######## block 1 ########
### Clock wires, drivers and flops, block 1

(4 px per µm)
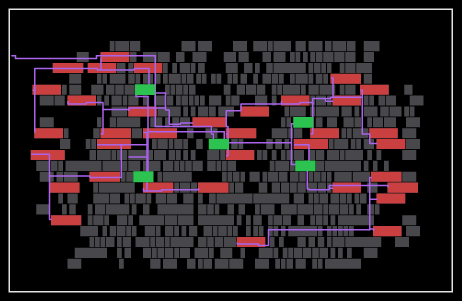

$ cat config.mk
export PLATFORM = sky130hd
export DESIGN_NAME = player_motion_ctrl
export DESIGN_NICKNAME = d
export VERILOG_FILES = /design/src/rtl/player_motion_pkg.sv /design/src/rtl/player_motion_ctrl_vert.sv /design/src/rtl/player_motion_ctrl.sv
export SDC_FILE = /design/constraint.sdc
export NUM_CORES = 1
export LEC_CHECK = 0
export ABC_AREA = 1
export CORE_ASPECT_RATIO = 0.6
export CORE_MARGIN = 5
export CORE_UTILIZATION = 44
export DETAILED_ROUTE_END_ITERATION = 10
export GPL_ROUTABILITY_DRIVEN = 0
export GPL_TIMING_DRIVEN = 0
export PLACE_DENSITY = 0.67
export SETUP_SLACK_MARGIN = 0.05
export SYNTH_ARGS = -nofsm -noshare
export SYNTH_HDL_FRONTEND = slang
export SYNTH_SLANG_ARGS = --single-unit
$ cat constraint.sdc
create_clock -name frame_Clk -period 2 [get_ports frame_Clk]
set_input_delay 0.4 -clock frame_Clk [delete_from_list [all_inputs] [get_ports frame_Clk]]
set_output_delay 0.4 -clock frame_Clk [all_outputs]
set_load 0.02 [all_outputs]
$ cat src/rtl/player_motion_pkg.sv
// Shared definitions for the player motion controller: keycodes, motion
// states, screen geometry and a small saturation helper.
package player_motion_pkg;

    // Decoded keycodes produced by the keyboard stage
    localparam logic [3:0] KEY_RIGHT      = 4'h4;
    localparam logic [3:0] KEY_LEFT       = 4'h2;
    localparam logic [3:0] KEY_JUMP       = 4'h1;
    localparam logic [3:0] KEY_JUMP_RIGHT = 4'h5;
    localparam logic [3:0] KEY_JUMP_LEFT  = 4'h3;

    // Screen and sprite geometry in pixels
    localparam int SCREEN_W = 640;
    localparam int PLAYER_W = 44;
    localparam int PLAYER_H = 72;

    typedef enum logic [1:0] {
        GROUNDED  = 2'd0,
        JUMP_RISE = 2'd1,
        JUMP_FALL = 2'd2
    } motion_state_t;

    // Clamp a signed 11-bit coordinate into the unsigned range [lo, hi]
    function automatic logic [9:0] sat_u10(input logic signed [10:0] v,
                                           input logic [9:0]         lo,
                                           input logic [9:0]         hi);
        logic [9:0] r;
        if (v < $signed({1'b0, lo})) begin
            r = lo;
        end else if (v > $signed({1'b0, hi})) begin
            r = hi;
        end else begin
            r = v[9:0];
        end
        return r;
    endfunction

endpackage

$ cat src/rtl/player_motion_ctrl_vert.sv
// player_vert_integrator: one-frame vertical step for an airborne player.
// Applies velocity to Y, adds gravity with a fall-speed cap, detects landing
// on the floor and the apex (velocity no longer upward) while rising.
import player_motion_pkg::*;

module player_vert_integrator #(
    parameter logic [9:0] GROUND_Y = 10'd300,
    parameter logic [5:0] GRAVITY  = 6'd1,
    parameter logic [5:0] MAX_FALL = 6'd12
) (
    input  motion_state_t state,
    input  logic [9:0]    y,
    input  logic [5:0]    vel,
    output logic [9:0]    y_next,
    output logic [5:0]    vel_next,
    output logic          land,
    output logic          apex
);

    logic signed [10:0] y_sum_s;
    logic signed [6:0]  vel_sum_s;
    logic [5:0]         vel_cap_s;

    assign y_sum_s   = $signed({1'b0, y}) + $signed({{5{vel[5]}}, vel});
    assign vel_sum_s = $signed({vel[5], vel}) + $signed({1'b0, GRAVITY});

    // Gravity step with the downward speed capped at MAX_FALL
    always_comb begin
        vel_cap_s = vel_sum_s[5:0];
        if (vel_sum_s > $signed({1'b0, MAX_FALL})) begin
            vel_cap_s = MAX_FALL;
        end else begin
            vel_cap_s = vel_sum_s[5:0];
        end
    end

    // Position/velocity update, landing snap and ceiling saturation
    always_comb begin
        y_next   = y;
        vel_next = vel;
        land     = 1'b0;
        apex     = 1'b0;
        case (state)
            JUMP_RISE, JUMP_FALL: begin
                if ((state == JUMP_FALL) && (y_sum_s >= $signed({1'b0, GROUND_Y}))) begin
                    land     = 1'b1;
                    y_next   = GROUND_Y;
                    vel_next = 6'd0;
                end else if (y_sum_s < 11'sd0) begin
                    y_next   = 10'd0;
                    vel_next = 6'd0;
                end else begin
                    y_next   = y_sum_s[9:0];
                    vel_next = vel_cap_s;
                end
                apex = (state == JUMP_RISE) && !vel_next[5];
            end
            default: begin
                y_next   = y;
                vel_next = vel;
                land     = 1'b0;
                apex     = 1'b0;
            end
        endcase
    end

endmodule

$ cat src/rtl/player_motion_ctrl.sv
// player_motion_ctrl: per-frame player kinematics (run, jump, gravity, clamp).
// One frame_Clk edge is one video frame; all outputs are registered.
// Optional macro PLAYER_MOTION_AIR_CONTROL_EN: when defined, run keys steer
// the player while airborne; otherwise the horizontal step is latched at
// takeoff and the facing direction is frozen until landing.
import player_motion_pkg::*;

module player_motion_ctrl #(
    parameter logic [9:0] INIT_X   = 10'd64,
    parameter logic [9:0] GROUND_Y = 10'd300,
    parameter logic [9:0] X_MIN    = 10'd0,
    parameter logic [9:0] X_MAX    = 10'(SCREEN_W - PLAYER_W - 1),
    parameter logic [3:0] RUN_STEP = 4'd2,
    parameter logic [5:0] JUMP_VEL = 6'd12,
    parameter logic [5:0] GRAVITY  = 6'd1,
    parameter logic [5:0] MAX_FALL = 6'd12
) (
    input  logic       frame_Clk,
    input  logic       Reset,
    input  logic [3:0] keycode,
    output logic [9:0] PlayerX,
    output logic [9:0] PlayerY,
    output logic       moving,
    output logic       playerDirection,
    output logic       frameCounter_0,
    output logic       airborne
);

    motion_state_t state_q, state_d;
    logic [9:0]    x_q, x_d;
    logic [9:0]    y_q, y_d;
    logic [5:0]    vel_q, vel_d;
    logic          dir_q, dir_d;
    logic          moving_q, moving_d;
    logic [3:0]    fc_q, fc_d;
    logic          airborne_q, airborne_d;
    logic          jump_prev_q, jump_prev_d;

    logic          run_r_s, run_l_s, jump_k_s, jump_rise_s;
    logic          step_r_s, step_l_s, dir_en_s;
    logic signed [10:0] x_sum_s;
    logic [9:0]    y_int_s;
    logic [5:0]    vel_int_s;
    logic          land_s, apex_s;

    assign run_r_s     = (keycode == KEY_RIGHT) || (keycode == KEY_JUMP_RIGHT);
    assign run_l_s     = (keycode == KEY_LEFT)  || (keycode == KEY_JUMP_LEFT);
    assign jump_k_s    = (keycode == KEY_JUMP)  || (keycode == KEY_JUMP_LEFT) ||
                         (keycode == KEY_JUMP_RIGHT);
    assign jump_rise_s = jump_k_s && !jump_prev_q;

    player_vert_integrator #(
        .GROUND_Y (GROUND_Y),
        .GRAVITY  (GRAVITY),
        .MAX_FALL (MAX_FALL)
    ) u_vert (
        .state    (state_q),
        .y        (y_q),
        .vel      (vel_q),
        .y_next   (y_int_s),
        .vel_next (vel_int_s),
        .land     (land_s),
        .apex     (apex_s)
    );

`ifdef PLAYER_MOTION_AIR_CONTROL_EN
    // Run keys steer and turn the player in every state
    always_comb begin
        step_r_s = run_r_s;
        step_l_s = run_l_s;
        dir_en_s = 1'b1;
    end
`else
    logic air_r_q, air_r_d;
    logic air_l_q, air_l_d;

    // On the ground follow the keys; in the air replay the takeoff step
    always_comb begin
        air_r_d = air_r_q;
        air_l_d = air_l_q;
        if (state_q == GROUNDED) begin
            step_r_s = run_r_s;
            step_l_s = run_l_s;
            dir_en_s = 1'b1;
            air_r_d  = run_r_s;
            air_l_d  = run_l_s;
        end else begin
            step_r_s = air_r_q;
            step_l_s = air_l_q;
            dir_en_s = 1'b0;
        end
    end

    // Latched takeoff step direction
    always_ff @(posedge frame_Clk) begin
        if (Reset) begin
            air_r_q <= 1'b0;
            air_l_q <= 1'b0;
        end else begin
            air_r_q <= air_r_d;
            air_l_q <= air_l_d;
        end
    end
`endif

    // Horizontal step in signed 11 bits so moving left from 0 cannot wrap
    always_comb begin
        if (step_r_s) begin
            x_sum_s = $signed({1'b0, x_q}) + $signed({7'd0, RUN_STEP});
        end else if (step_l_s) begin
            x_sum_s = $signed({1'b0, x_q}) - $signed({7'd0, RUN_STEP});
        end else begin
            x_sum_s = $signed({1'b0, x_q});
        end
    end

    // Next-state logic: jump FSM, clamped X, facing, counters
    always_comb begin
        state_d     = state_q;
        y_d         = y_q;
        vel_d       = vel_q;
        case (state_q)
            GROUNDED: begin
                if (jump_rise_s) begin
                    state_d = JUMP_RISE;
                    vel_d   = 6'd0 - JUMP_VEL;
                end else begin
                    state_d = GROUNDED;
                end
            end
            JUMP_RISE: begin
                y_d   = y_int_s;
                vel_d = vel_int_s;
                if (apex_s) begin
                    state_d = JUMP_FALL;
                end else begin
                    state_d = JUMP_RISE;
                end
            end
            JUMP_FALL: begin
                y_d   = y_int_s;
                vel_d = vel_int_s;
                if (land_s) begin
                    state_d = GROUNDED;
                end else begin
                    state_d = JUMP_FALL;
                end
            end
            default: begin
                state_d = GROUNDED;
                y_d     = GROUND_Y;
                vel_d   = 6'd0;
            end
        endcase

        x_d = sat_u10(x_sum_s, X_MIN, X_MAX);

        if (dir_en_s && run_l_s) begin
            dir_d = 1'b1;
        end else if (dir_en_s && run_r_s) begin
            dir_d = 1'b0;
        end else begin
            dir_d = dir_q;
        end

        moving_d    = (state_d == GROUNDED) && (run_r_s || run_l_s);
        airborne_d  = (state_d != GROUNDED);
        fc_d        = fc_q + 4'd1;
        jump_prev_d = jump_k_s;
    end

    // Frame-rate state registers with synchronous reset
    always_ff @(posedge frame_Clk) begin
        if (Reset) begin
            state_q     <= GROUNDED;
            x_q         <= INIT_X;
            y_q         <= GROUND_Y;
            vel_q       <= 6'd0;
            dir_q       <= 1'b0;
            moving_q    <= 1'b0;
            fc_q        <= 4'd0;
            airborne_q  <= 1'b0;
            jump_prev_q <= 1'b0;
        end else begin
            state_q     <= state_d;
            x_q         <= x_d;
            y_q         <= y_d;
            vel_q       <= vel_d;
            dir_q       <= dir_d;
            moving_q    <= moving_d;
            fc_q        <= fc_d;
            airborne_q  <= airborne_d;
            jump_prev_q <= jump_prev_d;
        end
    end

    assign PlayerX         = x_q;
    assign PlayerY         = y_q;
    assign moving          = moving_q;
    assign playerDirection = dir_q;
    assign frameCounter_0  = fc_q[0];
    assign airborne        = airborne_q;

endmodule

######## block 2 ########
--- src/rtl/vend_event_arbiter.sv ---
// vend_event_arbiter
//   Turns five raw vending-machine buttons into a queue of single-shot events.
//   Each button is synchronized, debounced on the tick strobe, and its 0->1
//   debounced transition raises a pending bit. One pending bit is serviced per
//   clock by fixed priority (clear > purchase > quarter > dime > nickel) and
//   pushed into a small FIFO; clear flushes the FIFO and leaves itself as the
//   only entry.
//
// Ports
//   clk          system clock, all state on the rising edge
//   clr_n        asynchronous active-low reset
//   tick         one-clk-wide sample strobe for the debouncers
//   btn_clr, btn_purchase, btn_nickel, btn_dime, btn_quarter
//                raw asynchronous active-high buttons
//   ack          consumer accepts the head event
//   ev_valid     queue non-empty (registered)
//   ev_code      head event: 0 none, 1 nickel, 2 dime, 3 quarter, 4 purchase,
//                5 clear (registered, 0 when ev_valid is 0)
//   fifo_count   number of queued entries
//   overflow     sticky, an event was dropped on a full queue
module vend_event_arbiter #(
  parameter int unsigned DEBOUNCE_TICKS = 4,
  parameter int unsigned FIFO_DEPTH     = 4
) (
  input  logic                          clk,
  input  logic                          clr_n,
  input  logic                          tick,
  input  logic                          btn_clr,
  input  logic                          btn_purchase,
  input  logic                          btn_nickel,
  input  logic                          btn_dime,
  input  logic                          btn_quarter,
  input  logic                          ack,
  output logic                          ev_valid,
  output logic [2:0]                    ev_code,
  output logic [$clog2(FIFO_DEPTH):0]   fifo_count,
  output logic                          overflow
);

  localparam int unsigned NB = 5;
  localparam int unsigned PW = $clog2(FIFO_DEPTH);
  localparam int unsigned CW = $clog2(DEBOUNCE_TICKS + 1);

  localparam logic [CW-1:0] CNT_LAST = CW'(DEBOUNCE_TICKS - 1);
  localparam logic [PW:0]   CNT_FULL = (PW + 1)'(FIFO_DEPTH);
  localparam logic [PW:0]   CNT_ONE  = (PW + 1)'(1);

  // Button bit positions; code of button i is i+1.
  localparam int unsigned B_NICKEL   = 0;
  localparam int unsigned B_DIME     = 1;
  localparam int unsigned B_QUARTER  = 2;
  localparam int unsigned B_PURCHASE = 3;
  localparam int unsigned B_CLEAR    = 4;

  typedef enum logic [2:0] {
    EV_NONE     = 3'd0,
    EV_NICKEL   = 3'd1,
    EV_DIME     = 3'd2,
    EV_QUARTER  = 3'd3,
    EV_PURCHASE = 3'd4,
    EV_CLEAR    = 3'd5
  } ev_code_e;

  logic [NB-1:0] btn_raw;
  assign btn_raw = {btn_clr, btn_purchase, btn_quarter, btn_dime, btn_nickel};

  // ------------------------------------------------------------------
  // Synchronizers and debouncers
  // ------------------------------------------------------------------
  logic [NB-1:0] sync1_q, sync2_q;
  logic [NB-1:0] deb_q, deb_d;
  logic [CW-1:0] cnt_q [NB];
  logic [CW-1:0] cnt_d [NB];
  logic [NB-1:0] rise;

  always_comb begin
    deb_d = deb_q;
    rise  = '0;
    for (int unsigned i = 0; i < NB; i++) begin
      cnt_d[i] = cnt_q[i];
      if (tick) begin
        if (sync2_q[i] != deb_q[i]) begin
          if (cnt_q[i] == CNT_LAST) begin
            deb_d[i] = sync2_q[i];
            cnt_d[i] = '0;
            rise[i]  = sync2_q[i];
          end else begin
            cnt_d[i] = cnt_q[i] + 1'b1;
          end
        end else begin
          cnt_d[i] = '0;
        end
      end
    end
  end

  always_ff @(posedge clk or negedge clr_n) begin
    if (!clr_n) begin
      sync1_q <= '0;
      sync2_q <= '0;
      deb_q   <= '0;
      for (int unsigned i = 0; i < NB; i++) begin
        cnt_q[i] <= '0;
      end
    end else begin
      sync1_q <= btn_raw;
      sync2_q <= sync1_q;
      deb_q   <= deb_d;
      for (int unsigned i = 0; i < NB; i++) begin
        cnt_q[i] <= cnt_d[i];
      end
    end
  end

  // ------------------------------------------------------------------
  // Pending bits and priority service
  // ------------------------------------------------------------------
  logic [NB-1:0] pend_q, pend_d;
  logic [NB-1:0] svc_mask;
  logic          svc_clear;
  logic          svc_push;
  ev_code_e      svc_code;

  always_comb begin
    svc_mask  = '0;
    svc_code  = EV_NONE;
    svc_clear = pend_q[B_CLEAR];
    svc_push  = 1'b0;
    if (pend_q[B_CLEAR]) begin
      svc_mask[B_CLEAR] = 1'b1;
      svc_code          = EV_CLEAR;
    end else if (pend_q[B_PURCHASE]) begin
      svc_mask[B_PURCHASE] = 1'b1;
      svc_code             = EV_PURCHASE;
      svc_push             = 1'b1;
    end else if (pend_q[B_QUARTER]) begin
      svc_mask[B_QUARTER] = 1'b1;
      svc_code            = EV_QUARTER;
      svc_push            = 1'b1;
    end else if (pend_q[B_DIME]) begin
      svc_mask[B_DIME] = 1'b1;
      svc_code         = EV_DIME;
      svc_push         = 1'b1;
    end else if (pend_q[B_NICKEL]) begin
      svc_mask[B_NICKEL] = 1'b1;
      svc_code           = EV_NICKEL;
      svc_push           = 1'b1;
    end
    // A clear discards everything else that was waiting; rises landing on
    // this same edge are kept since they happen after the clear.
    if (svc_clear) begin
      pend_d = rise;
    end else begin
      pend_d = (pend_q & ~svc_mask) | rise;
    end
  end

  always_ff @(posedge clk or negedge clr_n) begin
    if (!clr_n) begin
      pend_q <= '0;
    end else begin
      pend_q <= pend_d;
    end
  end

  // ------------------------------------------------------------------
  // Event FIFO
  // ------------------------------------------------------------------
  logic [2:0]    mem_q [FIFO_DEPTH];
  logic [PW-1:0] rd_q, rd_d, wr_q, wr_d;
  logic [PW-1:0] rd_nxt;
  logic [PW:0]   count_q, count_d;
  logic          ovf_q, ovf_d;
  logic          valid_q, valid_d;
  ev_code_e      head_q, head_d;
  logic          full, pop, push, drop;
  logic          mem_we;
  logic [PW-1:0] mem_waddr;
  logic [2:0]    mem_wdata;

  assign rd_nxt = rd_q + 1'b1;

  always_comb begin
    full      = (count_q == CNT_FULL);
    pop       = valid_q & ack & ~svc_clear;
    push      = svc_push & (~full | pop);
    drop      = svc_push & full & ~pop;
    rd_d      = rd_q;
    wr_d      = wr_q;
    count_d   = count_q;
    ovf_d     = ovf_q;
    head_d    = head_q;
    mem_we    = 1'b0;
    mem_waddr = wr_q;
    mem_wdata = svc_code;

    if (svc_clear) begin
      rd_d      = '0;
      wr_d      = (PW)'(1);
      count_d   = CNT_ONE;
      ovf_d     = 1'b0;
      head_d    = EV_CLEAR;
      mem_we    = 1'b1;
      mem_waddr = '0;
      mem_wdata = EV_CLEAR;
    end else begin
      mem_we = push;
      if (push) begin
        wr_d = wr_q + 1'b1;
      end
      if (pop) begin
        rd_d = rd_nxt;
      end
      case ({push, pop})
        2'b10:   count_d = count_q + 1'b1;
        2'b01:   count_d = count_q - 1'b1;
        default: count_d = count_q;
      endcase
      ovf_d = ovf_q | drop;
      // The registered head is rebuilt from what the queue will hold after
      // this edge, so a push into an empty (or just-emptied) queue bypasses
      // the memory read.
      if (pop) begin
        if (count_q == CNT_ONE) begin
          head_d = push ? svc_code : EV_NONE;
        end else begin
          head_d = ev_code_e'(mem_q[rd_nxt]);
        end
      end else if (count_q == '0) begin
        head_d = push ? svc_code : EV_NONE;
      end
    end
    valid_d = (count_d != '0);
  end

  always_ff @(posedge clk) begin
    if (mem_we) begin
      mem_q[mem_waddr] <= mem_wdata;
    end
  end

  always_ff @(posedge clk or negedge clr_n) begin
    if (!clr_n) begin
      rd_q    <= '0;
      wr_q    <= '0;
      count_q <= '0;
      ovf_q   <= 1'b0;
      valid_q <= 1'b0;
      head_q  <= EV_NONE;
    end else begin
      rd_q    <= rd_d;
      wr_q    <= wr_d;
      count_q <= count_d;
      ovf_q   <= ovf_d;
      valid_q <= valid_d;
      head_q  <= head_d;
    end
  end

  assign ev_valid   = valid_q;
  assign ev_code    = head_q;
  assign fifo_count = count_q;
  assign overflow   = ovf_q;

endmodule

--- config.mk ---
export PLATFORM = sky130hd
export DESIGN_NAME = vend_event_arbiter
export DESIGN_NICKNAME = d
export VERILOG_FILES = /design/src/rtl/vend_event_arbiter.sv
export SDC_FILE = /design/constraint.sdc
export NUM_CORES = 1
export LEC_CHECK = 0
export ABC_AREA = 1
export CAP_MARGIN = 0
export CORE_AREA = 4 4 96 98
export DETAILED_ROUTE_END_ITERATION = 6
export DIE_AREA = 0 0 100 102
export PLACE_DENSITY = 0.5
export SLEW_MARGIN = 20
export SYNTH_ARGS = -nofsm -noshare
export SYNTH_HDL_FRONTEND = slang
export SYNTH_SLANG_ARGS = --single-unit
export TNS_END_PERCENT = 50
--- constraint.sdc ---
create_clock -name clk -period 1.9 [get_ports clk]
set_input_delay 0.285 -clock clk [delete_from_list [all_inputs] [get_ports clk]]
set_output_delay 0.285 -clock clk [all_outputs]
set_load 0.05 [all_outputs]
######## block 3 ########
===== config.mk =====
export PLATFORM = sky130hd
export DESIGN_NAME = gsc_hold_timer
export DESIGN_NICKNAME = d
export VERILOG_FILES = /design/src/rtl/gsc_hold_timer.sv
export SDC_FILE = /design/constraint.sdc
export NUM_CORES = 1
export LEC_CHECK = 0
export ABC_AREA = 1
export CAP_MARGIN = 20
export CORE_AREA = 2 2 39 41
export CTS_CLUSTER_SIZE = 20
export DETAILED_ROUTE_END_ITERATION = 10
export DIE_AREA = 0 0 41 43
export HOLD_SLACK_MARGIN = 0.08
export PLACE_DENSITY_LB_ADDON = 0.08
export SYNTH_ARGS = -nofsm -noshare
export SYNTH_HDL_FRONTEND = slang
export SYNTH_SLANG_ARGS = --single-unit

===== constraint.sdc =====
create_clock -name clk -period 1.3 [get_ports clk]
set_input_delay 0.26 -clock clk [delete_from_list [all_inputs] [get_ports clk]]
set_output_delay 0.26 -clock clk [all_outputs]
set_load 0.1 [all_outputs]

===== src/rtl/gsc_hold_timer.sv =====
// gsc_hold_timer: counts the cycles for which one stimulus vector is held.
// Ports:
//   clk, rst  - clock, synchronous active-high reset
//   load_i    - restart the count at zero (takes priority over count_i)
//   count_i   - advance the count by one
//   tc_o      - high on the last cycle of a hold (count == HOLD_CYCLES-1)
module gsc_hold_timer #(
    parameter int unsigned HOLD_CYCLES = 10
) (
    input  logic clk,
    input  logic rst,
    input  logic load_i,
    input  logic count_i,
    output logic tc_o
);

    localparam logic [7:0] TC_VAL = 8'(HOLD_CYCLES - 1);

    logic [7:0] cnt_q;
    logic [7:0] cnt_d;

    // Next count: load wins over count; otherwise hold.
    always_comb begin
        cnt_d = cnt_q;
        if (load_i) begin
            cnt_d = 8'd0;
        end else if (count_i) begin
            cnt_d = cnt_q + 8'd1;
        end else begin
            cnt_d = cnt_q;
        end
    end

    // Count register.
    always_ff @(posedge clk) begin
        if (rst) begin
            cnt_q <= 8'd0;
        end else begin
            cnt_q <= cnt_d;
        end
    end

    assign tc_o = (cnt_q == TC_VAL);

endmodule


### Gate families picked out, block 3

(12 px per µm)
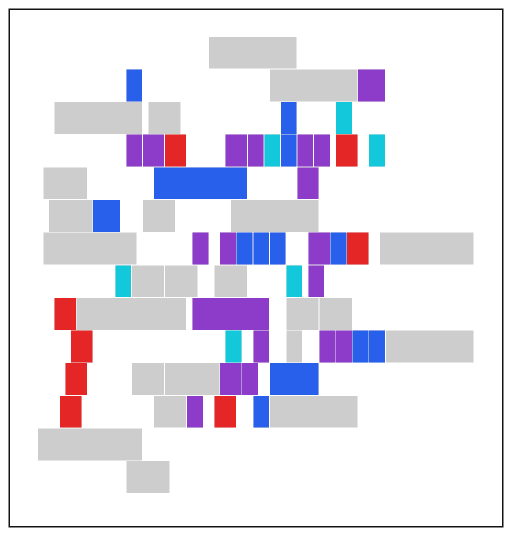
aoi and oai cells: marked red, cells 8. inv cells: marked cyan, cells 6. nand cells: marked purple, cells 19. nor cells: marked blue, cells 13.

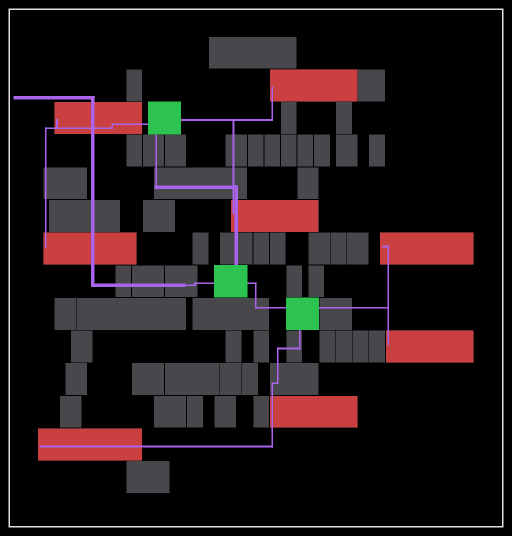
*Clock wires, drivers and flops, block 3*
(12 px per µm)
flip-flops: marked red, count 8. clock wires: marked purple, length 148 µm. clock-net drivers: marked green, count 3.
There are 4 routed clock nets. Position of the flops: all over the die.

==> metrics.cfg, block 3 <==
[cells_and_area]
fin_area_um2=578
layout-drive-gt1-share_pct=28.6
largest_reg_flops=8
logic_area_um2=248
nFillCells=147
syn_to_final_growth_pct=47.1
reg_top3=cnt_q: 8 flops
top_register=cnt_q

[cts]
cts.htree.levels=1
cts_buffer_depth=2
cts_tree=done
clk_latency_ns=0.26

[logic_synthesis]
synth-edff-count=0
synth_cell_types=12
synth_warnings=0
fp_nets=63
yosys.cell_count.top_type=nand2_1
largest_area_cell=dfxtp_1
yosysCellCount=57
ys_seq_share_pct=40.8
yosysTopAreaCellShare_pct=40.8
ys_chip_area_um2=393
ys_ff=8

[detailed_routing]
drc=0
wl_um=797
antenna_left=0
vias_per_cell=4.38
drt-wirelength-per-cell_um=9.27

[timing]
hold_violations=0
post-route-period-util_pct=114
post-route-min-period_ns=1.48
setup_viol=1
rsz0062_at_grt=yes
fmax_ghz=0.673
finalWorstSetupSlack_ns=-0.185
worstMarginPinSlew_ns=0.263

[global_route]
grt_pass1_wl_um=1390
overflow=0

[floorplanning]
row_count=14
die_w_um=41
ioPinCount=5

[worst_setup_path]
crit_path_end_kind=output port
crit_cells=4
r2r_start=cnt_q[0]
required_ns=1.04
cp-endpoint=tc_o
r2r_setup_slack_ns=0.13
cp_num_buf_inv=2
cp.arrival_ns=1.22

[flow_run]
max_cap_violations=0

[placement]
dp_hpwl_um=614
io_buffers=4
postPlaceCellArea_um2=541

[hold_path]
hold_path_depth=2
worstHoldStart=cnt_q[4]

[status]
run_status=finished, violations left
violations=negative setup slack

[power_and_ir_drop]
power_density_nw_per_um2=868

## block 3: cell type report
cell class / count / share of cell area, %
Timing Repair Buffer: 10 / 16.5
Inverter: 6 / 3.90
Multi-Input combinational cell: 42 / 42.9
Clock buffer: 4 / 4.55
Tap cell: 16 / 3.46
Sequential cell: 8 / 28.8
## block 3: logic make-up (layout without fill, tap and decap cells)
logic type,after synthesis,in the layout,share of synthesized area [%]
buffers and inverters,7,20,7.00
AND-OR/OR-AND,8,8,10.2
flip-flops,8,8,40.8
adder cells (fa/ha/maj),2,2,6.37
AND/OR/NAND/NOR,32,32,35.7
## block 3: metrics by stage
step	instances	worst slack, ns
after floorplan	57	-0.558
after global placement	82	-0.0510
after detailed placement	82	-0.0599
after CTS	86	-0.204
after global routing	86	-0.234
final	86	-0.185
## block 3: layer usage
| layer | GRT usage (%) | up-vias | part of all wire, % |
|---|---|---|---|
| li1 | - | 211 | - |
| met1 | 16.5 | 157 | 53 |
| met2 | 14.4 | 5 | 41 |
| met3 | 6.28 | 4 | 3.0 |
| met4 | 10.0 | 0 | 2.9 |
| met5 | 0 | - | 0 |
## block 3: power breakdown
group          switching [µW]  internal, µW
combinational            17.3          24.4
sequential               2.31           247
clock                    92.5           118
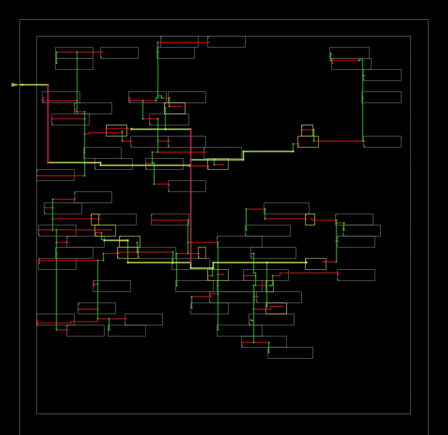
*Clock wiring as the flow saved it, block 2*
CTS buffer count: 9
P_clk: 974 µW
Fin Clk Skew: 0.00813 ns
Sink Count: 59
# clk buffers: 10

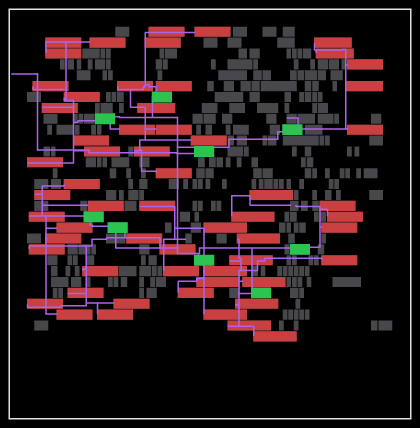
*Clock wires, drivers and flops, block 2*
(4 px per µm)
clock wires: marked purple, length 810 µm. flip-flops: marked red, count 59. clock-net drivers: marked green, count 9.
Position of the flops: all over the die. There are 10 routed clock nets.

==> metrics.cfg, block 2 <==
[worst_setup_path]
r2r-end=ev_valid
crit_family=buffers and inverters
critPathLaunch=fifo_count[1]
cp.arrival_ns=1.54
cp_num_buf_inv=1

[detailed_routing]
drt-wirelength-per-cell_um=11.5
wl_um=5040
vias_per_cell=4.35

[logic_synthesis]
synth.area.top_cells=dfrtp_1 43%, edfxtp_1 13%, nand2_1 10%
top_cells_by_count=74 x nand2_1, 47 x dfrtp_1, 29 x inv_1, 23 x nor2_1, 14 x o21ai_0
fa_ha_area_share_pct=5.00
xor_area_share_pct=1.59

[global_route]
overflow=0
grt_use_met3_pct=4.51
grt_pass1_vias=1838
grt_pass1_wl_um=8690

[hold_path]
hold_class=reg -> reg

[cells_and_area]
nFillCells=850
lay_top_count=nand2_1

[status]
run_status=finished clean

[power_and_ir_drop]
netSwitchingFraction_pct=39.0
combPwrFrac_pct=37.7
power_density_nw_per_um2=1330

[floorplanning]
die_y_um=102
row_count=34
initCoreUtil_pct=32.5

[cts]
clkTransAtPathRegs_ns=0.07

## block 2: registers in the layout, summed over array words and instances (netlist names)
register and flops:
sync2_q 5, deb_q 5, pend_q 5, wr_q 2
sync1_q 5, ev_code 3, overflow 1, ev_valid 1
mem_q 12, rd_q 2, cnt_q 15, fifo_count 3
## block 2: how the worst min path moves through the flow
stage,endpoint,slack [ns],cells after the start
2_1_floorplan,cnt_q[0],-0.01,0
3_3_place_gp,rd_q[1],0.17,1
3_5_place_dp,rd_q[1],0.17,1
4_1_cts,rd_q[1],0.34,2
5_1_grt,rd_q[1],0.35,2
6_report,sync2_q[0],0.34,0
## block 2: through the flow
stage               area [µm²]  setup slack, ns  hold WS, ns
detailed placement        3180           -0.166        0.174
floorplan                 2800         0.000682      -0.0106
CTS                       3360           0.0659        0.344
global route              3370         -0.00778        0.351
finish                    3370           0.0732        0.342
global placement          3180           -0.127        0.173
## block 2: layout make-up
cell class              count  share of cell area (%)
flip-flops and latches     59                    45.7
clock inverters             5                   0.853
well taps                 108                    4.01
repair buffers             33                    8.72
multi-input cells         187                    32.1
inverters                  36                    4.56
clock buffers              10                    4.08
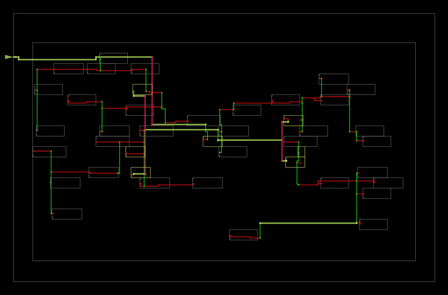
*Clock wiring as the flow saved it, block 1*
Latency at later pin: 0.29 ns
Fin Clk Skew: 0.00252 ns
Sink Count: 35
registers: 35
CTS buffer count: 5

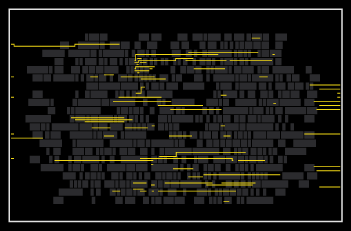
*Metal 3, block 1*
(3 px per µm) Cells faint in the background.
The layer carries 652 µm of wire. 60 nets have wire on it. The layer holds 7.6% of the routed length. The longest straight run is 32.7 µm. The wires run mostly horizontal.

About 'Clock wires, drivers and flops' of block 1:
clock-net drivers: marked green, count 5. flip-flops: marked red, count 35. clock wires: marked purple, length 539 µm.
There are 6 routed clock nets.

==> metrics.cfg, block 1 <==
[logic_synthesis]
largest_area_cell=dfxtp_1
synth_warnings=0
top_cells_by_count=115 x nand2_1, 60 x inv_1, 52 x nor2_1, 35 x dfxtp_1, 33 x a21oi_1
yosys.cell_count.top_type=nand2_1
ff_type=dfxtp_1
synth_area_per_cell_um2=6.34
async_reset_ff_share_pct=0
fp_nets=445
syn_area_um2=2660
synth_cell_types=34

[timing]
drv_slew=0
post-route-min-period_ns=2.33
finalWorstSetupSlack_ns=-0.326
setup_viol=24
holdWs_ns=0.417
post-route-period-util_pct=116

[cells_and_area]
register_area_um2=733
clk_share_pct=2.22
instances_no_fill=585
largestClassByArea=combinational gates
layout-drive-gt1-share_pct=35.4
clkbuf_count=6
logic_area_um2=2070
seq_area_share_pct=18.6
nNetsFinal=530

[floorplanning]
core_area_um2=5730
die_y_um=70.2
row_count=21
initCoreUtil_pct=46.5

[worst_setup_path]
crit_path_end_kind=register
critPathMaxFanout=2
crit_cells=15
cp.arrival_ns=2.54
cp_num_buf_inv=8
reg2reg_depth=15
r2r-end=PlayerY[4]
required_ns=2.21
crit_family=buffers and inverters
cp-endpoint=PlayerY[4]

[hold_path]
hold_class=reg -> reg
hold_path_depth=1

[status]
run_status=finished, violations left
violations=negative setup slack

[detailed_routing]
antenna_left=0
dr_wl_met2_um=3580
m1WireLength_um=4220
drt_iter0_markers=211
top_layer=met4
dr.pass1.iters=5

[power_and_ir_drop]
p_leak_uw=0.00179

[global_route]
grt_max_degree=11
grt_pass1_vias=2703
grt_pass1_wl_um=13200

[cts]
cts_tree=done
cts.htree.levels=2
cts_hold_buf=0
cts_buffer_depth=2

[flow_run]
max_cap_violations=0
warnings=34

[placement]
io_buffers=29

## block 1: timing repair
action / in CTS / in global routing
pin swaps: 22 / 35
resized: 46 / 70
setup endpoints to repair: 29 / 30
gates cloned: 1 / 0
setup buffers: 38 / 10
hold endpoints to repair: 0 / 0
## block 1: stage by stage
step                util (%)  TNS, ns
floorplan                  -   -0.536
global placement        53.8   -10.83
detailed placement      53.8   -11.14
CTS                     63.4    -4.44
global route            69.0    -8.48
finish                  69.0    -5.10
## block 1: flip-flops by register name, indices dropped and copies added, names as in the netlist
signal,flops
air_l_q,1
PlayerY,10
playerDirection,1
PlayerX,10
jump_prev_q,1
vel_q,6
air_r_q,1
moving,1
state_q,2
airborne,1
fc_q,1
## block 1: cells by family (layout without fill, tap and decap cells)
kind of cell               Yosys count  in the layout  share of synthesized area, %
muxes                                1              1                         0.376
xor gates and xnor gates            14             14                          4.61
AOI/OAI and AO/OA                   54             54                          11.3
and+or+nand+nor                    224            224                          37.2
buffers and inverters               73            158                          11.0
adders and majority gates           19             19                          9.22
DFF                                 35             35                          26.3
## block 1: power by group
group	switching (µW)	total (µW)	internal (µW)	leakage [µW]
clock	267	537	271	0.0000470
sequential	61.7	804	742	0.000292
combinational	513	900	387	0.00145

==> notes/layouts.md <==
Pictures saved along the way, in no particular order.

I/O nets highlighted.
picture 1
(12 px per µm)
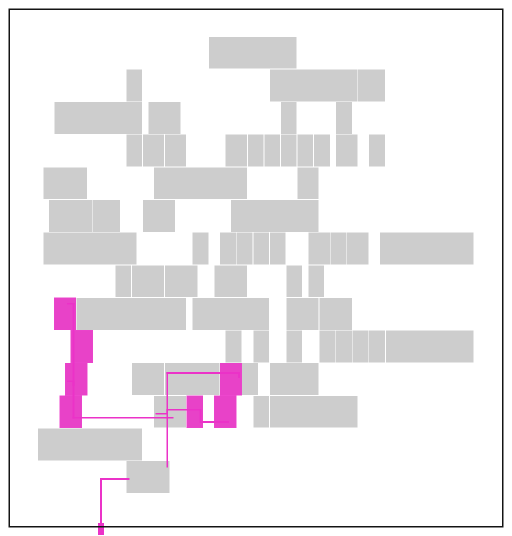
picture 2
(4 px per µm)
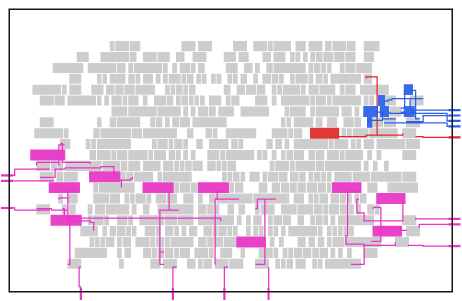
picture 3
(4 px per µm)
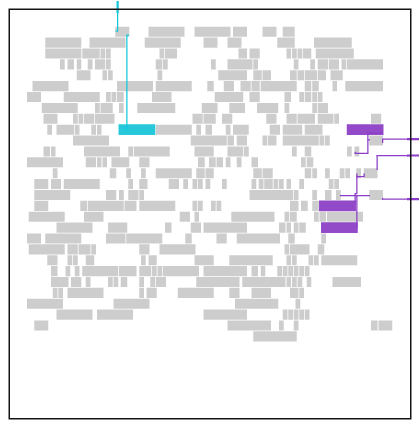
block 2 -> picture 3
block 3 -> picture 1
block 1 -> picture 2
Of these, smallest die: picture 1


######## block 4 ########
### Metal 3, block 4

(4 px per µm) Cells faint in the background.
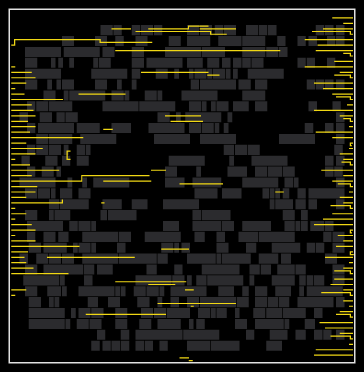

==> config.mk <==
export PLATFORM = sky130hd
export DESIGN_NAME = mem_stage
export DESIGN_NICKNAME = d
export VERILOG_FILES = /design/src/rtl/mem_stage.sv
export SDC_FILE = /design/constraint.sdc
export NUM_CORES = 1
export LEC_CHECK = 0
export CORE_AREA = 2 2 84 86
export DETAILED_ROUTE_END_ITERATION = 7
export DIE_AREA = 0 0 86 88
export DONT_BUFFER_PORTS = 1
export SLEW_MARGIN = 10
export SYNTH_ARGS = -nofsm -noshare
export SYNTH_HDL_FRONTEND = slang
export SYNTH_SLANG_ARGS = --single-unit
export TNS_END_PERCENT = 20
==> constraint.sdc <==
create_clock -name clk -period 1.5 [get_ports clk]
set_input_delay 0.3 -clock clk [delete_from_list [all_inputs] [get_ports clk]]
set_output_delay 0.3 -clock clk [all_outputs]
set_load 0.01 [all_outputs]
==> src/rtl/mem_stage.sv <==
// Memory stage: non-memory instructions pass straight through to the writeback pipe;
// loads and stores run a bounded req/ack transaction with data memory.
module mem_stage #(
  parameter int N       = 32,
  parameter int M       = 4,
  parameter int TIMEOUT = 16
) (
  input  logic         clk,
  input  logic         rst,
  input  logic         valid_M,
  input  logic         memw_M,
  input  logic         regmem_M,
  input  logic         regw_M,
  input  logic         pcload_M,
  input  logic [M-1:0] regScr_M,
  input  logic [N-1:0] ALUrslt_M,
  input  logic [N-1:0] wdata_M,
  output logic         mem_req,
  output logic         mem_we,
  output logic [N-1:0] mem_addr,
  output logic [N-1:0] mem_wdata,
  input  logic [N-1:0] mem_rdata,
  input  logic         mem_ack,
  output logic         stall_M,
  output logic         pcload_o,
  output logic         regw_o,
  output logic         regmem_o,
  output logic [M-1:0] regScr_o,
  output logic [N-1:0] rslt_o,
  output logic         err_timeout,
  output logic [1:0]   dbg_state
);

  localparam int CW = $clog2(TIMEOUT + 1);

  typedef enum logic [1:0] {
    IDLE = 2'd0,
    WAIT = 2'd1,
    DONE = 2'd2
  } state_t;

  state_t         state_q;
  logic [CW-1:0]  cnt_q;
  logic [N-1:0]   rdata_q;
  logic           aborted_q;
  logic           err_q;

  logic mem_op;
  logic is_load;

  // A store wins when both memw_M and regmem_M are set.
  assign mem_op  = valid_M & (memw_M | regmem_M);
  assign is_load = regmem_M & ~memw_M;

  always_ff @(posedge clk or negedge rst) begin
    if (!rst) begin
      state_q   <= IDLE;
      cnt_q     <= '0;
      rdata_q   <= '0;
      aborted_q <= 1'b0;
      err_q     <= 1'b0;
    end else begin
      case (state_q)
        IDLE: begin
          if (mem_op) begin
            state_q   <= WAIT;
            cnt_q     <= '0;
            aborted_q <= 1'b0;
          end
        end
        WAIT: begin
          if (mem_ack) begin
            rdata_q   <= mem_rdata;
            cnt_q     <= '0;
            aborted_q <= 1'b0;
            state_q   <= DONE;
          end else if (cnt_q == CW'(TIMEOUT - 1)) begin
            rdata_q   <= '0;
            cnt_q     <= '0;
            aborted_q <= 1'b1;
            err_q     <= 1'b1;
            state_q   <= DONE;
          end else begin
            cnt_q <= cnt_q + 1'b1;
          end
        end
        DONE:    state_q <= IDLE;
        default: state_q <= IDLE;
      endcase
    end
  end

  // Outputs are forced to zero while reset is asserted, even for pass-through.
  always_comb begin
    mem_req   = 1'b0;
    mem_we    = 1'b0;
    mem_addr  = '0;
    mem_wdata = '0;
    stall_M   = 1'b0;
    pcload_o  = 1'b0;
    regw_o    = 1'b0;
    regmem_o  = 1'b0;
    regScr_o  = '0;
    rslt_o    = '0;
    if (rst) begin
      case (state_q)
        IDLE: begin
          if (mem_op) begin
            stall_M = 1'b1;
          end else if (valid_M) begin
            pcload_o = pcload_M;
            regw_o   = regw_M;
            regmem_o = regmem_M;
            regScr_o = regScr_M;
            rslt_o   = ALUrslt_M;
          end
        end
        WAIT: begin
          mem_req   = 1'b1;
          mem_we    = memw_M;
          mem_addr  = ALUrslt_M;
          mem_wdata = wdata_M;
          stall_M   = 1'b1;
        end
        DONE: begin
          pcload_o = pcload_M;
          regw_o   = regw_M & ~aborted_q;
          regmem_o = regmem_M & ~aborted_q;
          regScr_o = regScr_M;
          rslt_o   = is_load ? rdata_q : ALUrslt_M;
        end
        default: ;
      endcase
    end
  end

  assign err_timeout = err_q;
  assign dbg_state   = state_q;

endmodule

######## block 5 ########
## src/rtl/dircc_pmem_port2_arbiter.sv

```systemverilog
// Two-requester arbiter for the 16-bit s2 port of the processing memory, with locked sequences and lock timeout.
// Define DIRCC_PMEM_ARB_RR_EN for round-robin tie-break; otherwise requester 0 has fixed priority.
module dircc_pmem_port2_arbiter #(
    parameter int ADDR_W       = 15,
    parameter int DATA_W       = 16,
    parameter int LOCK_TIMEOUT = 64
) (
    input  logic              clk,
    input  logic              reset,
    input  logic [ADDR_W-1:0] m0_address,
    input  logic              m0_read,
    input  logic              m0_write,
    input  logic [DATA_W-1:0] m0_writedata,
    input  logic [1:0]        m0_byteenable,
    input  logic              m0_lock,
    output logic              m0_waitrequest,
    output logic [DATA_W-1:0] m0_readdata,
    output logic              m0_readdatavalid,
    input  logic [ADDR_W-1:0] m1_address,
    input  logic              m1_read,
    input  logic              m1_write,
    input  logic [DATA_W-1:0] m1_writedata,
    input  logic [1:0]        m1_byteenable,
    input  logic              m1_lock,
    output logic              m1_waitrequest,
    output logic [DATA_W-1:0] m1_readdata,
    output logic              m1_readdatavalid,
    output logic [ADDR_W-1:0] mem_address2,
    output logic              mem_chipselect2,
    output logic              mem_write2,
    output logic [DATA_W-1:0] mem_writedata2,
    output logic [1:0]        mem_byteenable2,
    output logic              mem_clken2,
    input  logic [DATA_W-1:0] mem_readdata2,
    output logic              lock_timeout_pulse
);

    localparam int CNT_W = (LOCK_TIMEOUT > 1) ? $clog2(LOCK_TIMEOUT) : 1;
    localparam logic [CNT_W-1:0] CNT_LAST = CNT_W'((LOCK_TIMEOUT > 0) ? (LOCK_TIMEOUT - 1) : 0);
    localparam bit TIMEOUT_EN = (LOCK_TIMEOUT > 0);

    typedef enum logic [1:0] {
        ST_IDLE  = 2'd0,
        ST_LOCK0 = 2'd1,
        ST_LOCK1 = 2'd2
    } state_t;

    state_t            r_state;
    state_t            w_state_nxt;
    logic [CNT_W-1:0]  r_lock_cnt;
    logic              r_rd_pend;
    logic              r_rd_owner;
    logic [ADDR_W-1:0] r_addr;
    logic [DATA_W-1:0] r_wdata;
    logic [1:0]        r_be;
`ifdef DIRCC_PMEM_ARB_RR_EN
    logic              r_last_grant;
`endif

    logic w_req0;
    logic w_req1;
    logic w_gnt0;
    logic w_gnt1;
    logic w_acc;
    logic w_rd_acc;
    logic w_timeout;

    assign w_req0 = m0_read | m0_write;
    assign w_req1 = m1_read | m1_write;
    assign w_acc  = w_gnt0 | w_gnt1;

    // Grant decision: zero-latency, at most one requester, nothing granted in reset
    always_comb begin
        w_gnt0 = 1'b0;
        w_gnt1 = 1'b0;
        if (reset) begin
            w_gnt0 = 1'b0;
            w_gnt1 = 1'b0;
        end else begin
            case (r_state)
                ST_IDLE: begin
                    if (w_req0 && w_req1) begin
`ifdef DIRCC_PMEM_ARB_RR_EN
                        w_gnt0 = r_last_grant;
                        w_gnt1 = ~r_last_grant;
`else
                        w_gnt0 = 1'b1;
`endif
                    end else begin
                        w_gnt0 = w_req0;
                        w_gnt1 = w_req1;
                    end
                end
                ST_LOCK0: w_gnt0 = w_req0;
                ST_LOCK1: w_gnt1 = w_req1;
                default: begin
                    w_gnt0 = 1'b0;
                    w_gnt1 = 1'b0;
                end
            endcase
        end
    end

    // Lock tracking and timeout detection
    always_comb begin
        w_state_nxt = r_state;
        w_timeout   = 1'b0;
        if (reset) begin
            w_state_nxt = ST_IDLE;
        end else begin
            case (r_state)
                ST_IDLE: begin
                    if (w_gnt0 && m0_lock) begin
                        w_state_nxt = ST_LOCK0;
                    end else if (w_gnt1 && m1_lock) begin
                        w_state_nxt = ST_LOCK1;
                    end else begin
                        w_state_nxt = ST_IDLE;
                    end
                end
                ST_LOCK0: begin
                    if (w_gnt0 && !m0_lock) begin
                        w_state_nxt = ST_IDLE;
                    end else if (TIMEOUT_EN && (r_lock_cnt == CNT_LAST)) begin
                        w_state_nxt = ST_IDLE;
                        w_timeout   = 1'b1;
                    end else begin
                        w_state_nxt = ST_LOCK0;
                    end
                end
                ST_LOCK1: begin
                    if (w_gnt1 && !m1_lock) begin
                        w_state_nxt = ST_IDLE;
                    end else if (TIMEOUT_EN && (r_lock_cnt == CNT_LAST)) begin
                        w_state_nxt = ST_IDLE;
                        w_timeout   = 1'b1;
                    end else begin
                        w_state_nxt = ST_LOCK1;
                    end
                end
                default: w_state_nxt = ST_IDLE;
            endcase
        end
    end

    // Memory-side drive; the buses park on the last granted values when idle
    always_comb begin
        mem_address2    = r_addr;
        mem_writedata2  = r_wdata;
        mem_byteenable2 = r_be;
        mem_write2      = 1'b0;
        w_rd_acc        = 1'b0;
        if (w_gnt0) begin
            mem_address2    = m0_address;
            mem_writedata2  = m0_writedata;
            mem_byteenable2 = m0_byteenable;
            mem_write2      = m0_write;
            w_rd_acc        = m0_read & ~m0_write;
        end else if (w_gnt1) begin
            mem_address2    = m1_address;
            mem_writedata2  = m1_writedata;
            mem_byteenable2 = m1_byteenable;
            mem_write2      = m1_write;
            w_rd_acc        = m1_read & ~m1_write;
        end else begin
            mem_write2 = 1'b0;
            w_rd_acc   = 1'b0;
        end
    end

    // State, lock counter, read-return tracking and parked bus values
    always_ff @(posedge clk) begin
        if (reset) begin
            r_state    <= ST_IDLE;
            r_lock_cnt <= '0;
            r_rd_pend  <= 1'b0;
            r_rd_owner <= 1'b0;
            r_addr     <= '0;
            r_wdata    <= '0;
            r_be       <= 2'b00;
`ifdef DIRCC_PMEM_ARB_RR_EN
            r_last_grant <= 1'b1;
`endif
        end else begin
            r_state <= w_state_nxt;
            if ((r_state == ST_IDLE) || (w_state_nxt == ST_IDLE)) begin
                r_lock_cnt <= '0;
            end else begin
                r_lock_cnt <= r_lock_cnt + CNT_W'(1);
            end
            r_rd_pend  <= w_rd_acc;
            r_rd_owner <= w_gnt1;
            if (w_acc) begin
                r_addr  <= mem_address2;
                r_wdata <= mem_writedata2;
                r_be    <= mem_byteenable2;
            end else begin
                r_addr  <= r_addr;
                r_wdata <= r_wdata;
                r_be    <= r_be;
            end
`ifdef DIRCC_PMEM_ARB_RR_EN
            // A forced release counts as the lock owner's turn
            if (w_acc) begin
                r_last_grant <= w_gnt1;
            end else if (w_timeout) begin
                r_last_grant <= (r_state == ST_LOCK1);
            end else begin
                r_last_grant <= r_last_grant;
            end
`endif
        end
    end

    assign m0_waitrequest     = ~w_gnt0;
    assign m1_waitrequest     = ~w_gnt1;
    assign mem_chipselect2    = w_acc;
    assign mem_clken2         = ~reset;
    assign lock_timeout_pulse = w_timeout;
    assign m0_readdata        = mem_readdata2;
    assign m1_readdata        = mem_readdata2;
    assign m0_readdatavalid   = r_rd_pend & ~r_rd_owner & ~reset;
    assign m1_readdatavalid   = r_rd_pend &  r_rd_owner & ~reset;

endmodule

```

## config.mk

```make
export PLATFORM = sky130hd
export DESIGN_NAME = dircc_pmem_port2_arbiter
export DESIGN_NICKNAME = d
export VERILOG_FILES = /design/src/rtl/dircc_pmem_port2_arbiter.sv
export SDC_FILE = /design/constraint.sdc
export NUM_CORES = 1
export LEC_CHECK = 0
export CORE_ASPECT_RATIO = 0.6
export CORE_MARGIN = 2
export CORE_UTILIZATION = 38
export CTS_CLUSTER_DIAMETER = 30
export DETAILED_ROUTE_END_ITERATION = 16
export GPL_TIMING_DRIVEN = 0
export PLACE_DENSITY = 0.8
export SYNTH_ARGS = -nofsm -noshare
export SYNTH_HDL_FRONTEND = slang
export SYNTH_SLANG_ARGS = --single-unit
```

## constraint.sdc

```tcl
create_clock -name clk -period 2.69 [get_ports clk]
set_input_delay 0.538 -clock clk [delete_from_list [all_inputs] [get_ports clk]]
set_output_delay 0.538 -clock clk [all_outputs]
set_load 0.05 [all_outputs]
```

######## block 6 ########
**src/rtl/acc_trace_pkg.sv**
```systemverilog
// Shared types and helpers for the accumulator trace UART: UART FSM states,
// frame width and the nibble-to-ASCII-hex conversion.
package acc_trace_pkg;

    typedef enum logic [1:0] {
        IDLE  = 2'd0,
        START = 2'd1,
        DATA  = 2'd2,
        STOP  = 2'd3
    } uart_state_t;

    localparam int DATA_BITS = 8;

    // '0'..'9' for 0-9, 'A'..'F' for 10-15
    function automatic logic [7:0] nibble_to_ascii(input logic [3:0] nib);
        logic [7:0] wide;
        wide = {4'h0, nib};
        if (nib < 4'd10) begin
            return 8'h30 + wide;
        end
        return 8'h41 + (wide - 8'd10);
    endfunction

endpackage

```
**src/rtl/acc_trace_uart_tx.sv**
```systemverilog
// 8N1 UART transmitter, LSB first. Accepts a byte only in IDLE (ready=1);
// tx is registered from the state held before each edge, so it lags by one cycle.
module uart_tx
    import acc_trace_pkg::*;
#(
    parameter int CLKS_PER_BIT = 868
) (
    input  logic       clk,
    input  logic       resetn,
    input  logic       valid,
    input  logic [7:0] data,
    output logic       ready,
    output logic       tx
);

    localparam int BW = (CLKS_PER_BIT > 1) ? $clog2(CLKS_PER_BIT) : 1;
    localparam int IW = $clog2(DATA_BITS);
    localparam logic [BW-1:0] BAUD_LAST = BW'(CLKS_PER_BIT - 1);
    localparam logic [IW-1:0] BIT_LAST  = IW'(DATA_BITS - 1);

    uart_state_t          state_q;
    logic [BW-1:0]        baud_cnt_q;
    logic [IW-1:0]        bit_idx_q;
    logic [DATA_BITS-1:0] shift_q;
    logic                 tx_q;

    logic baud_done;
    assign baud_done = (baud_cnt_q == BAUD_LAST);

    always_ff @(posedge clk) begin
        if (!resetn) begin
            state_q    <= IDLE;
            baud_cnt_q <= '0;
            bit_idx_q  <= '0;
            shift_q    <= '0;
            tx_q       <= 1'b1;
        end else begin
            case (state_q)
                START:   tx_q <= 1'b0;
                DATA:    tx_q <= shift_q[bit_idx_q];
                default: tx_q <= 1'b1;
            endcase

            case (state_q)
                IDLE: begin
                    if (valid) begin
                        shift_q    <= data;
                        baud_cnt_q <= '0;
                        state_q    <= START;
                    end
                end
                START: begin
                    if (baud_done) begin
                        baud_cnt_q <= '0;
                        bit_idx_q  <= '0;
                        state_q    <= DATA;
                    end else begin
                        baud_cnt_q <= baud_cnt_q + BW'(1);
                    end
                end
                DATA: begin
                    if (baud_done) begin
                        baud_cnt_q <= '0;
                        if (bit_idx_q == BIT_LAST) begin
                            state_q <= STOP;
                        end else begin
                            bit_idx_q <= bit_idx_q + IW'(1);
                        end
                    end else begin
                        baud_cnt_q <= baud_cnt_q + BW'(1);
                    end
                end
                STOP: begin
                    if (baud_done) begin
                        baud_cnt_q <= '0;
                        state_q    <= IDLE;
                    end else begin
                        baud_cnt_q <= baud_cnt_q + BW'(1);
                    end
                end
                default: state_q <= IDLE;
            endcase
        end
    end

    assign ready = (state_q == IDLE);
    assign tx    = tx_q;

endmodule

```
**src/rtl/acc_trace_uart.sv**
```systemverilog
// Accumulator change tracer: queues every sampled change of acc_in in a small
// FIFO and sends each as an ASCII hex character over the UART.
module acc_trace_uart
    import acc_trace_pkg::*;
#(
    parameter int CLKS_PER_BIT = 868,
    parameter int FIFO_DEPTH   = 8
) (
    input  logic                          clk,
    input  logic                          resetn,
    input  logic                          sample_en,
    input  logic [3:0]                    acc_in,
    output logic                          tx,
    output logic                          busy,
    output logic                          overflow,
    output logic [$clog2(FIFO_DEPTH):0]   fifo_level
);

    localparam int PW = $clog2(FIFO_DEPTH);
    localparam int LW = PW + 1;

    logic [3:0]    mem_q [FIFO_DEPTH];
    logic [PW-1:0] wr_ptr_q;
    logic [PW-1:0] rd_ptr_q;
    logic [LW-1:0] level_q;
    logic [LW-1:0] level_d;
    logic [3:0]    prev_q;
    logic          prev_valid_q;
    logic          overflow_q;

    logic       push_req;
    logic       fifo_full;
    logic       fifo_nonempty;
    logic       push;
    logic       pop;
    logic       tx_ready;
    logic [7:0] head_ascii;

    assign push_req      = sample_en && (!prev_valid_q || (acc_in != prev_q));
    // Fullness uses the registered level, so a same-cycle pop cannot rescue a push.
    assign fifo_full     = (level_q == LW'(FIFO_DEPTH));
    assign fifo_nonempty = (level_q != '0);
    assign push          = push_req && !fifo_full;
    assign pop           = fifo_nonempty && tx_ready;
    assign level_d       = level_q + LW'(push) - LW'(pop);
    assign head_ascii    = nibble_to_ascii(mem_q[rd_ptr_q]);

    always_ff @(posedge clk) begin
        if (!resetn) begin
            wr_ptr_q     <= '0;
            rd_ptr_q     <= '0;
            level_q      <= '0;
            prev_q       <= '0;
            prev_valid_q <= 1'b0;
            overflow_q   <= 1'b0;
        end else begin
            if (sample_en) begin
                prev_q       <= acc_in;
                prev_valid_q <= 1'b1;
            end
            if (push) begin
                wr_ptr_q <= wr_ptr_q + PW'(1);
            end
            if (pop) begin
                rd_ptr_q <= rd_ptr_q + PW'(1);
            end
            level_q <= level_d;
            if (push_req && fifo_full) begin
                overflow_q <= 1'b1;
            end
        end
    end

    always_ff @(posedge clk) begin
        if (push) begin
            mem_q[wr_ptr_q] <= acc_in;
        end
    end

    uart_tx #(
        .CLKS_PER_BIT(CLKS_PER_BIT)
    ) u_tx (
        .clk    (clk),
        .resetn (resetn),
        .valid  (fifo_nonempty),
        .data   (head_ascii),
        .ready  (tx_ready),
        .tx     (tx)
    );

    assign busy       = !tx_ready || fifo_nonempty;
    assign overflow   = overflow_q;
    assign fifo_level = level_q;

endmodule

```
**config.mk**
```make
export PLATFORM = sky130hd
export DESIGN_NAME = acc_trace_uart
export DESIGN_NICKNAME = d
export VERILOG_FILES = /design/src/rtl/acc_trace_pkg.sv /design/src/rtl/acc_trace_uart_tx.sv /design/src/rtl/acc_trace_uart.sv
export SDC_FILE = /design/constraint.sdc
export NUM_CORES = 1
export LEC_CHECK = 0
export CAP_MARGIN = 15
export CORE_UTILIZATION = 50
export CTS_BUF_LIST = sky130_fd_sc_hd__clkbuf_8
export DETAILED_ROUTE_END_ITERATION = 8
export HOLD_SLACK_MARGIN = 0.1
export PLACE_DENSITY_LB_ADDON = 0.1
export SKIP_LAST_GASP = 1
export SYNTH_ARGS = -nofsm -noshare
export SYNTH_HDL_FRONTEND = slang
export SYNTH_SLANG_ARGS = --single-unit
```
**constraint.sdc**
```tcl
create_clock -name clk -period 3.2 [get_ports clk]
set_clock_uncertainty 0.15 [all_clocks]
set_input_delay 0.64 -clock clk [delete_from_list [all_inputs] [get_ports clk]]
set_output_delay 0.64 -clock clk [all_outputs]
set_load 0.01 [all_outputs]
```
######## block 7 ########
File: config.mk
export PLATFORM = sky130hd
export DESIGN_NAME = rvfi_exit_monitor
export DESIGN_NICKNAME = d
export VERILOG_FILES = /design/src/rtl/riscv.sv /design/src/rtl/rvfi_pkg.sv /design/src/rtl/rvfi_tohost_port.sv /design/src/rtl/rvfi_exit_monitor.sv
export SDC_FILE = /design/constraint.sdc
export NUM_CORES = 2
export LEC_CHECK = 0
export CAP_MARGIN = 10
export CORE_AREA = 2 2 359 361
export DETAILED_ROUTE_END_ITERATION = 8
export DIE_AREA = 0 0 361 363
export HOLD_SLACK_MARGIN = 0.03
export PLACE_DENSITY = 0.51
export SLEW_MARGIN = 20
export SYNTH_ARGS = -nofsm -noshare
export SYNTH_HDL_FRONTEND = slang
export SYNTH_HIERARCHICAL = 1
export SYNTH_SLANG_ARGS = --single-unit
File: constraint.sdc
create_clock -name clk_i -period 12.3 [get_ports clk_i]
set_input_delay 2.46 -clock clk_i [delete_from_list [all_inputs] [get_ports clk_i]]
set_output_delay 2.46 -clock clk_i [all_outputs]
set_load 0.03 [all_outputs]
File: src/rtl/riscv.sv
// Core-wide RISC-V architectural constants shared by the verification helpers.
package riscv;
  localparam int unsigned XLEN = 64;
endpackage

File: src/rtl/rvfi_pkg.sv
// RVFI commit-port record, exit classification and store-instruction decode.
package rvfi_pkg;

  localparam int unsigned XLEN = riscv::XLEN;

  typedef enum logic [1:0] {
    EXIT_NONE    = 2'd0,
    EXIT_TOHOST  = 2'd1,
    EXIT_TIMEOUT = 2'd2,
    EXIT_HANG    = 2'd3
  } exit_kind_e;

  typedef struct packed {
    logic              valid;
    logic [31:0]       insn;
    logic              trap;
    logic [XLEN-1:0]   pc_rdata;
    logic [XLEN-1:0]   mem_addr;
    logic [XLEN/8-1:0] mem_wmask;
    logic [XLEN-1:0]   mem_wdata;
  } rvfi_instr_t;

  // SW/SD in the base encoding, C.SW/C.SD (C.SD only on RV64) in quadrant 0.
  function automatic logic is_store(input logic [31:0] insn);
    logic base_st;
    logic rvc_st;
    base_st = (insn[6:0] == 7'b0100011) &&
              ((insn[14:12] == 3'b010) || (insn[14:12] == 3'b011));
    rvc_st  = (insn[1:0] == 2'b00) &&
              ((insn[15:13] == 3'b110) || ((insn[15:13] == 3'b111) && (XLEN == 64)));
    return base_st || rvc_st;
  endfunction

endpackage

File: src/rtl/rvfi_tohost_port.sv
// Per-commit-port tohost watcher: remembers the last tohost write and flags a
// terminating store commit on this port.
module rvfi_tohost_port
  import rvfi_pkg::*;
(
  input  logic            clk_i,
  input  logic            rst_i,
  input  logic            clear_i,
  input  logic [XLEN-1:0] tohost_addr_i,
  input  rvfi_instr_t     rvfi_i,
  output logic            term_o,
  output logic [XLEN-1:0] code_o
);

  logic            hit;
  logic            pending;
  logic [XLEN-1:0] value;

  // The write is observed whether or not the commit is valid.
  assign hit = (rvfi_i.mem_addr == tohost_addr_i) && (tohost_addr_i != '0) &&
               (rvfi_i.mem_wmask != '0) && (rvfi_i.mem_wdata != '0);

  // NOTE: registers take non-blocking assignments so every flop samples pre-edge values.
  always_ff @(posedge clk_i or posedge rst_i) begin
    if (rst_i) begin
      pending <= 1'b0;
      value   <= '0;
    end else if (clear_i) begin
      pending <= 1'b0;
      value   <= '0;
    end else if (hit) begin
      pending <= 1'b1;
      value   <= rvfi_i.mem_wdata;
    end
  end

  assign term_o = rvfi_i.valid && is_store(rvfi_i.insn) && (pending || hit);
  assign code_o = hit ? rvfi_i.mem_wdata : value;

endmodule

File: src/rtl/rvfi_exit_monitor.sv
// Watches RVFI commits and decides when a simulation run has ended (tohost
// write, cycle timeout or hang), while keeping cycle/instret/trap statistics.
module rvfi_exit_monitor
  import rvfi_pkg::*;
#(
  parameter int unsigned NR_COMMIT_PORTS = 2,
  parameter int unsigned CNT_W           = 64,
  parameter int unsigned HANG_LIMIT      = 1000
) (
  input  logic                               clk_i,
  input  logic                               rst_i,
  input  rvfi_instr_t [NR_COMMIT_PORTS-1:0]  rvfi_i,
  input  logic [riscv::XLEN-1:0]             tohost_addr_i,
  input  logic [CNT_W-1:0]                   timeout_i,
  input  logic                               clear_i,
  output logic                               done_o,
  output exit_kind_e                         exit_kind_o,
  output logic [riscv::XLEN-1:0]             exit_code_o,
  output logic [riscv::XLEN-1:0]             exit_pc_o,
  output logic [CNT_W-1:0]                   cycles_o,
  output logic [CNT_W-1:0]                   instret_o,
  output logic [CNT_W-1:0]                   traps_o
);

  localparam logic [0:0]       ST_RUN  = 1'b0;
  localparam logic [0:0]       ST_DONE = 1'b1;
  localparam logic [CNT_W-1:0] CNT_ONE = CNT_W'(1);

  logic [0:0]      state;
  logic [31:0]     hang_cnt;

  logic [NR_COMMIT_PORTS-1:0] port_term;
  logic [XLEN-1:0]            port_code [NR_COMMIT_PORTS];

  logic            tohost_fire;
  logic [XLEN-1:0] sel_code;
  logic [XLEN-1:0] sel_pc;
  logic [CNT_W-1:0] n_valid;
  logic [CNT_W-1:0] n_trap;
  logic            any_valid;
  logic            timeout_hit;
  logic            hang_hit;

  for (genvar i = 0; i < NR_COMMIT_PORTS; i++) begin : g_port
    rvfi_tohost_port u_port (
      .clk_i         (clk_i),
      .rst_i         (rst_i),
      .clear_i       (clear_i),
      .tohost_addr_i (tohost_addr_i),
      .rvfi_i        (rvfi_i[i]),
      .term_o        (port_term[i]),
      .code_o        (port_code[i])
    );
  end

  function automatic logic [CNT_W-1:0] sat_add(input logic [CNT_W-1:0] a,
                                               input logic [CNT_W-1:0] b);
    logic [CNT_W:0] s;
    s = {1'b0, a} + {1'b0, b};
    return s[CNT_W] ? '1 : s[CNT_W-1:0];
  endfunction

  // NOTE: every combinational output gets a default first so no latch is inferred.
  always_comb begin
    tohost_fire = 1'b0;
    sel_code    = '0;
    sel_pc      = '0;
    n_valid     = '0;
    n_trap      = '0;
    // Walk downwards so the lowest-index terminating port is the one kept.
    for (int i = int'(NR_COMMIT_PORTS) - 1; i >= 0; i--) begin
      if (port_term[i]) begin
        tohost_fire = 1'b1;
        sel_code    = port_code[i];
        sel_pc      = rvfi_i[i].pc_rdata;
      end
    end
    for (int i = 0; i < int'(NR_COMMIT_PORTS); i++) begin
      if (rvfi_i[i].valid) n_valid = n_valid + CNT_ONE;
      if (rvfi_i[i].trap && !rvfi_i[i].valid) n_trap = n_trap + CNT_ONE;
    end
  end

  assign any_valid   = (n_valid != '0);
  assign timeout_hit = (timeout_i != '0) && (cycles_o >= timeout_i);
  // Fires on the HANG_LIMIT-th consecutive commit-free cycle.
  assign hang_hit    = (HANG_LIMIT != 0) && !any_valid &&
                       (hang_cnt == 32'(HANG_LIMIT - 1));

  always_ff @(posedge clk_i or posedge rst_i) begin
    if (rst_i) begin
      state       <= ST_RUN;
      exit_kind_o <= EXIT_NONE;
      exit_code_o <= '0;
      exit_pc_o   <= '0;
      cycles_o    <= '0;
      instret_o   <= '0;
      traps_o     <= '0;
      hang_cnt    <= '0;
    end else if (clear_i) begin
      state       <= ST_RUN;
      exit_kind_o <= EXIT_NONE;
      exit_code_o <= '0;
      exit_pc_o   <= '0;
      cycles_o    <= '0;
      instret_o   <= '0;
      traps_o     <= '0;
      hang_cnt    <= '0;
    end else if (state == ST_RUN) begin
      cycles_o  <= sat_add(cycles_o, CNT_ONE);
      instret_o <= sat_add(instret_o, n_valid);
      traps_o   <= sat_add(traps_o, n_trap);
      if (any_valid)            hang_cnt <= '0;
      else if (hang_cnt != '1)  hang_cnt <= hang_cnt + 32'd1;

      if (tohost_fire) begin
        state       <= ST_DONE;
        exit_kind_o <= EXIT_TOHOST;
        exit_code_o <= sel_code;
        exit_pc_o   <= sel_pc;
      end else if (timeout_hit) begin
        state       <= ST_DONE;
        exit_kind_o <= EXIT_TIMEOUT;
      end else if (hang_hit) begin
        state       <= ST_DONE;
        exit_kind_o <= EXIT_HANG;
      end
    end
  end

  assign done_o = (state == ST_DONE);

endmodule

### I/O nets highlighted, block 6

(6 px per µm)
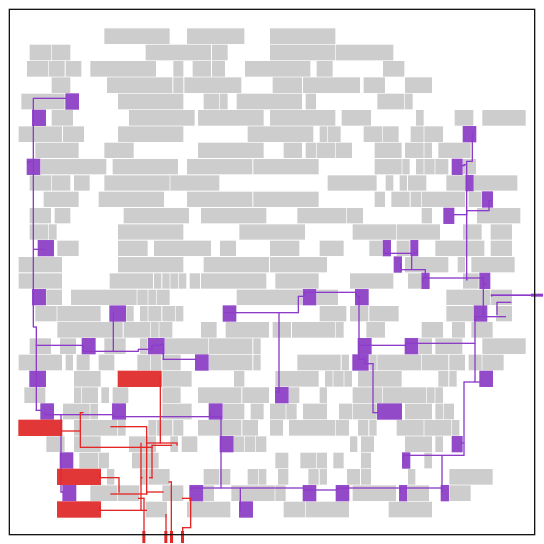
fifo_level: marked red, bits 4, direction output, end cells 4, wire 126 µm. resetn: marked purple, bits 1, direction input, end cells 44, wire 415 µm.

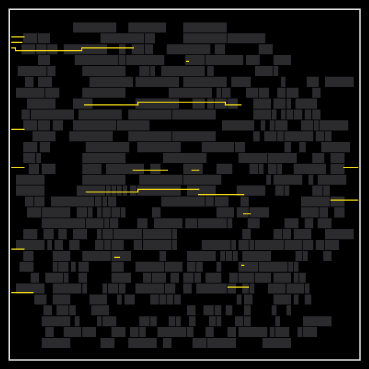
*Metal 3, block 6*
(4 px per µm) Cells faint in the background.
The layer holds 2.6% of the routed length. The longest straight run is 21.8 µm. The layer carries 161 µm of wire.

==> metrics.cfg, block 6 <==
[worst_setup_path]
critPathMaxStageDelay_ns=0.43
cp.arrival_ns=3.02
cp_num_buf_inv=4
r2r_setup_slack_ns=0.37
critPathMaxFanout=2
crit_family=adder cells

[timing]
rsz0062_at_grt=no
post-route-min-period_ns=2.92

[cells_and_area]
antennaDiodeCount=0
layout-drive-gt1-share_pct=12.3
fin_util_pct=59.6
syn_to_final_growth_pct=13.1
register_area_um2=1800
largestClassByArea=registers

[power_and_ir_drop]
combPwrFrac_pct=38.0
p_sw_uw=1130

[global_route]
grt_pass1_wl_um=10600
overflow=0
gr-usage-met1_pct=24.5

[detailed_routing]
drt_iter0_markers=69
wl_um=6190
vias=2335

[placement]
dp_hpwl_um=4330

[floorplanning]
ioPinCount=14
die_w_um=87.3

[logic_synthesis]
synth-edff-count=32
synth_warnings=0

[cts]
ctsRootBufferMaster=clkbuf_8
cts_resized=0

[status]
run_status=finished clean

[flow_run]
max_cap_violations=0

==> block 6: logic make-up (layout without fill, tap and decap cells) <==
group	count (synthesis)	in the layout	share of synthesized area, %
buffers and inverters	30	57	3.88
AND-OR/OR-AND	45	45	7.63
multiplexers	27	27	11.7
flip-flops	74	74	49.5
adder cells (fa/ha/maj)	21	21	7.43
XOR/XNOR	12	12	2.89
AND/OR/NAND/NOR	113	113	17.0
==> block 6: sequential cells by signal (all words and copies together) (netlist names), named ones only <==
name,cells
overflow,1
u_tx.baud_cnt_q,10
mem_q,32
fifo_level,4
u_tx.bit_idx_q,3
wr_ptr_q,3
u_tx.shift_q,7
u_tx.tx,1
u_tx.state_q,2
rd_ptr_q,3
prev_q,4
prev_valid_q,1
==> block 6: final timing paths <==
kind	start	to	cells past startpoint
min	prev_valid_q	prev_valid_q	1
min reg2reg	prev_valid_q	prev_valid_q	1
max	acc_in[2]	fifo_level[2]	12
max reg2reg	register	u_tx.shift_q[4]	8
==> block 6: metal layers <==
metal | up-vias | part of all wire, %
met5 | - | 0
met4 | 0 | 1.5
met3 | 10 | 2.6
met2 | 21 | 47
met1 | 1112 | 49
li1 | 1192 | -
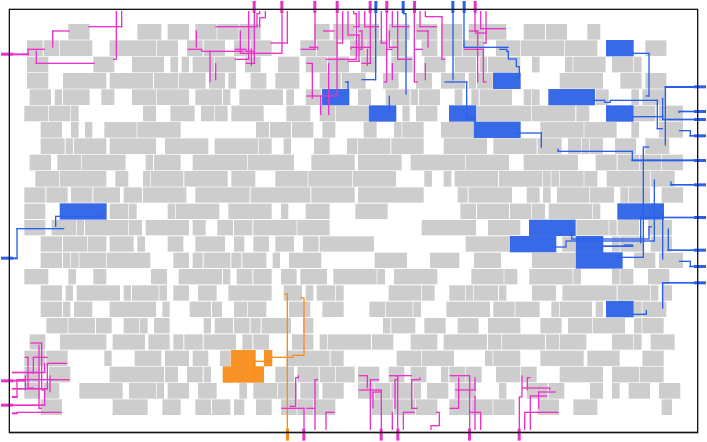
*I/O nets highlighted, block 5*
(6 px per µm)
m0_read: marked orange, bits 1, direction input, end cells 3, wire 46.8 µm. mem_readdata2: marked magenta, bits 16, direction input, end cells 0, wire 608 µm. mem_address2: marked blue, bits 15, direction output, end cells 15, wire 319 µm.

==> metrics.cfg, block 5 <==
[timing]
finalWorstSetupSlack_ns=0.0440
maxSlewHeadroom_pct=48.5
post-route-period-util_pct=98.4
post-route-min-period_ns=2.65
timing.setup.tns_ns=0

[logic_synthesis]
synth.area.top_cells=dfxtp_1 31%, a311oi_2 15%, buf_4 9.2%
largest_area_cell=dfxtp_1
synth_cell_types=40
yosys.cell_count.top_type=nand2_1
yosysTopAreaCellShare_pct=30.9
ff_type=dfxtp_1

[placement]
io_buffers=146
dpl.cell_count=559

[cells_and_area]
lay_top_count=clkdlybuf4s50_1
fin_util_pct=73.4
nFillCells=546
logic_area_um2=1930

[power_and_ir_drop]
p_leak_uw=0.00201
power_density_nw_per_um2=658

[worst_setup_path]
setup.worst_path.class=reg -> out
required_ns=2.15
path_cells=inv_2 -> buf_4 -> ha_1 -> a21o_1 -> buf_4 -> nand2_1 -> a32oi_1 -> nor2_1 -> clkdlybuf4s15_2

[detailed_routing]
antenna_left=0
drc=0
dr.pass1.iters=4
dr_wl_met2_um=4370

[cts]
cts_hold_buf=0
clkSinkCount=43
numCtsBuffers=5

[global_route]
antenna_found_initial=0
grt_pass1_vias=2978

[hold_path]
hold_class=reg -> reg

[flow_run]
max_cap_violations=0
warnings=31

[floorplanning]
core_area_um2=7180
ioPinCount=163

[status]
run_status=finished clean

[block 5: layout make-up]
type / instances / area share (%)
multi-input combinational: 216 / 36.7
sequential: 43 / 16.4
buffer: 54 / 9.31
tap: 91 / 2.16
timing repair buffer: 159 / 31.5
inverter: 8 / 1.07
clock buffer: 8 / 2.97
[block 5: path summary, 6_finish.rpt]
check,from,to,slack [ns],depth (start not counted)
worst max-delay path,r_state[0],mem_write2,0.04,9
worst min-delay path,r_lock_cnt[0],r_lock_cnt[0],0.49,1
worst max register to register,r_state[0],r_addr[1],0.84,9
worst min register to register,r_lock_cnt[0],r_lock_cnt[0],0.49,1
[block 5: per-layer routing]
metal	global-route usage [%]	up-vias
met5	0	-
met4	4.07	0
met3	4.60	14
met2	35.4	119
met1	29.3	1459
li1	-	1470
[block 5: kinds of logic after synthesis]
kind of cell               count (synthesis)  share of synthesized area [%]
DFF                                       43                           30.9
buffers and inverters                     63                           15.8
adders and majority gates                  6                           2.70
AOI/OAI and AO/OA                         88                           30.1
and+or+nand+nor                          118                           19.2
xor gates and xnor gates                   4                           1.26
[block 5: power by group]
group          total, µW  switching, µW  internal, µW
clock                632            237           395
sequential           773           44.3           728
combinational       2060           1230           829
total               3470           1520          1950
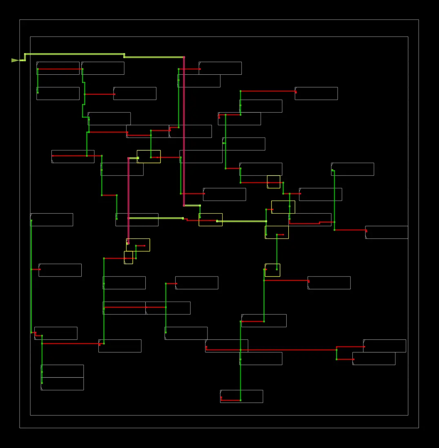
*Clock wiring as the flow saved it, block 4*
CTS buffer count: 5
Latency at later pin: 0.29 ns
Fin Clk Skew: 0.00473 ns

About 'Metal 3' of block 4:
The wires run mostly horizontal. The layer holds 8.4% of the routed length. 122 nets have wire on it. The longest straight run is 40.9 µm.

==> metrics.cfg, block 4 <==
[status]
violations=negative setup slack
run_status=finished, violations left

[worst_setup_path]
r2r-end=rdata_q[28]
required_ns=1.20
setup.worst_path.class=reg -> out
reg2reg_depth=5

[detailed_routing]
antenna_left=0
vias=2951

[power_and_ir_drop]
clk-power_uw=752
netSwitchingFraction_pct=39.1

[timing]
finalWorstSetupSlack_ns=-0.437
setup_viol=106
timing.setup.tns_ns=-32.70

[cells_and_area]
buffers_excl_clock=37
buffer_area_share_pct=13.6
nFillCells=598

[cts]
clkTransAtPathRegs_ns=0.09

[hold_path]
hold_class=in -> reg

[floorplanning]
dieArea_um2=7570

block 4: critical path, stage by stage (launching register included):
cell and delay, ns:
dfrtp_2 0.44, nor4bb_4 0.29, buf_6 0.17, clkbuf_16 0.18, nand2_1 0.07, a21oi_2 0.19
block 4: state kept, by name (all words and copies together) (netlist names):
name	count
dbg_state	2
cnt_q	5
aborted_q	1
rdata_q	32
err_timeout	1
block 4: metrics by stage:
stage          hold WS, ns  total power (µW)
3_3_place_gp       0.00608              3160
5_1_grt              0.111              4440
6_report             0.125              4160
2_1_floorplan      0.00441              2770
4_1_cts              0.112              4080
3_5_place_dp       0.00583              3200
block 4: per-layer routing:
layer  GRT usage, %  vias up
met2           41.6      161
met3           4.43        9
li1               -     1352
met4           4.33        0
met1           31.1     1429
met5              0        -
block 4: timing repair:
item	CTS	global route
cloned	1	3
endpoints found under the hold margin	41	0
pin swaps	2	21
resized	18	31
buffers inserted	1	1
setup endpoints to repair	106	139
hold buffers	2	0
block 4: layout by cell type, fill, tap and decap left out, types with 11 or more instances in the layout:
cell       count
dfrtp_1       39
o2111ai_1     32
and3_1        63
buf_4         16
o2bb2ai_1     32
nand2_2       12
nand2_1       53
a21oi_4       14
buf_12        11
a21oi_2       20
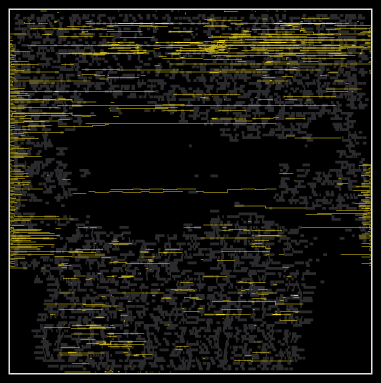
*Metal 3, block 7*
(1 px per µm) Cells faint in the background.
The layer carries 12200 µm of wire. The longest straight run is 279 µm. The layer holds 7.8% of the routed length. 580 nets have wire on it.

==> metrics.cfg, block 7 <==
[detailed_routing]
dr_wl_met2_um=66700
m1WireLength_um=72800
drt_iter0_markers=2966

[logic_synthesis]
synth_cell_types=71
fa_ha_area_share_pct=3.18
xor_area_share_pct=4.11
ys_ff=485

[status]
run_status=finished clean

[worst_setup_path]
cpMaxStageDelayCell=nor4_1
required_ns=12.82
critPathLaunch=tohost_addr_i[22]

[hold_path]
hold_class=reg -> reg
hold_path_depth=2

[cells_and_area]
clkbuf_count=98
top_register=g_port.u_port/value

[cts]
clkTransAtPathRegs_ns=0.05

[placement]
io_buffers=877

==> block 7: Yosys cell counts (79+ instances only) <==
| cell | instances | area, µm² |
|---|---|---|
| a21oi_1 | 161 | 806 |
| a22oi_1 | 127 | 953 |
| and3_1 | 79 | 494 |
| clkbuf_1 | 152 | 571 |
| dfrtp_1 | 485 | 12100 |
| inv_1 | 97 | 364 |
| mux2i_1 | 134 | 1340 |
| nand2_1 | 257 | 965 |
| nand2b_1 | 259 | 1620 |
| nand3_1 | 114 | 571 |
| nand4_1 | 104 | 651 |
| nor2_1 | 178 | 668 |
| nor4_1 | 143 | 895 |
| o21ai_0 | 209 | 1050 |
==> block 7: stage by stage <==
| stage | area, µm² | utilization, % | worst slack (ns) | hold slack [ns] | total power (µW) |
|---|---|---|---|---|---|
| final | 42600 | 33.6 | 4.20 | 0.476 | 4030 |
| after global routing | 42600 | 33.5 | 4.34 | 0.494 | 4180 |
| after CTS | 42600 | 33.5 | 4.49 | 0.481 | 4100 |
| after detailed placement | 40400 | 31.8 | 3.81 | 0.469 | 2110 |
| after global placement | 40400 | 31.8 | 3.80 | 0.462 | 2110 |
| after floorplan | 30000 | - | 5.08 | 0.459 | 1780 |

==> screenshots <==
Clock wires, drivers and flops.
image #1
(6 px per µm)
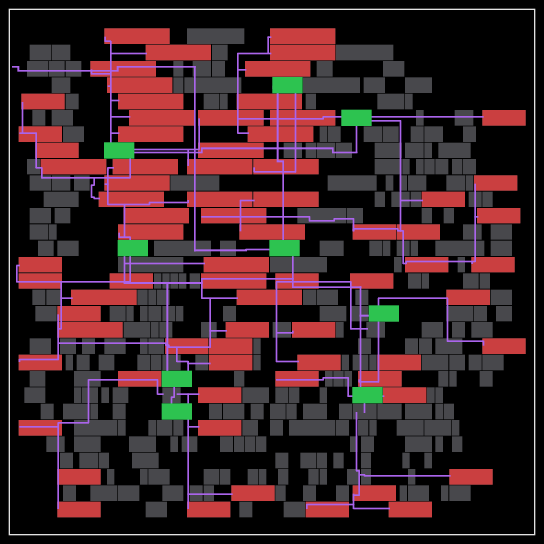
image #2
(6 px per µm)
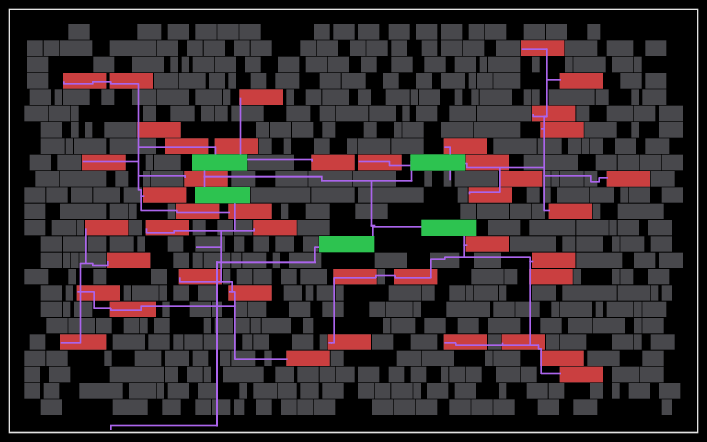
image #3
(1 px per µm)
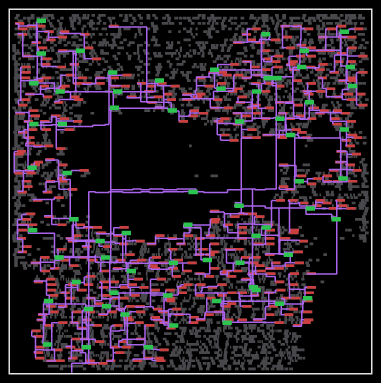
image #4
(6 px per µm)
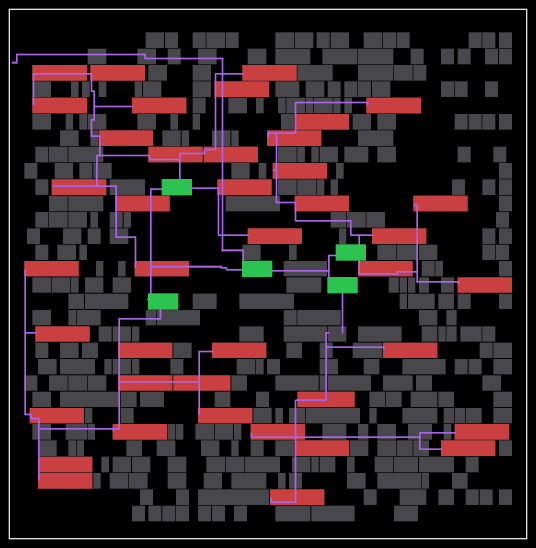
Image #3 comes from block 7.
Image #1 comes from block 6.
Image #2 comes from block 5.
Image #4 comes from block 4.
The one with the largest die is image #3.


######## block 8 ########
### Cell classes on the final placement, block 8

(2 px per µm)
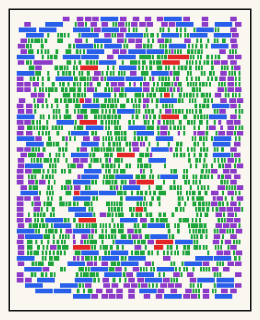

`src/rtl/div_issue_ctrl.sv`:
```
// Requester-side controller for the multi-cycle unsigned divider core.
// Takes RISC-V DIV/DIVU/REM/REMU requests, issues operand magnitudes to the
// core over Start/Done, applies sign fixup and returns a tagged result.
// Divide-by-zero and signed overflow are answered locally without the core.
module div_issue_ctrl #(
  parameter int unsigned XLEN  = 32,
  parameter int unsigned TAG_W = 5
) (
  input  logic             Clk,
  input  logic             Reset,
  input  logic             ReqValid,
  output logic             ReqReady,
  input  logic [1:0]       ReqOp,
  input  logic [XLEN-1:0]  ReqRs1,
  input  logic [XLEN-1:0]  ReqRs2,
  input  logic [TAG_W-1:0] ReqTag,
  output logic             RspValid,
  input  logic             RspReady,
  output logic [XLEN-1:0]  RspData,
  output logic [TAG_W-1:0] RspTag,
  input  logic             Flush,
  output logic             DivStart,
  output logic [XLEN-1:0]  DivDividend,
  output logic [XLEN-1:0]  DivDivisor,
  input  logic             DivDone,
  input  logic [XLEN-1:0]  DivQuotient,
  input  logic [XLEN-1:0]  DivRemainder
);

  localparam logic [XLEN-1:0] INT_MIN = {1'b1, {(XLEN-1){1'b0}}};

  typedef enum logic [2:0] {IDLE, ISSUE, BUSY, RESP, DRAIN} state_t;

  state_t     state;
  logic       is_rem_q;
  logic       signed_q;
  logic       s1_q;
  logic       s2_q;
  logic       low_seen_q;

  logic            accept;
  logic            req_signed;
  logic            req_s1;
  logic            req_s2;
  logic [XLEN-1:0] mag1;
  logic [XLEN-1:0] mag2;
  logic            div_zero;
  logic            overflow;
  logic            bypass;
  logic [XLEN-1:0] bypass_data;
  logic [XLEN-1:0] core_raw;
  logic            core_neg;
  logic [XLEN-1:0] core_fixed;

  assign ReqReady = (state == IDLE);
  // Flush in IDLE blocks acceptance for that cycle.
  assign accept   = ReqValid && ReqReady && !Flush;

  // Request decode: signs, magnitudes and the locally-resolved corner cases.
  always_comb begin
    req_signed  = ~ReqOp[0];
    req_s1      = ReqRs1[XLEN-1];
    req_s2      = ReqRs2[XLEN-1];
    mag1        = (req_signed && req_s1) ? ('0 - ReqRs1) : ReqRs1;
    mag2        = (req_signed && req_s2) ? ('0 - ReqRs2) : ReqRs2;
    div_zero    = (ReqRs2 == '0);
    overflow    = req_signed && (ReqRs1 == INT_MIN) && (ReqRs2 == '1);
    bypass      = div_zero || overflow;
    bypass_data = '0;
    if (div_zero)
      bypass_data = ReqOp[1] ? ReqRs1 : '1;
    else if (overflow)
      bypass_data = ReqOp[1] ? '0 : INT_MIN;
  end

  // Result selection and sign fixup of the core output.
  always_comb begin
    core_raw   = is_rem_q ? DivRemainder : DivQuotient;
    core_neg   = signed_q && (is_rem_q ? s1_q : (s1_q ^ s2_q));
    core_fixed = core_neg ? ('0 - core_raw) : core_raw;
  end

  // Controller FSM with registered response and core-launch outputs.
  always_ff @(posedge Clk or negedge Reset) begin
    if (!Reset) begin
      state       <= IDLE;
      is_rem_q    <= 1'b0;
      signed_q    <= 1'b0;
      s1_q        <= 1'b0;
      s2_q        <= 1'b0;
      low_seen_q  <= 1'b0;
      RspValid    <= 1'b0;
      RspData     <= '0;
      RspTag      <= '0;
      DivStart    <= 1'b0;
      DivDividend <= '0;
      DivDivisor  <= '0;
    end else begin
      case (state)
        IDLE: begin
          if (accept) begin
            is_rem_q <= ReqOp[1];
            signed_q <= req_signed;
            s1_q     <= req_s1;
            s2_q     <= req_s2;
            RspTag   <= ReqTag;
            if (bypass) begin
              RspData  <= bypass_data;
              RspValid <= 1'b1;
              state    <= RESP;
            end else begin
              DivDividend <= mag1;
              DivDivisor  <= mag2;
              DivStart    <= 1'b1;
              state       <= ISSUE;
            end
          end
        end
        ISSUE: begin
          // Start was already seen by the core this edge, so a flush here
          // must still wait for a full low/high Done cycle.
          DivStart <= 1'b0;
          if (Flush) begin
            low_seen_q <= 1'b0;
            state      <= DRAIN;
          end else begin
            state <= BUSY;
          end
        end
        BUSY: begin
          if (Flush) begin
            // Done has already dropped once the core is past Start.
            low_seen_q <= 1'b1;
            state      <= DRAIN;
          end else if (DivDone) begin
            RspData  <= core_fixed;
            RspValid <= 1'b1;
            state    <= RESP;
          end
        end
        RESP: begin
          if (Flush || RspReady) begin
            RspValid <= 1'b0;
            state    <= IDLE;
          end
        end
        DRAIN: begin
          if (!DivDone)
            low_seen_q <= 1'b1;
          else if (low_seen_q)
            state <= IDLE;
        end
        default: state <= IDLE;
      endcase
    end
  end

endmodule
```
`config.mk`:
```
export PLATFORM = sky130hd
export DESIGN_NAME = div_issue_ctrl
export DESIGN_NICKNAME = d
export VERILOG_FILES = /design/src/rtl/div_issue_ctrl.sv
export SDC_FILE = /design/constraint.sdc
export NUM_CORES = 1
export LEC_CHECK = 0
export ABC_AREA = 1
export CAP_MARGIN = 30
export CORE_AREA = 3 3 117 147
export CTS_BUF_LIST = sky130_fd_sc_hd__clkbuf_8 sky130_fd_sc_hd__clkbuf_16
export CTS_CLUSTER_SIZE = 40
export DETAILED_ROUTE_END_ITERATION = 8
export DIE_AREA = 0 0 120 150
export GPL_TIMING_DRIVEN = 0
export MAX_ROUTING_LAYER = met4
export PLACE_DENSITY = 0.92
export SLEW_MARGIN = 20
export SYNTH_ARGS = -nofsm -noshare
export SYNTH_HDL_FRONTEND = slang
export SYNTH_SLANG_ARGS = --single-unit
```
`constraint.sdc`:
```
create_clock -name Clk -period 4.8 [get_ports Clk]
set_input_delay 0.96 -clock Clk [delete_from_list [all_inputs] [get_ports Clk]]
set_output_delay 0.96 -clock Clk [all_outputs]
set_load 0.01 [all_outputs]
```
######## block 9 ########
`config.mk`:
```
export PLATFORM = sky130hd
export DESIGN_NAME = pulse_trigger_gen
export DESIGN_NICKNAME = d
export VERILOG_FILES = /design/src/rtl/pulse_trigger_gen.sv
export SDC_FILE = /design/constraint.sdc
export NUM_CORES = 1
export LEC_CHECK = 0
export ABC_AREA = 0
export ABC_CLOCK_PERIOD_IN_PS = 4500
export CORE_UTILIZATION = 35
export CTS_BUF_LIST = sky130_fd_sc_hd__clkbuf_16
export CTS_CLUSTER_SIZE = 20
export DETAILED_ROUTE_END_ITERATION = 8
export HOLD_SLACK_MARGIN = 0.02
export PLACE_DENSITY = 0.53
export SLEW_MARGIN = 5
export SYNTH_ARGS = -nofsm -noshare
export SYNTH_HDL_FRONTEND = slang
export SYNTH_SLANG_ARGS = --single-unit
```
`constraint.sdc`:
```
create_clock -name clock -period 4.5 [get_ports clock]
set_input_delay 0.9 -clock clock [delete_from_list [all_inputs] [get_ports clock]]
set_output_delay 0.9 -clock clock [all_outputs]
set_load 0.02 [all_outputs]
```
`src/rtl/pulse_trigger_gen.sv`:
```
// Edge-triggered pulse train generator: optional start delay, then either a
// fixed burst of pulses (one-shot) or a train that runs while 'on' stays high.
module pulse_trigger_gen #(
    parameter int W = 8
) (
    input  logic         clock,
    input  logic         reset,
    input  logic         on,
    input  logic         mode,
    input  logic [W-1:0] delay,
    input  logic [W-1:0] high_len,
    input  logic [W-1:0] low_len,
    input  logic [W-1:0] count,
    output logic         signal,
    output logic         busy,
    output logic         done
);

    typedef enum logic [1:0] {
        IDLE  = 2'd0,
        DELAY = 2'd1,
        HIGH  = 2'd2,
        LOW   = 2'd3
    } state_t;

    state_t       state_q, state_d;
    logic         on_q;
    logic [W-1:0] cnt_q, cnt_d;
    logic [W-1:0] pulse_q, pulse_d;
    logic [W-1:0] high_q, high_d;
    logic [W-1:0] low_q, low_d;
    logic         mode_q, mode_d;
    logic         stop_q, stop_d;
    logic         done_q, done_d;
    logic         trigger;
    logic         last_high;

    function automatic logic [W-1:0] at_least_one(input logic [W-1:0] v);
        return (v == '0) ? W'(1) : v;
    endfunction

    assign trigger = on & ~on_q;
    assign signal  = (state_q == HIGH);
    assign busy    = (state_q != IDLE);
    assign done    = done_q;

    always_ff @(posedge clock or posedge reset) begin
        if (reset) begin
            state_q <= IDLE;
            on_q    <= 1'b0;
            cnt_q   <= '0;
            pulse_q <= '0;
            high_q  <= '0;
            low_q   <= '0;
            mode_q  <= 1'b0;
            stop_q  <= 1'b0;
            done_q  <= 1'b0;
        end else begin
            state_q <= state_d;
            on_q    <= on;
            cnt_q   <= cnt_d;
            pulse_q <= pulse_d;
            high_q  <= high_d;
            low_q   <= low_d;
            mode_q  <= mode_d;
            stop_q  <= stop_d;
            done_q  <= done_d;
        end
    end

    // A continuous train that sees 'on' low during HIGH remembers it in
    // stop_q so the high phase still runs its full length before stopping.
    always_comb begin
        last_high = mode_q ? (stop_q | ~on) : (pulse_q == W'(1));
    end

    always_comb begin
        state_d = state_q;
        cnt_d   = cnt_q;
        pulse_d = pulse_q;
        high_d  = high_q;
        low_d   = low_q;
        mode_d  = mode_q;
        stop_d  = stop_q;
        done_d  = 1'b0;

        case (state_q)
            IDLE: begin
                if (trigger) begin
                    mode_d  = mode;
                    high_d  = at_least_one(high_len);
                    low_d   = at_least_one(low_len);
                    pulse_d = at_least_one(count);
                    stop_d  = 1'b0;
                    if (delay != '0) begin
                        state_d = DELAY;
                        cnt_d   = delay - W'(1);
                    end else begin
                        state_d = HIGH;
                        cnt_d   = at_least_one(high_len) - W'(1);
                    end
                end
            end
            DELAY: begin
                if (mode_q && !on) begin
                    state_d = IDLE;
                    done_d  = 1'b1;
                end else if (cnt_q == '0) begin
                    state_d = HIGH;
                    cnt_d   = high_q - W'(1);
                end else begin
                    cnt_d = cnt_q - W'(1);
                end
            end
            HIGH: begin
                if (mode_q && !on) begin
                    stop_d = 1'b1;
                end
                if (cnt_q == '0) begin
                    if (last_high) begin
                        state_d = IDLE;
                        done_d  = 1'b1;
                        stop_d  = 1'b0;
                    end else begin
                        state_d = LOW;
                        cnt_d   = low_q - W'(1);
                        if (!mode_q) begin
                            pulse_d = pulse_q - W'(1);
                        end
                    end
                end else begin
                    cnt_d = cnt_q - W'(1);
                end
            end
            LOW: begin
                if (mode_q && !on) begin
                    state_d = IDLE;
                    done_d  = 1'b1;
                end else if (cnt_q == '0) begin
                    state_d = HIGH;
                    cnt_d   = high_q - W'(1);
                end else begin
                    cnt_d = cnt_q - W'(1);
                end
            end
            default: begin
                state_d = IDLE;
            end
        endcase
    end

endmodule

```
######## block 10 ########
--- src/rtl/spike_rate_decoder.sv ---
// Spike-train decoder: counts spikes and tracks the latest inter-spike interval over a
// programmable window, presenting each completed window's result on a valid/ready port.
module spike_rate_decoder #(
  parameter int unsigned WINDOW_BITS = 6,
  parameter int unsigned COUNT_WIDTH = 8,
  parameter int unsigned ISI_WIDTH   = 8
) (
  input  logic                   clk,
  input  logic                   reset,
  input  logic                   spike_in,
  input  logic                   enable,
  input  logic [WINDOW_BITS-1:0] window_len,
  output logic [COUNT_WIDTH-1:0] rate_out,
  output logic [ISI_WIDTH-1:0]   isi_out,
  output logic                   out_valid,
  input  logic                   out_ready,
  output logic                   overrun,
  output logic                   busy
);

  typedef enum logic [0:0] {StIdle, StCount} state_e;

  localparam logic [COUNT_WIDTH-1:0] CntMax = '1;
  localparam logic [COUNT_WIDTH-1:0] CntOne = COUNT_WIDTH'(1);
  localparam logic [ISI_WIDTH-1:0]   IsiMax = '1;
  localparam logic [ISI_WIDTH-1:0]   IsiOne = ISI_WIDTH'(1);
  localparam logic [WINDOW_BITS-1:0] WinOne = WINDOW_BITS'(1);

  state_e                 state_q, state_d;
  logic [WINDOW_BITS-1:0] wcnt_q, wcnt_d;
  logic [COUNT_WIDTH-1:0] cnt_q, cnt_d;
  logic [ISI_WIDTH-1:0]   isi_q, isi_d;
  logic [ISI_WIDTH-1:0]   timer_q, timer_d;
  logic                   seen_q, seen_d;
  logic [COUNT_WIDTH-1:0] rate_q, rate_d;
  logic [ISI_WIDTH-1:0]   isi_out_q, isi_out_d;
  logic                   valid_q, valid_d;
  logic                   overrun_q, overrun_d;

  logic                   offer;
  logic                   load;
  logic [COUNT_WIDTH-1:0] res_cnt;
  logic [ISI_WIDTH-1:0]   res_isi;
  logic [ISI_WIDTH-1:0]   timer_nxt;

  // Window accumulators; res_* already include this cycle's sample so the last cycle counts.
  always_comb begin
    state_d   = state_q;
    wcnt_d    = wcnt_q;
    cnt_d     = '0;
    isi_d     = '0;
    timer_d   = '0;
    seen_d    = 1'b0;
    offer     = 1'b0;
    res_cnt   = cnt_q;
    res_isi   = isi_q;
    timer_nxt = timer_q;

    if (spike_in) begin
      if (cnt_q != CntMax) res_cnt = cnt_q + CntOne;
      if (seen_q) res_isi = timer_q;
      timer_nxt = IsiOne;
    end else if (timer_q != IsiMax) begin
      timer_nxt = timer_q + IsiOne;
    end

    unique case (state_q)
      StIdle: begin
        wcnt_d = '0;
        if (enable) begin
          state_d = StCount;
          wcnt_d  = window_len;
        end
      end
      StCount: begin
        if (wcnt_q == '0) begin
          offer = 1'b1;
          if (enable) begin
            wcnt_d = window_len;
          end else begin
            state_d = StIdle;
            wcnt_d  = '0;
          end
        end else if (!enable) begin
          state_d = StIdle;
          wcnt_d  = '0;
        end else begin
          wcnt_d  = wcnt_q - WinOne;
          cnt_d   = res_cnt;
          isi_d   = res_isi;
          timer_d = timer_nxt;
          seen_d  = seen_q | spike_in;
        end
      end
      default: state_d = StIdle;
    endcase
  end

  // A held result is replaced only when it is consumed in the same cycle.
  always_comb begin
    load      = offer && (!valid_q || out_ready);
    rate_d    = rate_q;
    isi_out_d = isi_out_q;
    valid_d   = valid_q;
    overrun_d = overrun_q | (offer && valid_q && !out_ready);
    if (load) begin
      rate_d    = res_cnt;
      isi_out_d = res_isi;
      valid_d   = 1'b1;
    end else if (valid_q && out_ready) begin
      valid_d = 1'b0;
    end
  end

  always_ff @(posedge clk) begin
    if (reset) begin
      state_q   <= StIdle;
      wcnt_q    <= '0;
      cnt_q     <= '0;
      isi_q     <= '0;
      timer_q   <= '0;
      seen_q    <= 1'b0;
      rate_q    <= '0;
      isi_out_q <= '0;
      valid_q   <= 1'b0;
      overrun_q <= 1'b0;
    end else begin
      state_q   <= state_d;
      wcnt_q    <= wcnt_d;
      cnt_q     <= cnt_d;
      isi_q     <= isi_d;
      timer_q   <= timer_d;
      seen_q    <= seen_d;
      rate_q    <= rate_d;
      isi_out_q <= isi_out_d;
      valid_q   <= valid_d;
      overrun_q <= overrun_d;
    end
  end

  assign rate_out  = rate_q;
  assign isi_out   = isi_out_q;
  assign out_valid = valid_q;
  assign overrun   = overrun_q;
  assign busy      = (state_q == StCount);

endmodule

--- config.mk ---
export PLATFORM = sky130hd
export DESIGN_NAME = spike_rate_decoder
export DESIGN_NICKNAME = d
export VERILOG_FILES = /design/src/rtl/spike_rate_decoder.sv
export SDC_FILE = /design/constraint.sdc
export NUM_CORES = 1
export LEC_CHECK = 0
export CORE_MARGIN = 5
export CORE_UTILIZATION = 30
export CTS_CLUSTER_SIZE = 16
export DETAILED_ROUTE_END_ITERATION = 8
export PLACE_DENSITY = 0.54
export RECOVER_POWER = 100
export SLEW_MARGIN = 20
export SYNTH_ARGS = -nofsm -noshare
export SYNTH_HDL_FRONTEND = slang
export SYNTH_SLANG_ARGS = --single-unit
--- constraint.sdc ---
create_clock -name clk -period 1.95 [get_ports clk]
set_input_delay 0.2925 -clock clk [delete_from_list [all_inputs] [get_ports clk]]
set_output_delay 0.2925 -clock clk [all_outputs]
set_load 0.01 [all_outputs]
######## block 11 ########
--- src/rtl/uart_pkg.sv ---
// -----------------------------------------------------------------------------
// uart_pkg
// Shared definitions for the UART receiver and transmitter: default line
// timing, data width and the receiver state encoding.
// No ports (package).
// -----------------------------------------------------------------------------
package uart_pkg;

    localparam int CLK_FREQ_DEF = 50_000_000;
    localparam int BAUD_DEF     = 9600;
    localparam int DATA_BITS    = 8;

    typedef enum logic [2:0] {
        ST_IDLE,
        ST_START,
        ST_DATA,
        ST_STOP,
        ST_BREAK
    } rx_state_e;

endpackage

--- src/rtl/uart_baud_timer.sv ---
// -----------------------------------------------------------------------------
// uart_baud_timer
// Loadable down-counter with a zero flag. A load of N-1 makes zero_o assert
// N cycles later, so a phase started by a load lasts exactly N cycles.
// The counter parks at zero until the next load.
//
// Ports:
//   clk_i       system clock
//   rst_i       asynchronous active-high reset (counter -> 0)
//   load_i      load load_val_i on the next rising edge (priority over count)
//   load_val_i  value to load (phase length minus one)
//   zero_o      high while the counter reads zero
// -----------------------------------------------------------------------------
module uart_baud_timer #(
    parameter int CNT_W = 4
) (
    input  logic             clk_i,
    input  logic             rst_i,
    input  logic             load_i,
    input  logic [CNT_W-1:0] load_val_i,
    output logic             zero_o
);

    logic [CNT_W-1:0] cnt_q;
    logic [CNT_W-1:0] cnt_d;

    always_comb begin
        cnt_d = cnt_q;
        if (load_i) begin
            cnt_d = load_val_i;
        end else if (cnt_q != '0) begin
            cnt_d = cnt_q - 1'b1;
        end
    end

    always_ff @(posedge clk_i or posedge rst_i) begin
        if (rst_i) begin
            cnt_q <= '0;
        end else begin
            cnt_q <= cnt_d;
        end
    end

    assign zero_o = (cnt_q == '0);

endmodule

--- src/rtl/uart_rx.sv ---
// -----------------------------------------------------------------------------
// uart_rx
// 8N1 UART receiver. The serial line is brought into the clock domain by a
// two-flop synchroniser, the start bit is qualified at its mid-point and every
// following bit is sampled one bit time later, i.e. at its own mid-point.
//
// Ports:
//   clk         system clock, rising edge
//   rst         asynchronous active-high reset
//   rx_in       serial line, asynchronous, idle high
//   data        last correctly framed byte (held until the next good frame)
//   data_valid  one-cycle pulse when data updates
//   frame_err   one-cycle pulse when the stop bit is sampled low
//   busy        high whenever the receiver is not idle
// -----------------------------------------------------------------------------
module uart_rx
    import uart_pkg::*;
#(
    parameter int CLK_FREQ = CLK_FREQ_DEF,
    parameter int BAUD     = BAUD_DEF
) (
    input  logic                 clk,
    input  logic                 rst,
    input  logic                 rx_in,
    output logic [DATA_BITS-1:0] data,
    output logic                 data_valid,
    output logic                 frame_err,
    output logic                 busy
);

    localparam int BIT_CYCLES  = CLK_FREQ / BAUD;
    localparam int HALF_CYCLES = BIT_CYCLES / 2;
    localparam int CNT_W       = $clog2(BIT_CYCLES);

    localparam logic [CNT_W-1:0] BIT_LOAD  = CNT_W'(BIT_CYCLES - 1);
    localparam logic [CNT_W-1:0] HALF_LOAD = CNT_W'(HALF_CYCLES - 1);
    localparam logic [2:0]       LAST_BIT  = 3'(DATA_BITS - 1);

    generate
        if (BIT_CYCLES < 4) begin : g_bit_cycles_check
            $error("uart_rx: CLK_FREQ/BAUD must be at least 4");
        end
    endgenerate

    // Synchroniser flops reset to 1 so a reset does not look like a start edge.
    logic sync1_q;
    logic sync2_q;
    logic rx_s;

    rx_state_e            state_q, state_d;
    logic [2:0]           bit_idx_q, bit_idx_d;
    logic [DATA_BITS-1:0] shift_q, shift_d;
    logic [DATA_BITS-1:0] data_q, data_d;
    logic                 data_valid_q, data_valid_d;
    logic                 frame_err_q, frame_err_d;

    logic             tmr_load;
    logic [CNT_W-1:0] tmr_val;
    logic             tmr_zero;

    uart_baud_timer #(
        .CNT_W (CNT_W)
    ) u_timer (
        .clk_i      (clk),
        .rst_i      (rst),
        .load_i     (tmr_load),
        .load_val_i (tmr_val),
        .zero_o     (tmr_zero)
    );

    always_ff @(posedge clk or posedge rst) begin
        if (rst) begin
            sync1_q <= 1'b1;
            sync2_q <= 1'b1;
        end else begin
            sync1_q <= rx_in;
            sync2_q <= sync1_q;
        end
    end

    assign rx_s = sync2_q;

    always_comb begin
        state_d      = state_q;
        bit_idx_d    = bit_idx_q;
        shift_d      = shift_q;
        data_d       = data_q;
        data_valid_d = 1'b0;
        frame_err_d  = 1'b0;
        tmr_load     = 1'b0;
        tmr_val      = BIT_LOAD;

        case (state_q)
            ST_IDLE: begin
                if (!rx_s) begin
                    tmr_load = 1'b1;
                    tmr_val  = HALF_LOAD;
                    state_d  = ST_START;
                end
            end
            ST_START: begin
                if (tmr_zero) begin
                    if (!rx_s) begin
                        tmr_load  = 1'b1;
                        bit_idx_d = '0;
                        state_d   = ST_DATA;
                    end else begin
                        // Line went back high before mid start bit: a glitch.
                        state_d = ST_IDLE;
                    end
                end
            end
            ST_DATA: begin
                if (tmr_zero) begin
                    shift_d   = {rx_s, shift_q[DATA_BITS-1:1]};
                    bit_idx_d = bit_idx_q + 1'b1;
                    tmr_load  = 1'b1;
                    if (bit_idx_q == LAST_BIT) begin
                        state_d = ST_STOP;
                    end
                end
            end
            ST_STOP: begin
                if (tmr_zero) begin
                    if (rx_s) begin
                        data_d       = shift_q;
                        data_valid_d = 1'b1;
                        state_d      = ST_IDLE;
                    end else begin
                        frame_err_d = 1'b1;
                        state_d     = ST_BREAK;
                    end
                end
            end
            ST_BREAK: begin
                // Hold off until the line is released so a break gives one error.
                if (rx_s) begin
                    state_d = ST_IDLE;
                end
            end
            default: begin
                state_d = ST_IDLE;
            end
        endcase
    end

    always_ff @(posedge clk or posedge rst) begin
        if (rst) begin
            state_q      <= ST_IDLE;
            bit_idx_q    <= '0;
            data_q       <= '0;
            data_valid_q <= 1'b0;
            frame_err_q  <= 1'b0;
        end else begin
            state_q      <= state_d;
            bit_idx_q    <= bit_idx_d;
            data_q       <= data_d;
            data_valid_q <= data_valid_d;
            frame_err_q  <= frame_err_d;
        end
    end

    // The shift register is fully rewritten by every frame before it is used.
    always_ff @(posedge clk) begin
        shift_q <= shift_d;
    end

    assign data       = data_q;
    assign data_valid = data_valid_q;
    assign frame_err  = frame_err_q;
    assign busy       = (state_q != ST_IDLE);

endmodule

--- config.mk ---
export PLATFORM = sky130hd
export DESIGN_NAME = uart_rx
export DESIGN_NICKNAME = d
export VERILOG_FILES = /design/src/rtl/uart_pkg.sv /design/src/rtl/uart_baud_timer.sv /design/src/rtl/uart_rx.sv
export SDC_FILE = /design/constraint.sdc
export NUM_CORES = 1
export LEC_CHECK = 0
export ABC_AREA = 0
export CORE_UTILIZATION = 53
export CTS_BUF_LIST = sky130_fd_sc_hd__clkbuf_2 sky130_fd_sc_hd__clkbuf_4 sky130_fd_sc_hd__clkbuf_8
export DETAILED_ROUTE_END_ITERATION = 8
export GPL_TIMING_DRIVEN = 0
export PLACE_DENSITY = 0.77
export SLEW_MARGIN = 25
export SYNTH_ARGS = -nofsm -noshare
export SYNTH_HDL_FRONTEND = slang
export SYNTH_SLANG_ARGS = --single-unit
--- constraint.sdc ---
create_clock -name clk -period 1.97 [get_ports clk]
set_input_delay 0.197 -clock clk [delete_from_list [all_inputs] [get_ports clk]]
set_output_delay 0.197 -clock clk [all_outputs]
set_load 0.02 [all_outputs]
### I/O nets highlighted, block 11

(8 px per µm)
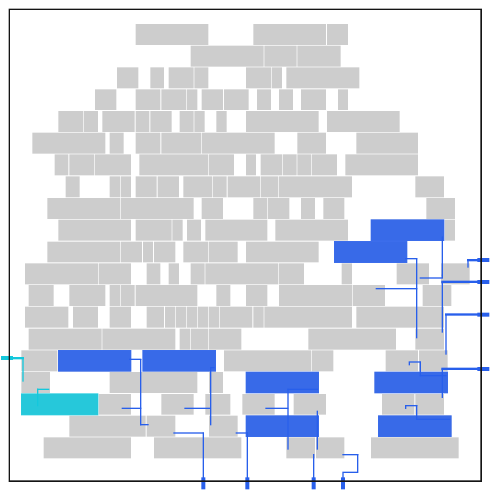
data: marked blue, bits 8, direction output, end cells 8, wire 136 µm. rx_in: marked cyan, bits 1, direction input, end cells 1, wire 7.50 µm.

==> metrics.cfg, block 11 <==
[status]
run_status=finished clean

[floorplanning]
ioPinCount=14
die_y_um=58.8

[logic_synthesis]
top_cells_by_count=29 x dfrtp_1, 10 x o21ai_0, 9 x mux2_2, 9 x xnor2_1
async_reset_ff_share_pct=79.5
fa_ha_area_share_pct=2.93
synth_cell_types=35
synth_warnings=0
ys_seq_share_pct=59.5
synthAoiAreaFrac_pct=6.22
xor_area_share_pct=5.63
mux_share_pct=7.39

[timing]
worstMarginPinSlew_ns=0.626
post-route-min-period_ns=1.91
finClkSkew_ns=0.00743
setup_viol=0
hold_violations=0

[power_and_ir_drop]
power_density_nw_per_um2=619
p_sw_uw=288
netSwitchingFraction_pct=23.0

[cts]
clkTransAtPathRegs_ns=0.12
ctsRootBufferMaster=clkbuf_4
cts.htree.levels=2
numCtsBuffers=5

[detailed_routing]
dr_wl_met2_um=1500
antenna_left=0
wl_um=3020

[cells_and_area]
antennaDiodeCount=0
final_cell_mix=29 x dfrtp_1, 12 x clkdlybuf4s50_1, 10 x o21ai_0, 9 x mux2_2, 9 x xnor2_1
nNetsFinal=162
instances_no_fill=200

[worst_setup_path]
crit_path_end_kind=register
r2r_start=u_timer.cnt_q[9]
critPathMaxStageDelay_ns=0.48

[global_route]
grt_pass1_wl_um=5100
antenna_found_initial=0
use_met2_pct=34.7

[placement]
dp_hpwl_um=2090

block 11: final cells by class:
cell class	instances	area, µm²
Clock buffer	5	37.5
Multi-Input combinational cell	82	679
Sequential cell	39	1020
Buffer	5	37.5
Fill cell	246	1030
Timing Repair Buffer	17	159
Inverter	5	18.8
Tap cell	44	55.1
Clock inverter	3	20.0
block 11: repair_timing:
item                                    4_1_cts  5_1_grt
resized                                       5        8
pin swaps                                     0        1
hold endpoints to repair                      0        0
buffers inserted                              0        4
endpoints found under the setup margin       16       20
block 11: critical path: cells and delay by family (launching register included):
family	cells	cell delay (ns)
buf+inv	1	0.15
mux	1	0.25
flops	1	0.48
simple gates	3	0.93
block 11: power by group through the flow:
stage          registers (µW)  logic (µW)  clock network, µW
6_report                  827        17.8                409
5_1_grt                   827        21.5                451
4_1_cts                   827        19.1                421
3_5_place_dp              842        19.2                  0
3_3_place_gp              842        17.9                  0
2_1_floorplan             842        10.9                  0
block 11: sequential cells by signal (all words and copies together) (netlist names), 3 cells and up:
signal,cells
state_q,3
u_timer.cnt_q,13
bit_idx_q,3
data,8
shift_q,8
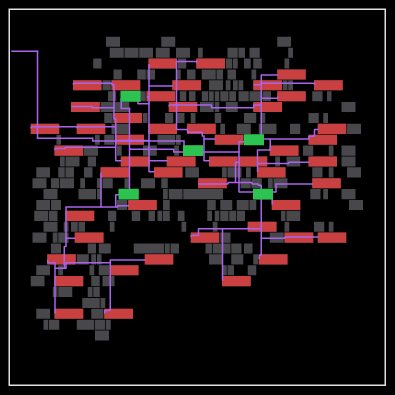
*Clock wires, drivers and flops, block 10*
(4 px per µm)
clock wires: marked purple, length 632 µm. flip-flops: marked red, count 50. clock-net drivers: marked green, count 5.
There are 6 routed clock nets.

==> metrics.cfg, block 10 <==
[status]
run_status=finished clean

[global_route]
overflow=0
antenna_found_initial=0
grt_use_met3_pct=3.22
grt_pass1_vias=1466
grt_pass1_wl_um=7000

[detailed_routing]
m1WireLength_um=2080
wl_met3_um=226
drc=0

[logic_synthesis]
synth-edff-count=0
xor_area_share_pct=3.34
fp_nets=236
ff_type=dfxtp_1
syn_inst=221
yosysCellCount=221
yosys.cell_count.top_type=dfxtp_1
syn_area_um2=2100
synth_area_per_cell_um2=9.49
async_reset_ff_share_pct=0
largest_area_cell=dfxtp_1
ys_ff=50
synth.area.top_cells=dfxtp_1 48%, nor2_1 7.7%, mux2i_1 6.7%

[placement]
dpl.cell_count=345
gp_congestion=0.798
pre_cts_ws_ns=0.117
postPlaceCellArea_um2=2540

[worst_setup_path]
critPathMaxFanout=6
crit_path_start_kind=register

[cells_and_area]
nNetsFinal=271
final_cell_mix=50 x dfxtp_1, 43 x nor2_1, 20 x dlygate4sd3_1, 14 x mux2i_1, 13 x a211oi_1
nFillCells=715
layout-drive-gt1-share_pct=8.98
fin_util_pct=37.9
lay_top_count=dfxtp_1
syn_to_final_growth_pct=22.8
antennaDiodeCount=0

[power_and_ir_drop]
p_leak_uw=0.000971
totalPowerFinal_uw=1830

[cts]
cts_buffer_depth=2
numCtsBuffers=5
clkTransAtPathRegs_ns=0.10
ctsRootBufferMaster=clkbuf_8
cts_tree=done

[timing]
post-route-period-util_pct=87.8
timing.setup.tns_ns=0
maxSlewHeadroom_pct=67.4
holdWs_ns=0.476
hold_violations=0
finalWorstSetupSlack_ns=0.238
drv_slew=0

[hold_path]
hold_class=reg -> reg

[flow_run]
warnings=27

[floorplanning]
die_w_um=93.6
initCoreUtil_pct=30.9

## block 10: power breakdown
part | total (µW) | internal (µW) | switching (µW)
logic | 184 | 90.2 | 93.4
clock network | 588 | 246 | 342
registers | 1060 | 1050 | 15.2
total | 1830 | 1380 | 451
## block 10: area by class of cell
cell class / instances / area (µm²) / area share [%]
Clock buffer: 5 / 68.8 / 2.67
Clock inverter: 2 / 15.0 / 0.583
Inverter: 7 / 26.3 / 1.02
Multi-Input combinational cell: 154 / 982 / 38.1
Sequential cell: 50 / 1000 / 38.8
Tap cell: 96 / 120 / 4.66
Timing Repair Buffer: 38 / 364 / 14.1
## block 10: final timing paths
path | from | end | slack, ns | cells after the start
worst min register to register | overrun | overrun | 0.48 | 2
worst max-delay path | cnt_q[0] | rate_out[1] | 0.24 | 5
worst min-delay path | overrun | overrun | 0.48 | 2
worst max register to register | cnt_q[0] | rate_out[1] | 0.24 | 5
## block 10: flip-flops by register name, summed over array words and instances (netlist names)
register,flops
busy,1
wcnt_q,6
isi_out,8
seen_q,1
isi_q,8
out_valid,1
cnt_q,8
overrun,1
timer_q,8
rate_out,8
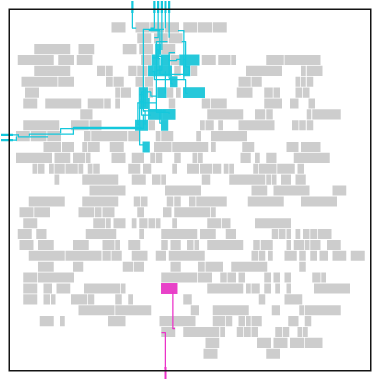
*I/O nets highlighted, block 9*
(4 px per µm)
delay: marked cyan, bits 8, direction input, end cells 18, wire 295 µm. mode: marked magenta, bits 1, direction input, end cells 1, wire 19.6 µm.

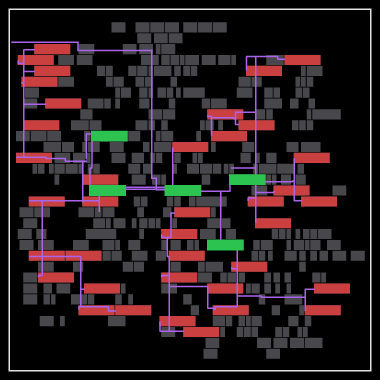
*Clock wires, drivers and flops, block 9*
(4 px per µm)
clock-net drivers: marked green, count 5. flip-flops: marked red, count 38. clock wires: marked purple, length 554 µm.
There are 6 routed clock nets.

==> metrics.cfg, block 9 <==
[timing]
setup_viol=0
holdWs_ns=0.538
post-route-min-period_ns=3.58
hold_violations=0
post-route-period-util_pct=79.6

[detailed_routing]
wl_met3_um=295
drc=0

[cells_and_area]
clkbuf_count=5
buffers_excl_clock=41

[cts]
cts_buffer_depth=2
ctsRootBufferMaster=clkbuf_16
numCtsBuffers=5
cts.htree.levels=2
cts_resized=0

[logic_synthesis]
ys_chip_area_um2=2710

[hold_path]
hold_path_depth=1

[worst_setup_path]
cpMaxStageDelayCell=clkdlybuf4s50_1
path_cells=clkdlybuf4s50_1 -> nor4_2 -> and2_1 -> inv_1 -> o21ba_2 -> ha_1 -> or3b_1 -> nor3_1 -> a2111oi_2 -> o22ai_1 -> mux2_2

[global_route]
grt_usage_pct=17.5

[status]
run_status=finished clean

[block 9: state kept, by name, summed over array words and instances (netlist names)]
signal   flops
cnt_q        8
high_q       8
low_q        8
pulse_q      8
state_q      2
done         1
mode_q       1
on_q         1
stop_q       1
[block 9: power breakdown]
group | switching, µW | internal (µW) | total [µW]
Clock | 132 | 200 | 332
Combinational | 436 | 417 | 852
Sequential | 219 | 504 | 723
Total | 787 | 1120 | 1910
[block 9: worst register-to-register path, cell delays in order (launching register included)]
cell and delay [ns]:
dfrtp_1 0.59, nor2_1 0.59, and2_1 0.57, buf_4 0.32, nor3b_1 0.11, and2_1 0.17, nor3_1 0.18
[block 9: cell families (layout without fill, tap and decap cells)]
| group | count (synthesis) | in the layout | share of synthesized area, % |
|---|---|---|---|
| multiplexers | 17 | 17 | 6.97 |
| AND-OR/OR-AND | 89 | 89 | 22.4 |
| AND/OR/NAND/NOR | 104 | 104 | 22.6 |
| buffers and inverters | 29 | 66 | 5.81 |
| flip-flops | 38 | 38 | 35.1 |
| XOR/XNOR | 12 | 12 | 3.88 |
| adder cells (fa/ha/maj) | 7 | 7 | 3.23 |
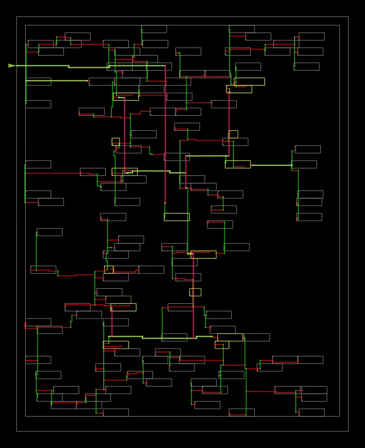
*Clock wiring as the flow saved it, block 8*
Latency at later pin: 0.36 ns
P_clk: 807 µW

Notes on 'Cell classes on the final placement' of block 8 above:
clock drivers and dummy loads: marked red, cells 15, share of their area 2.8%. remaining buffers and delay cells: marked purple, cells 291, share of their area 25%. remaining logic cells: marked green, cells 1131, share of their area 47%. registers: marked blue, cells 111, share of their area 25%.

==> metrics.cfg, block 8 <==
[logic_synthesis]
syn_inst=1288

[detailed_routing]
dr.pass1.iters=6
vias_per_cell=5.44
wl_um=31800

[worst_setup_path]
critPathLaunch=ReqRs1[1]

[timing]
post-route-min-period_ns=3.13
timing.setup.tns_ns=0

[floorplanning]
die_w_um=120
core_area_um2=16100

[cells_and_area]
final_cell_mix=486 x nand2_1, 243 x clkdlybuf4s50_1, 142 x nor2_1, 111 x dfrtp_1, 111 x o21ai_0
instances_no_fill=1764

[status]
run_status=finished clean

[cts]
cts_hold_buf=0
ctsRootBufferMaster=clkbuf_16

[power_and_ir_drop]
netSwitchingFraction_pct=44.1

[placement]
dp_hpwl_um=25400
dpl.cell_count=1749

[hold_path]
hold_path_depth=2

-- block 8: logic make-up after synthesis --
kind of cell / after synthesis / share of synthesized area (%)
buffers and inverters: 164 / 8.61
and+or+nand+nor: 792 / 40.8
xor gates and xnor gates: 50 / 5.32
DFF: 111 / 33.8
adders and majority gates: 4 / 0.608
AOI/OAI and AO/OA: 167 / 10.9
-- block 8: sequential cells by signal, summed over array words and instances (netlist names) --
| name | count |
|---|---|
| DivDividend | 32 |
| DivDivisor | 32 |
| DivStart | 1 |
| RspData | 32 |
| RspTag | 5 |
| RspValid | 1 |
| is_rem_q | 1 |
| low_seen_q | 1 |
| s1_q | 1 |
| s2_q | 1 |
| signed_q | 1 |
| state | 3 |
-- block 8: layer usage --
layer  track usage (%)  vias to the layer above
met2              64.3                      484
met1              38.9                     4414
li1                  -                     4611
met5                 -                        -
met3              7.71                       90
met4              14.6                        0
-- block 8: area by class of cell --
type                            instances  area, µm²
Clock inverter                          5       66.3
Timing Repair Buffer                  245       2470
Sequential cell                       111       2780
Fill cell                            1407       4800
Multi-Input combinational cell       1013       4740
Clock buffer                           10        239
Tap cell                              216        270
Buffer                                 46        263
Inverter                              118        445


==> notes/layouts.md <==
Pictures saved along the way, in no particular order.

Clock wiring as the flow saved it.
(a)
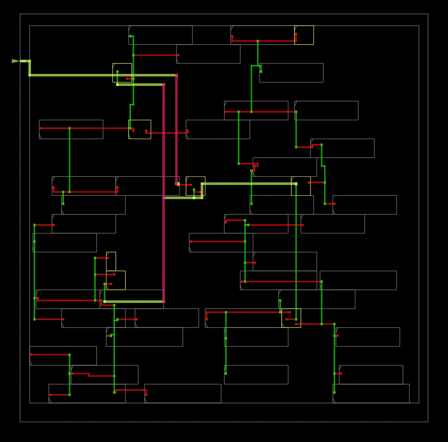
(b)
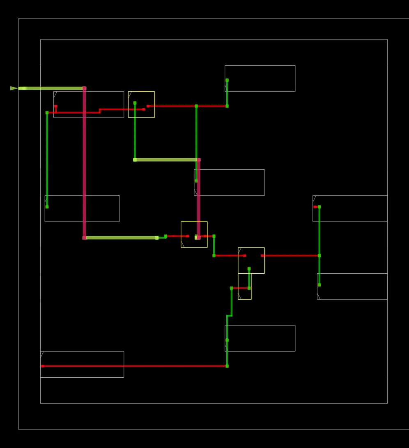
(c)
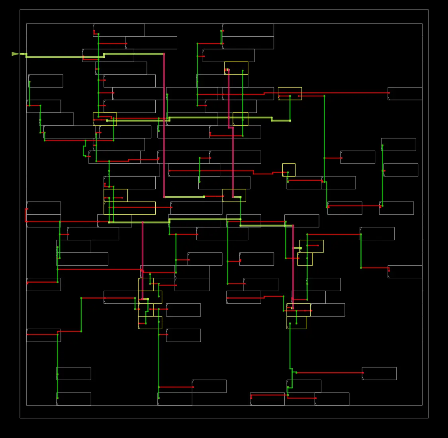
(d)
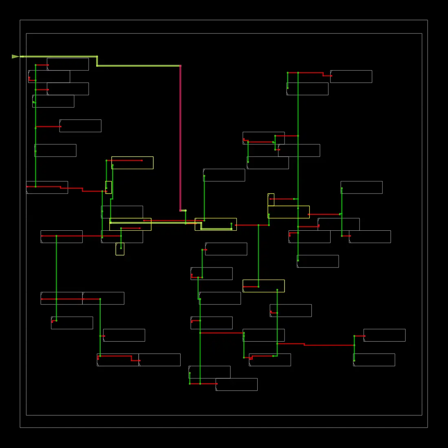
(e)
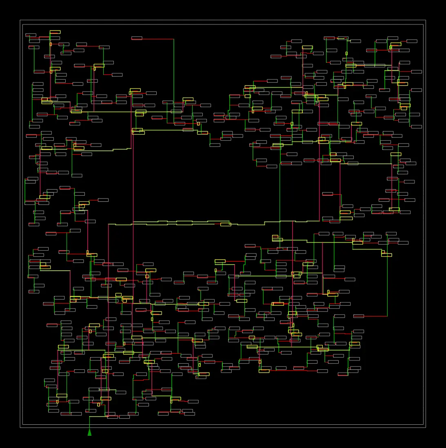
(f)
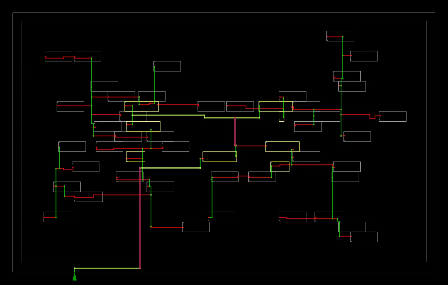
- most clock buffers: (e)
(d) -> block 9
(c) -> block 6
(f) -> block 5
(b) -> block 3
(a) -> block 11
(e) -> block 7


==> layout pictures side by side <==
I/O nets highlighted.
shot_01.png
(3 px per µm)
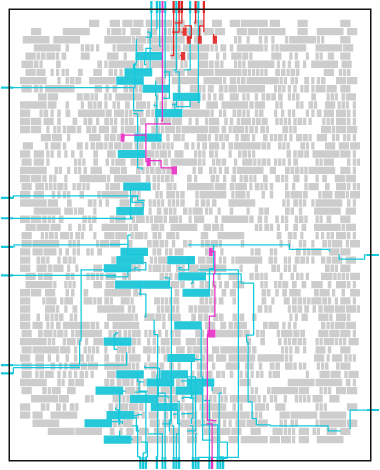
shot_02.png
(4 px per µm)
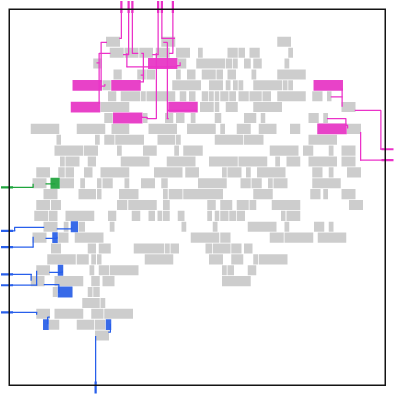
shot_03.png
(1 px per µm)
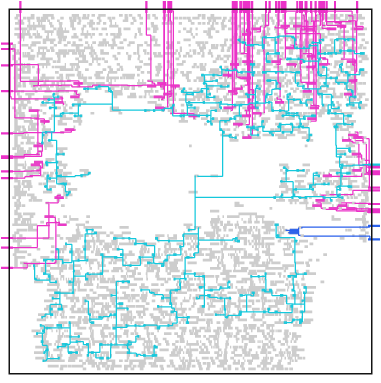
shot_04.png
(6 px per µm)
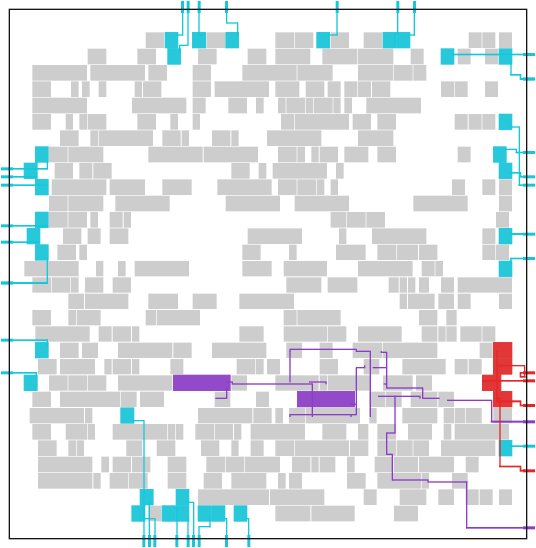
The one with the largest die is shot_03.png.
The one with the fewest cells is shot_02.png.
- shot_01.png = block 8
- shot_03.png = block 7
- shot_02.png = block 10
- shot_04.png = block 4

Power is estimated from default activity; no workload was simulated.
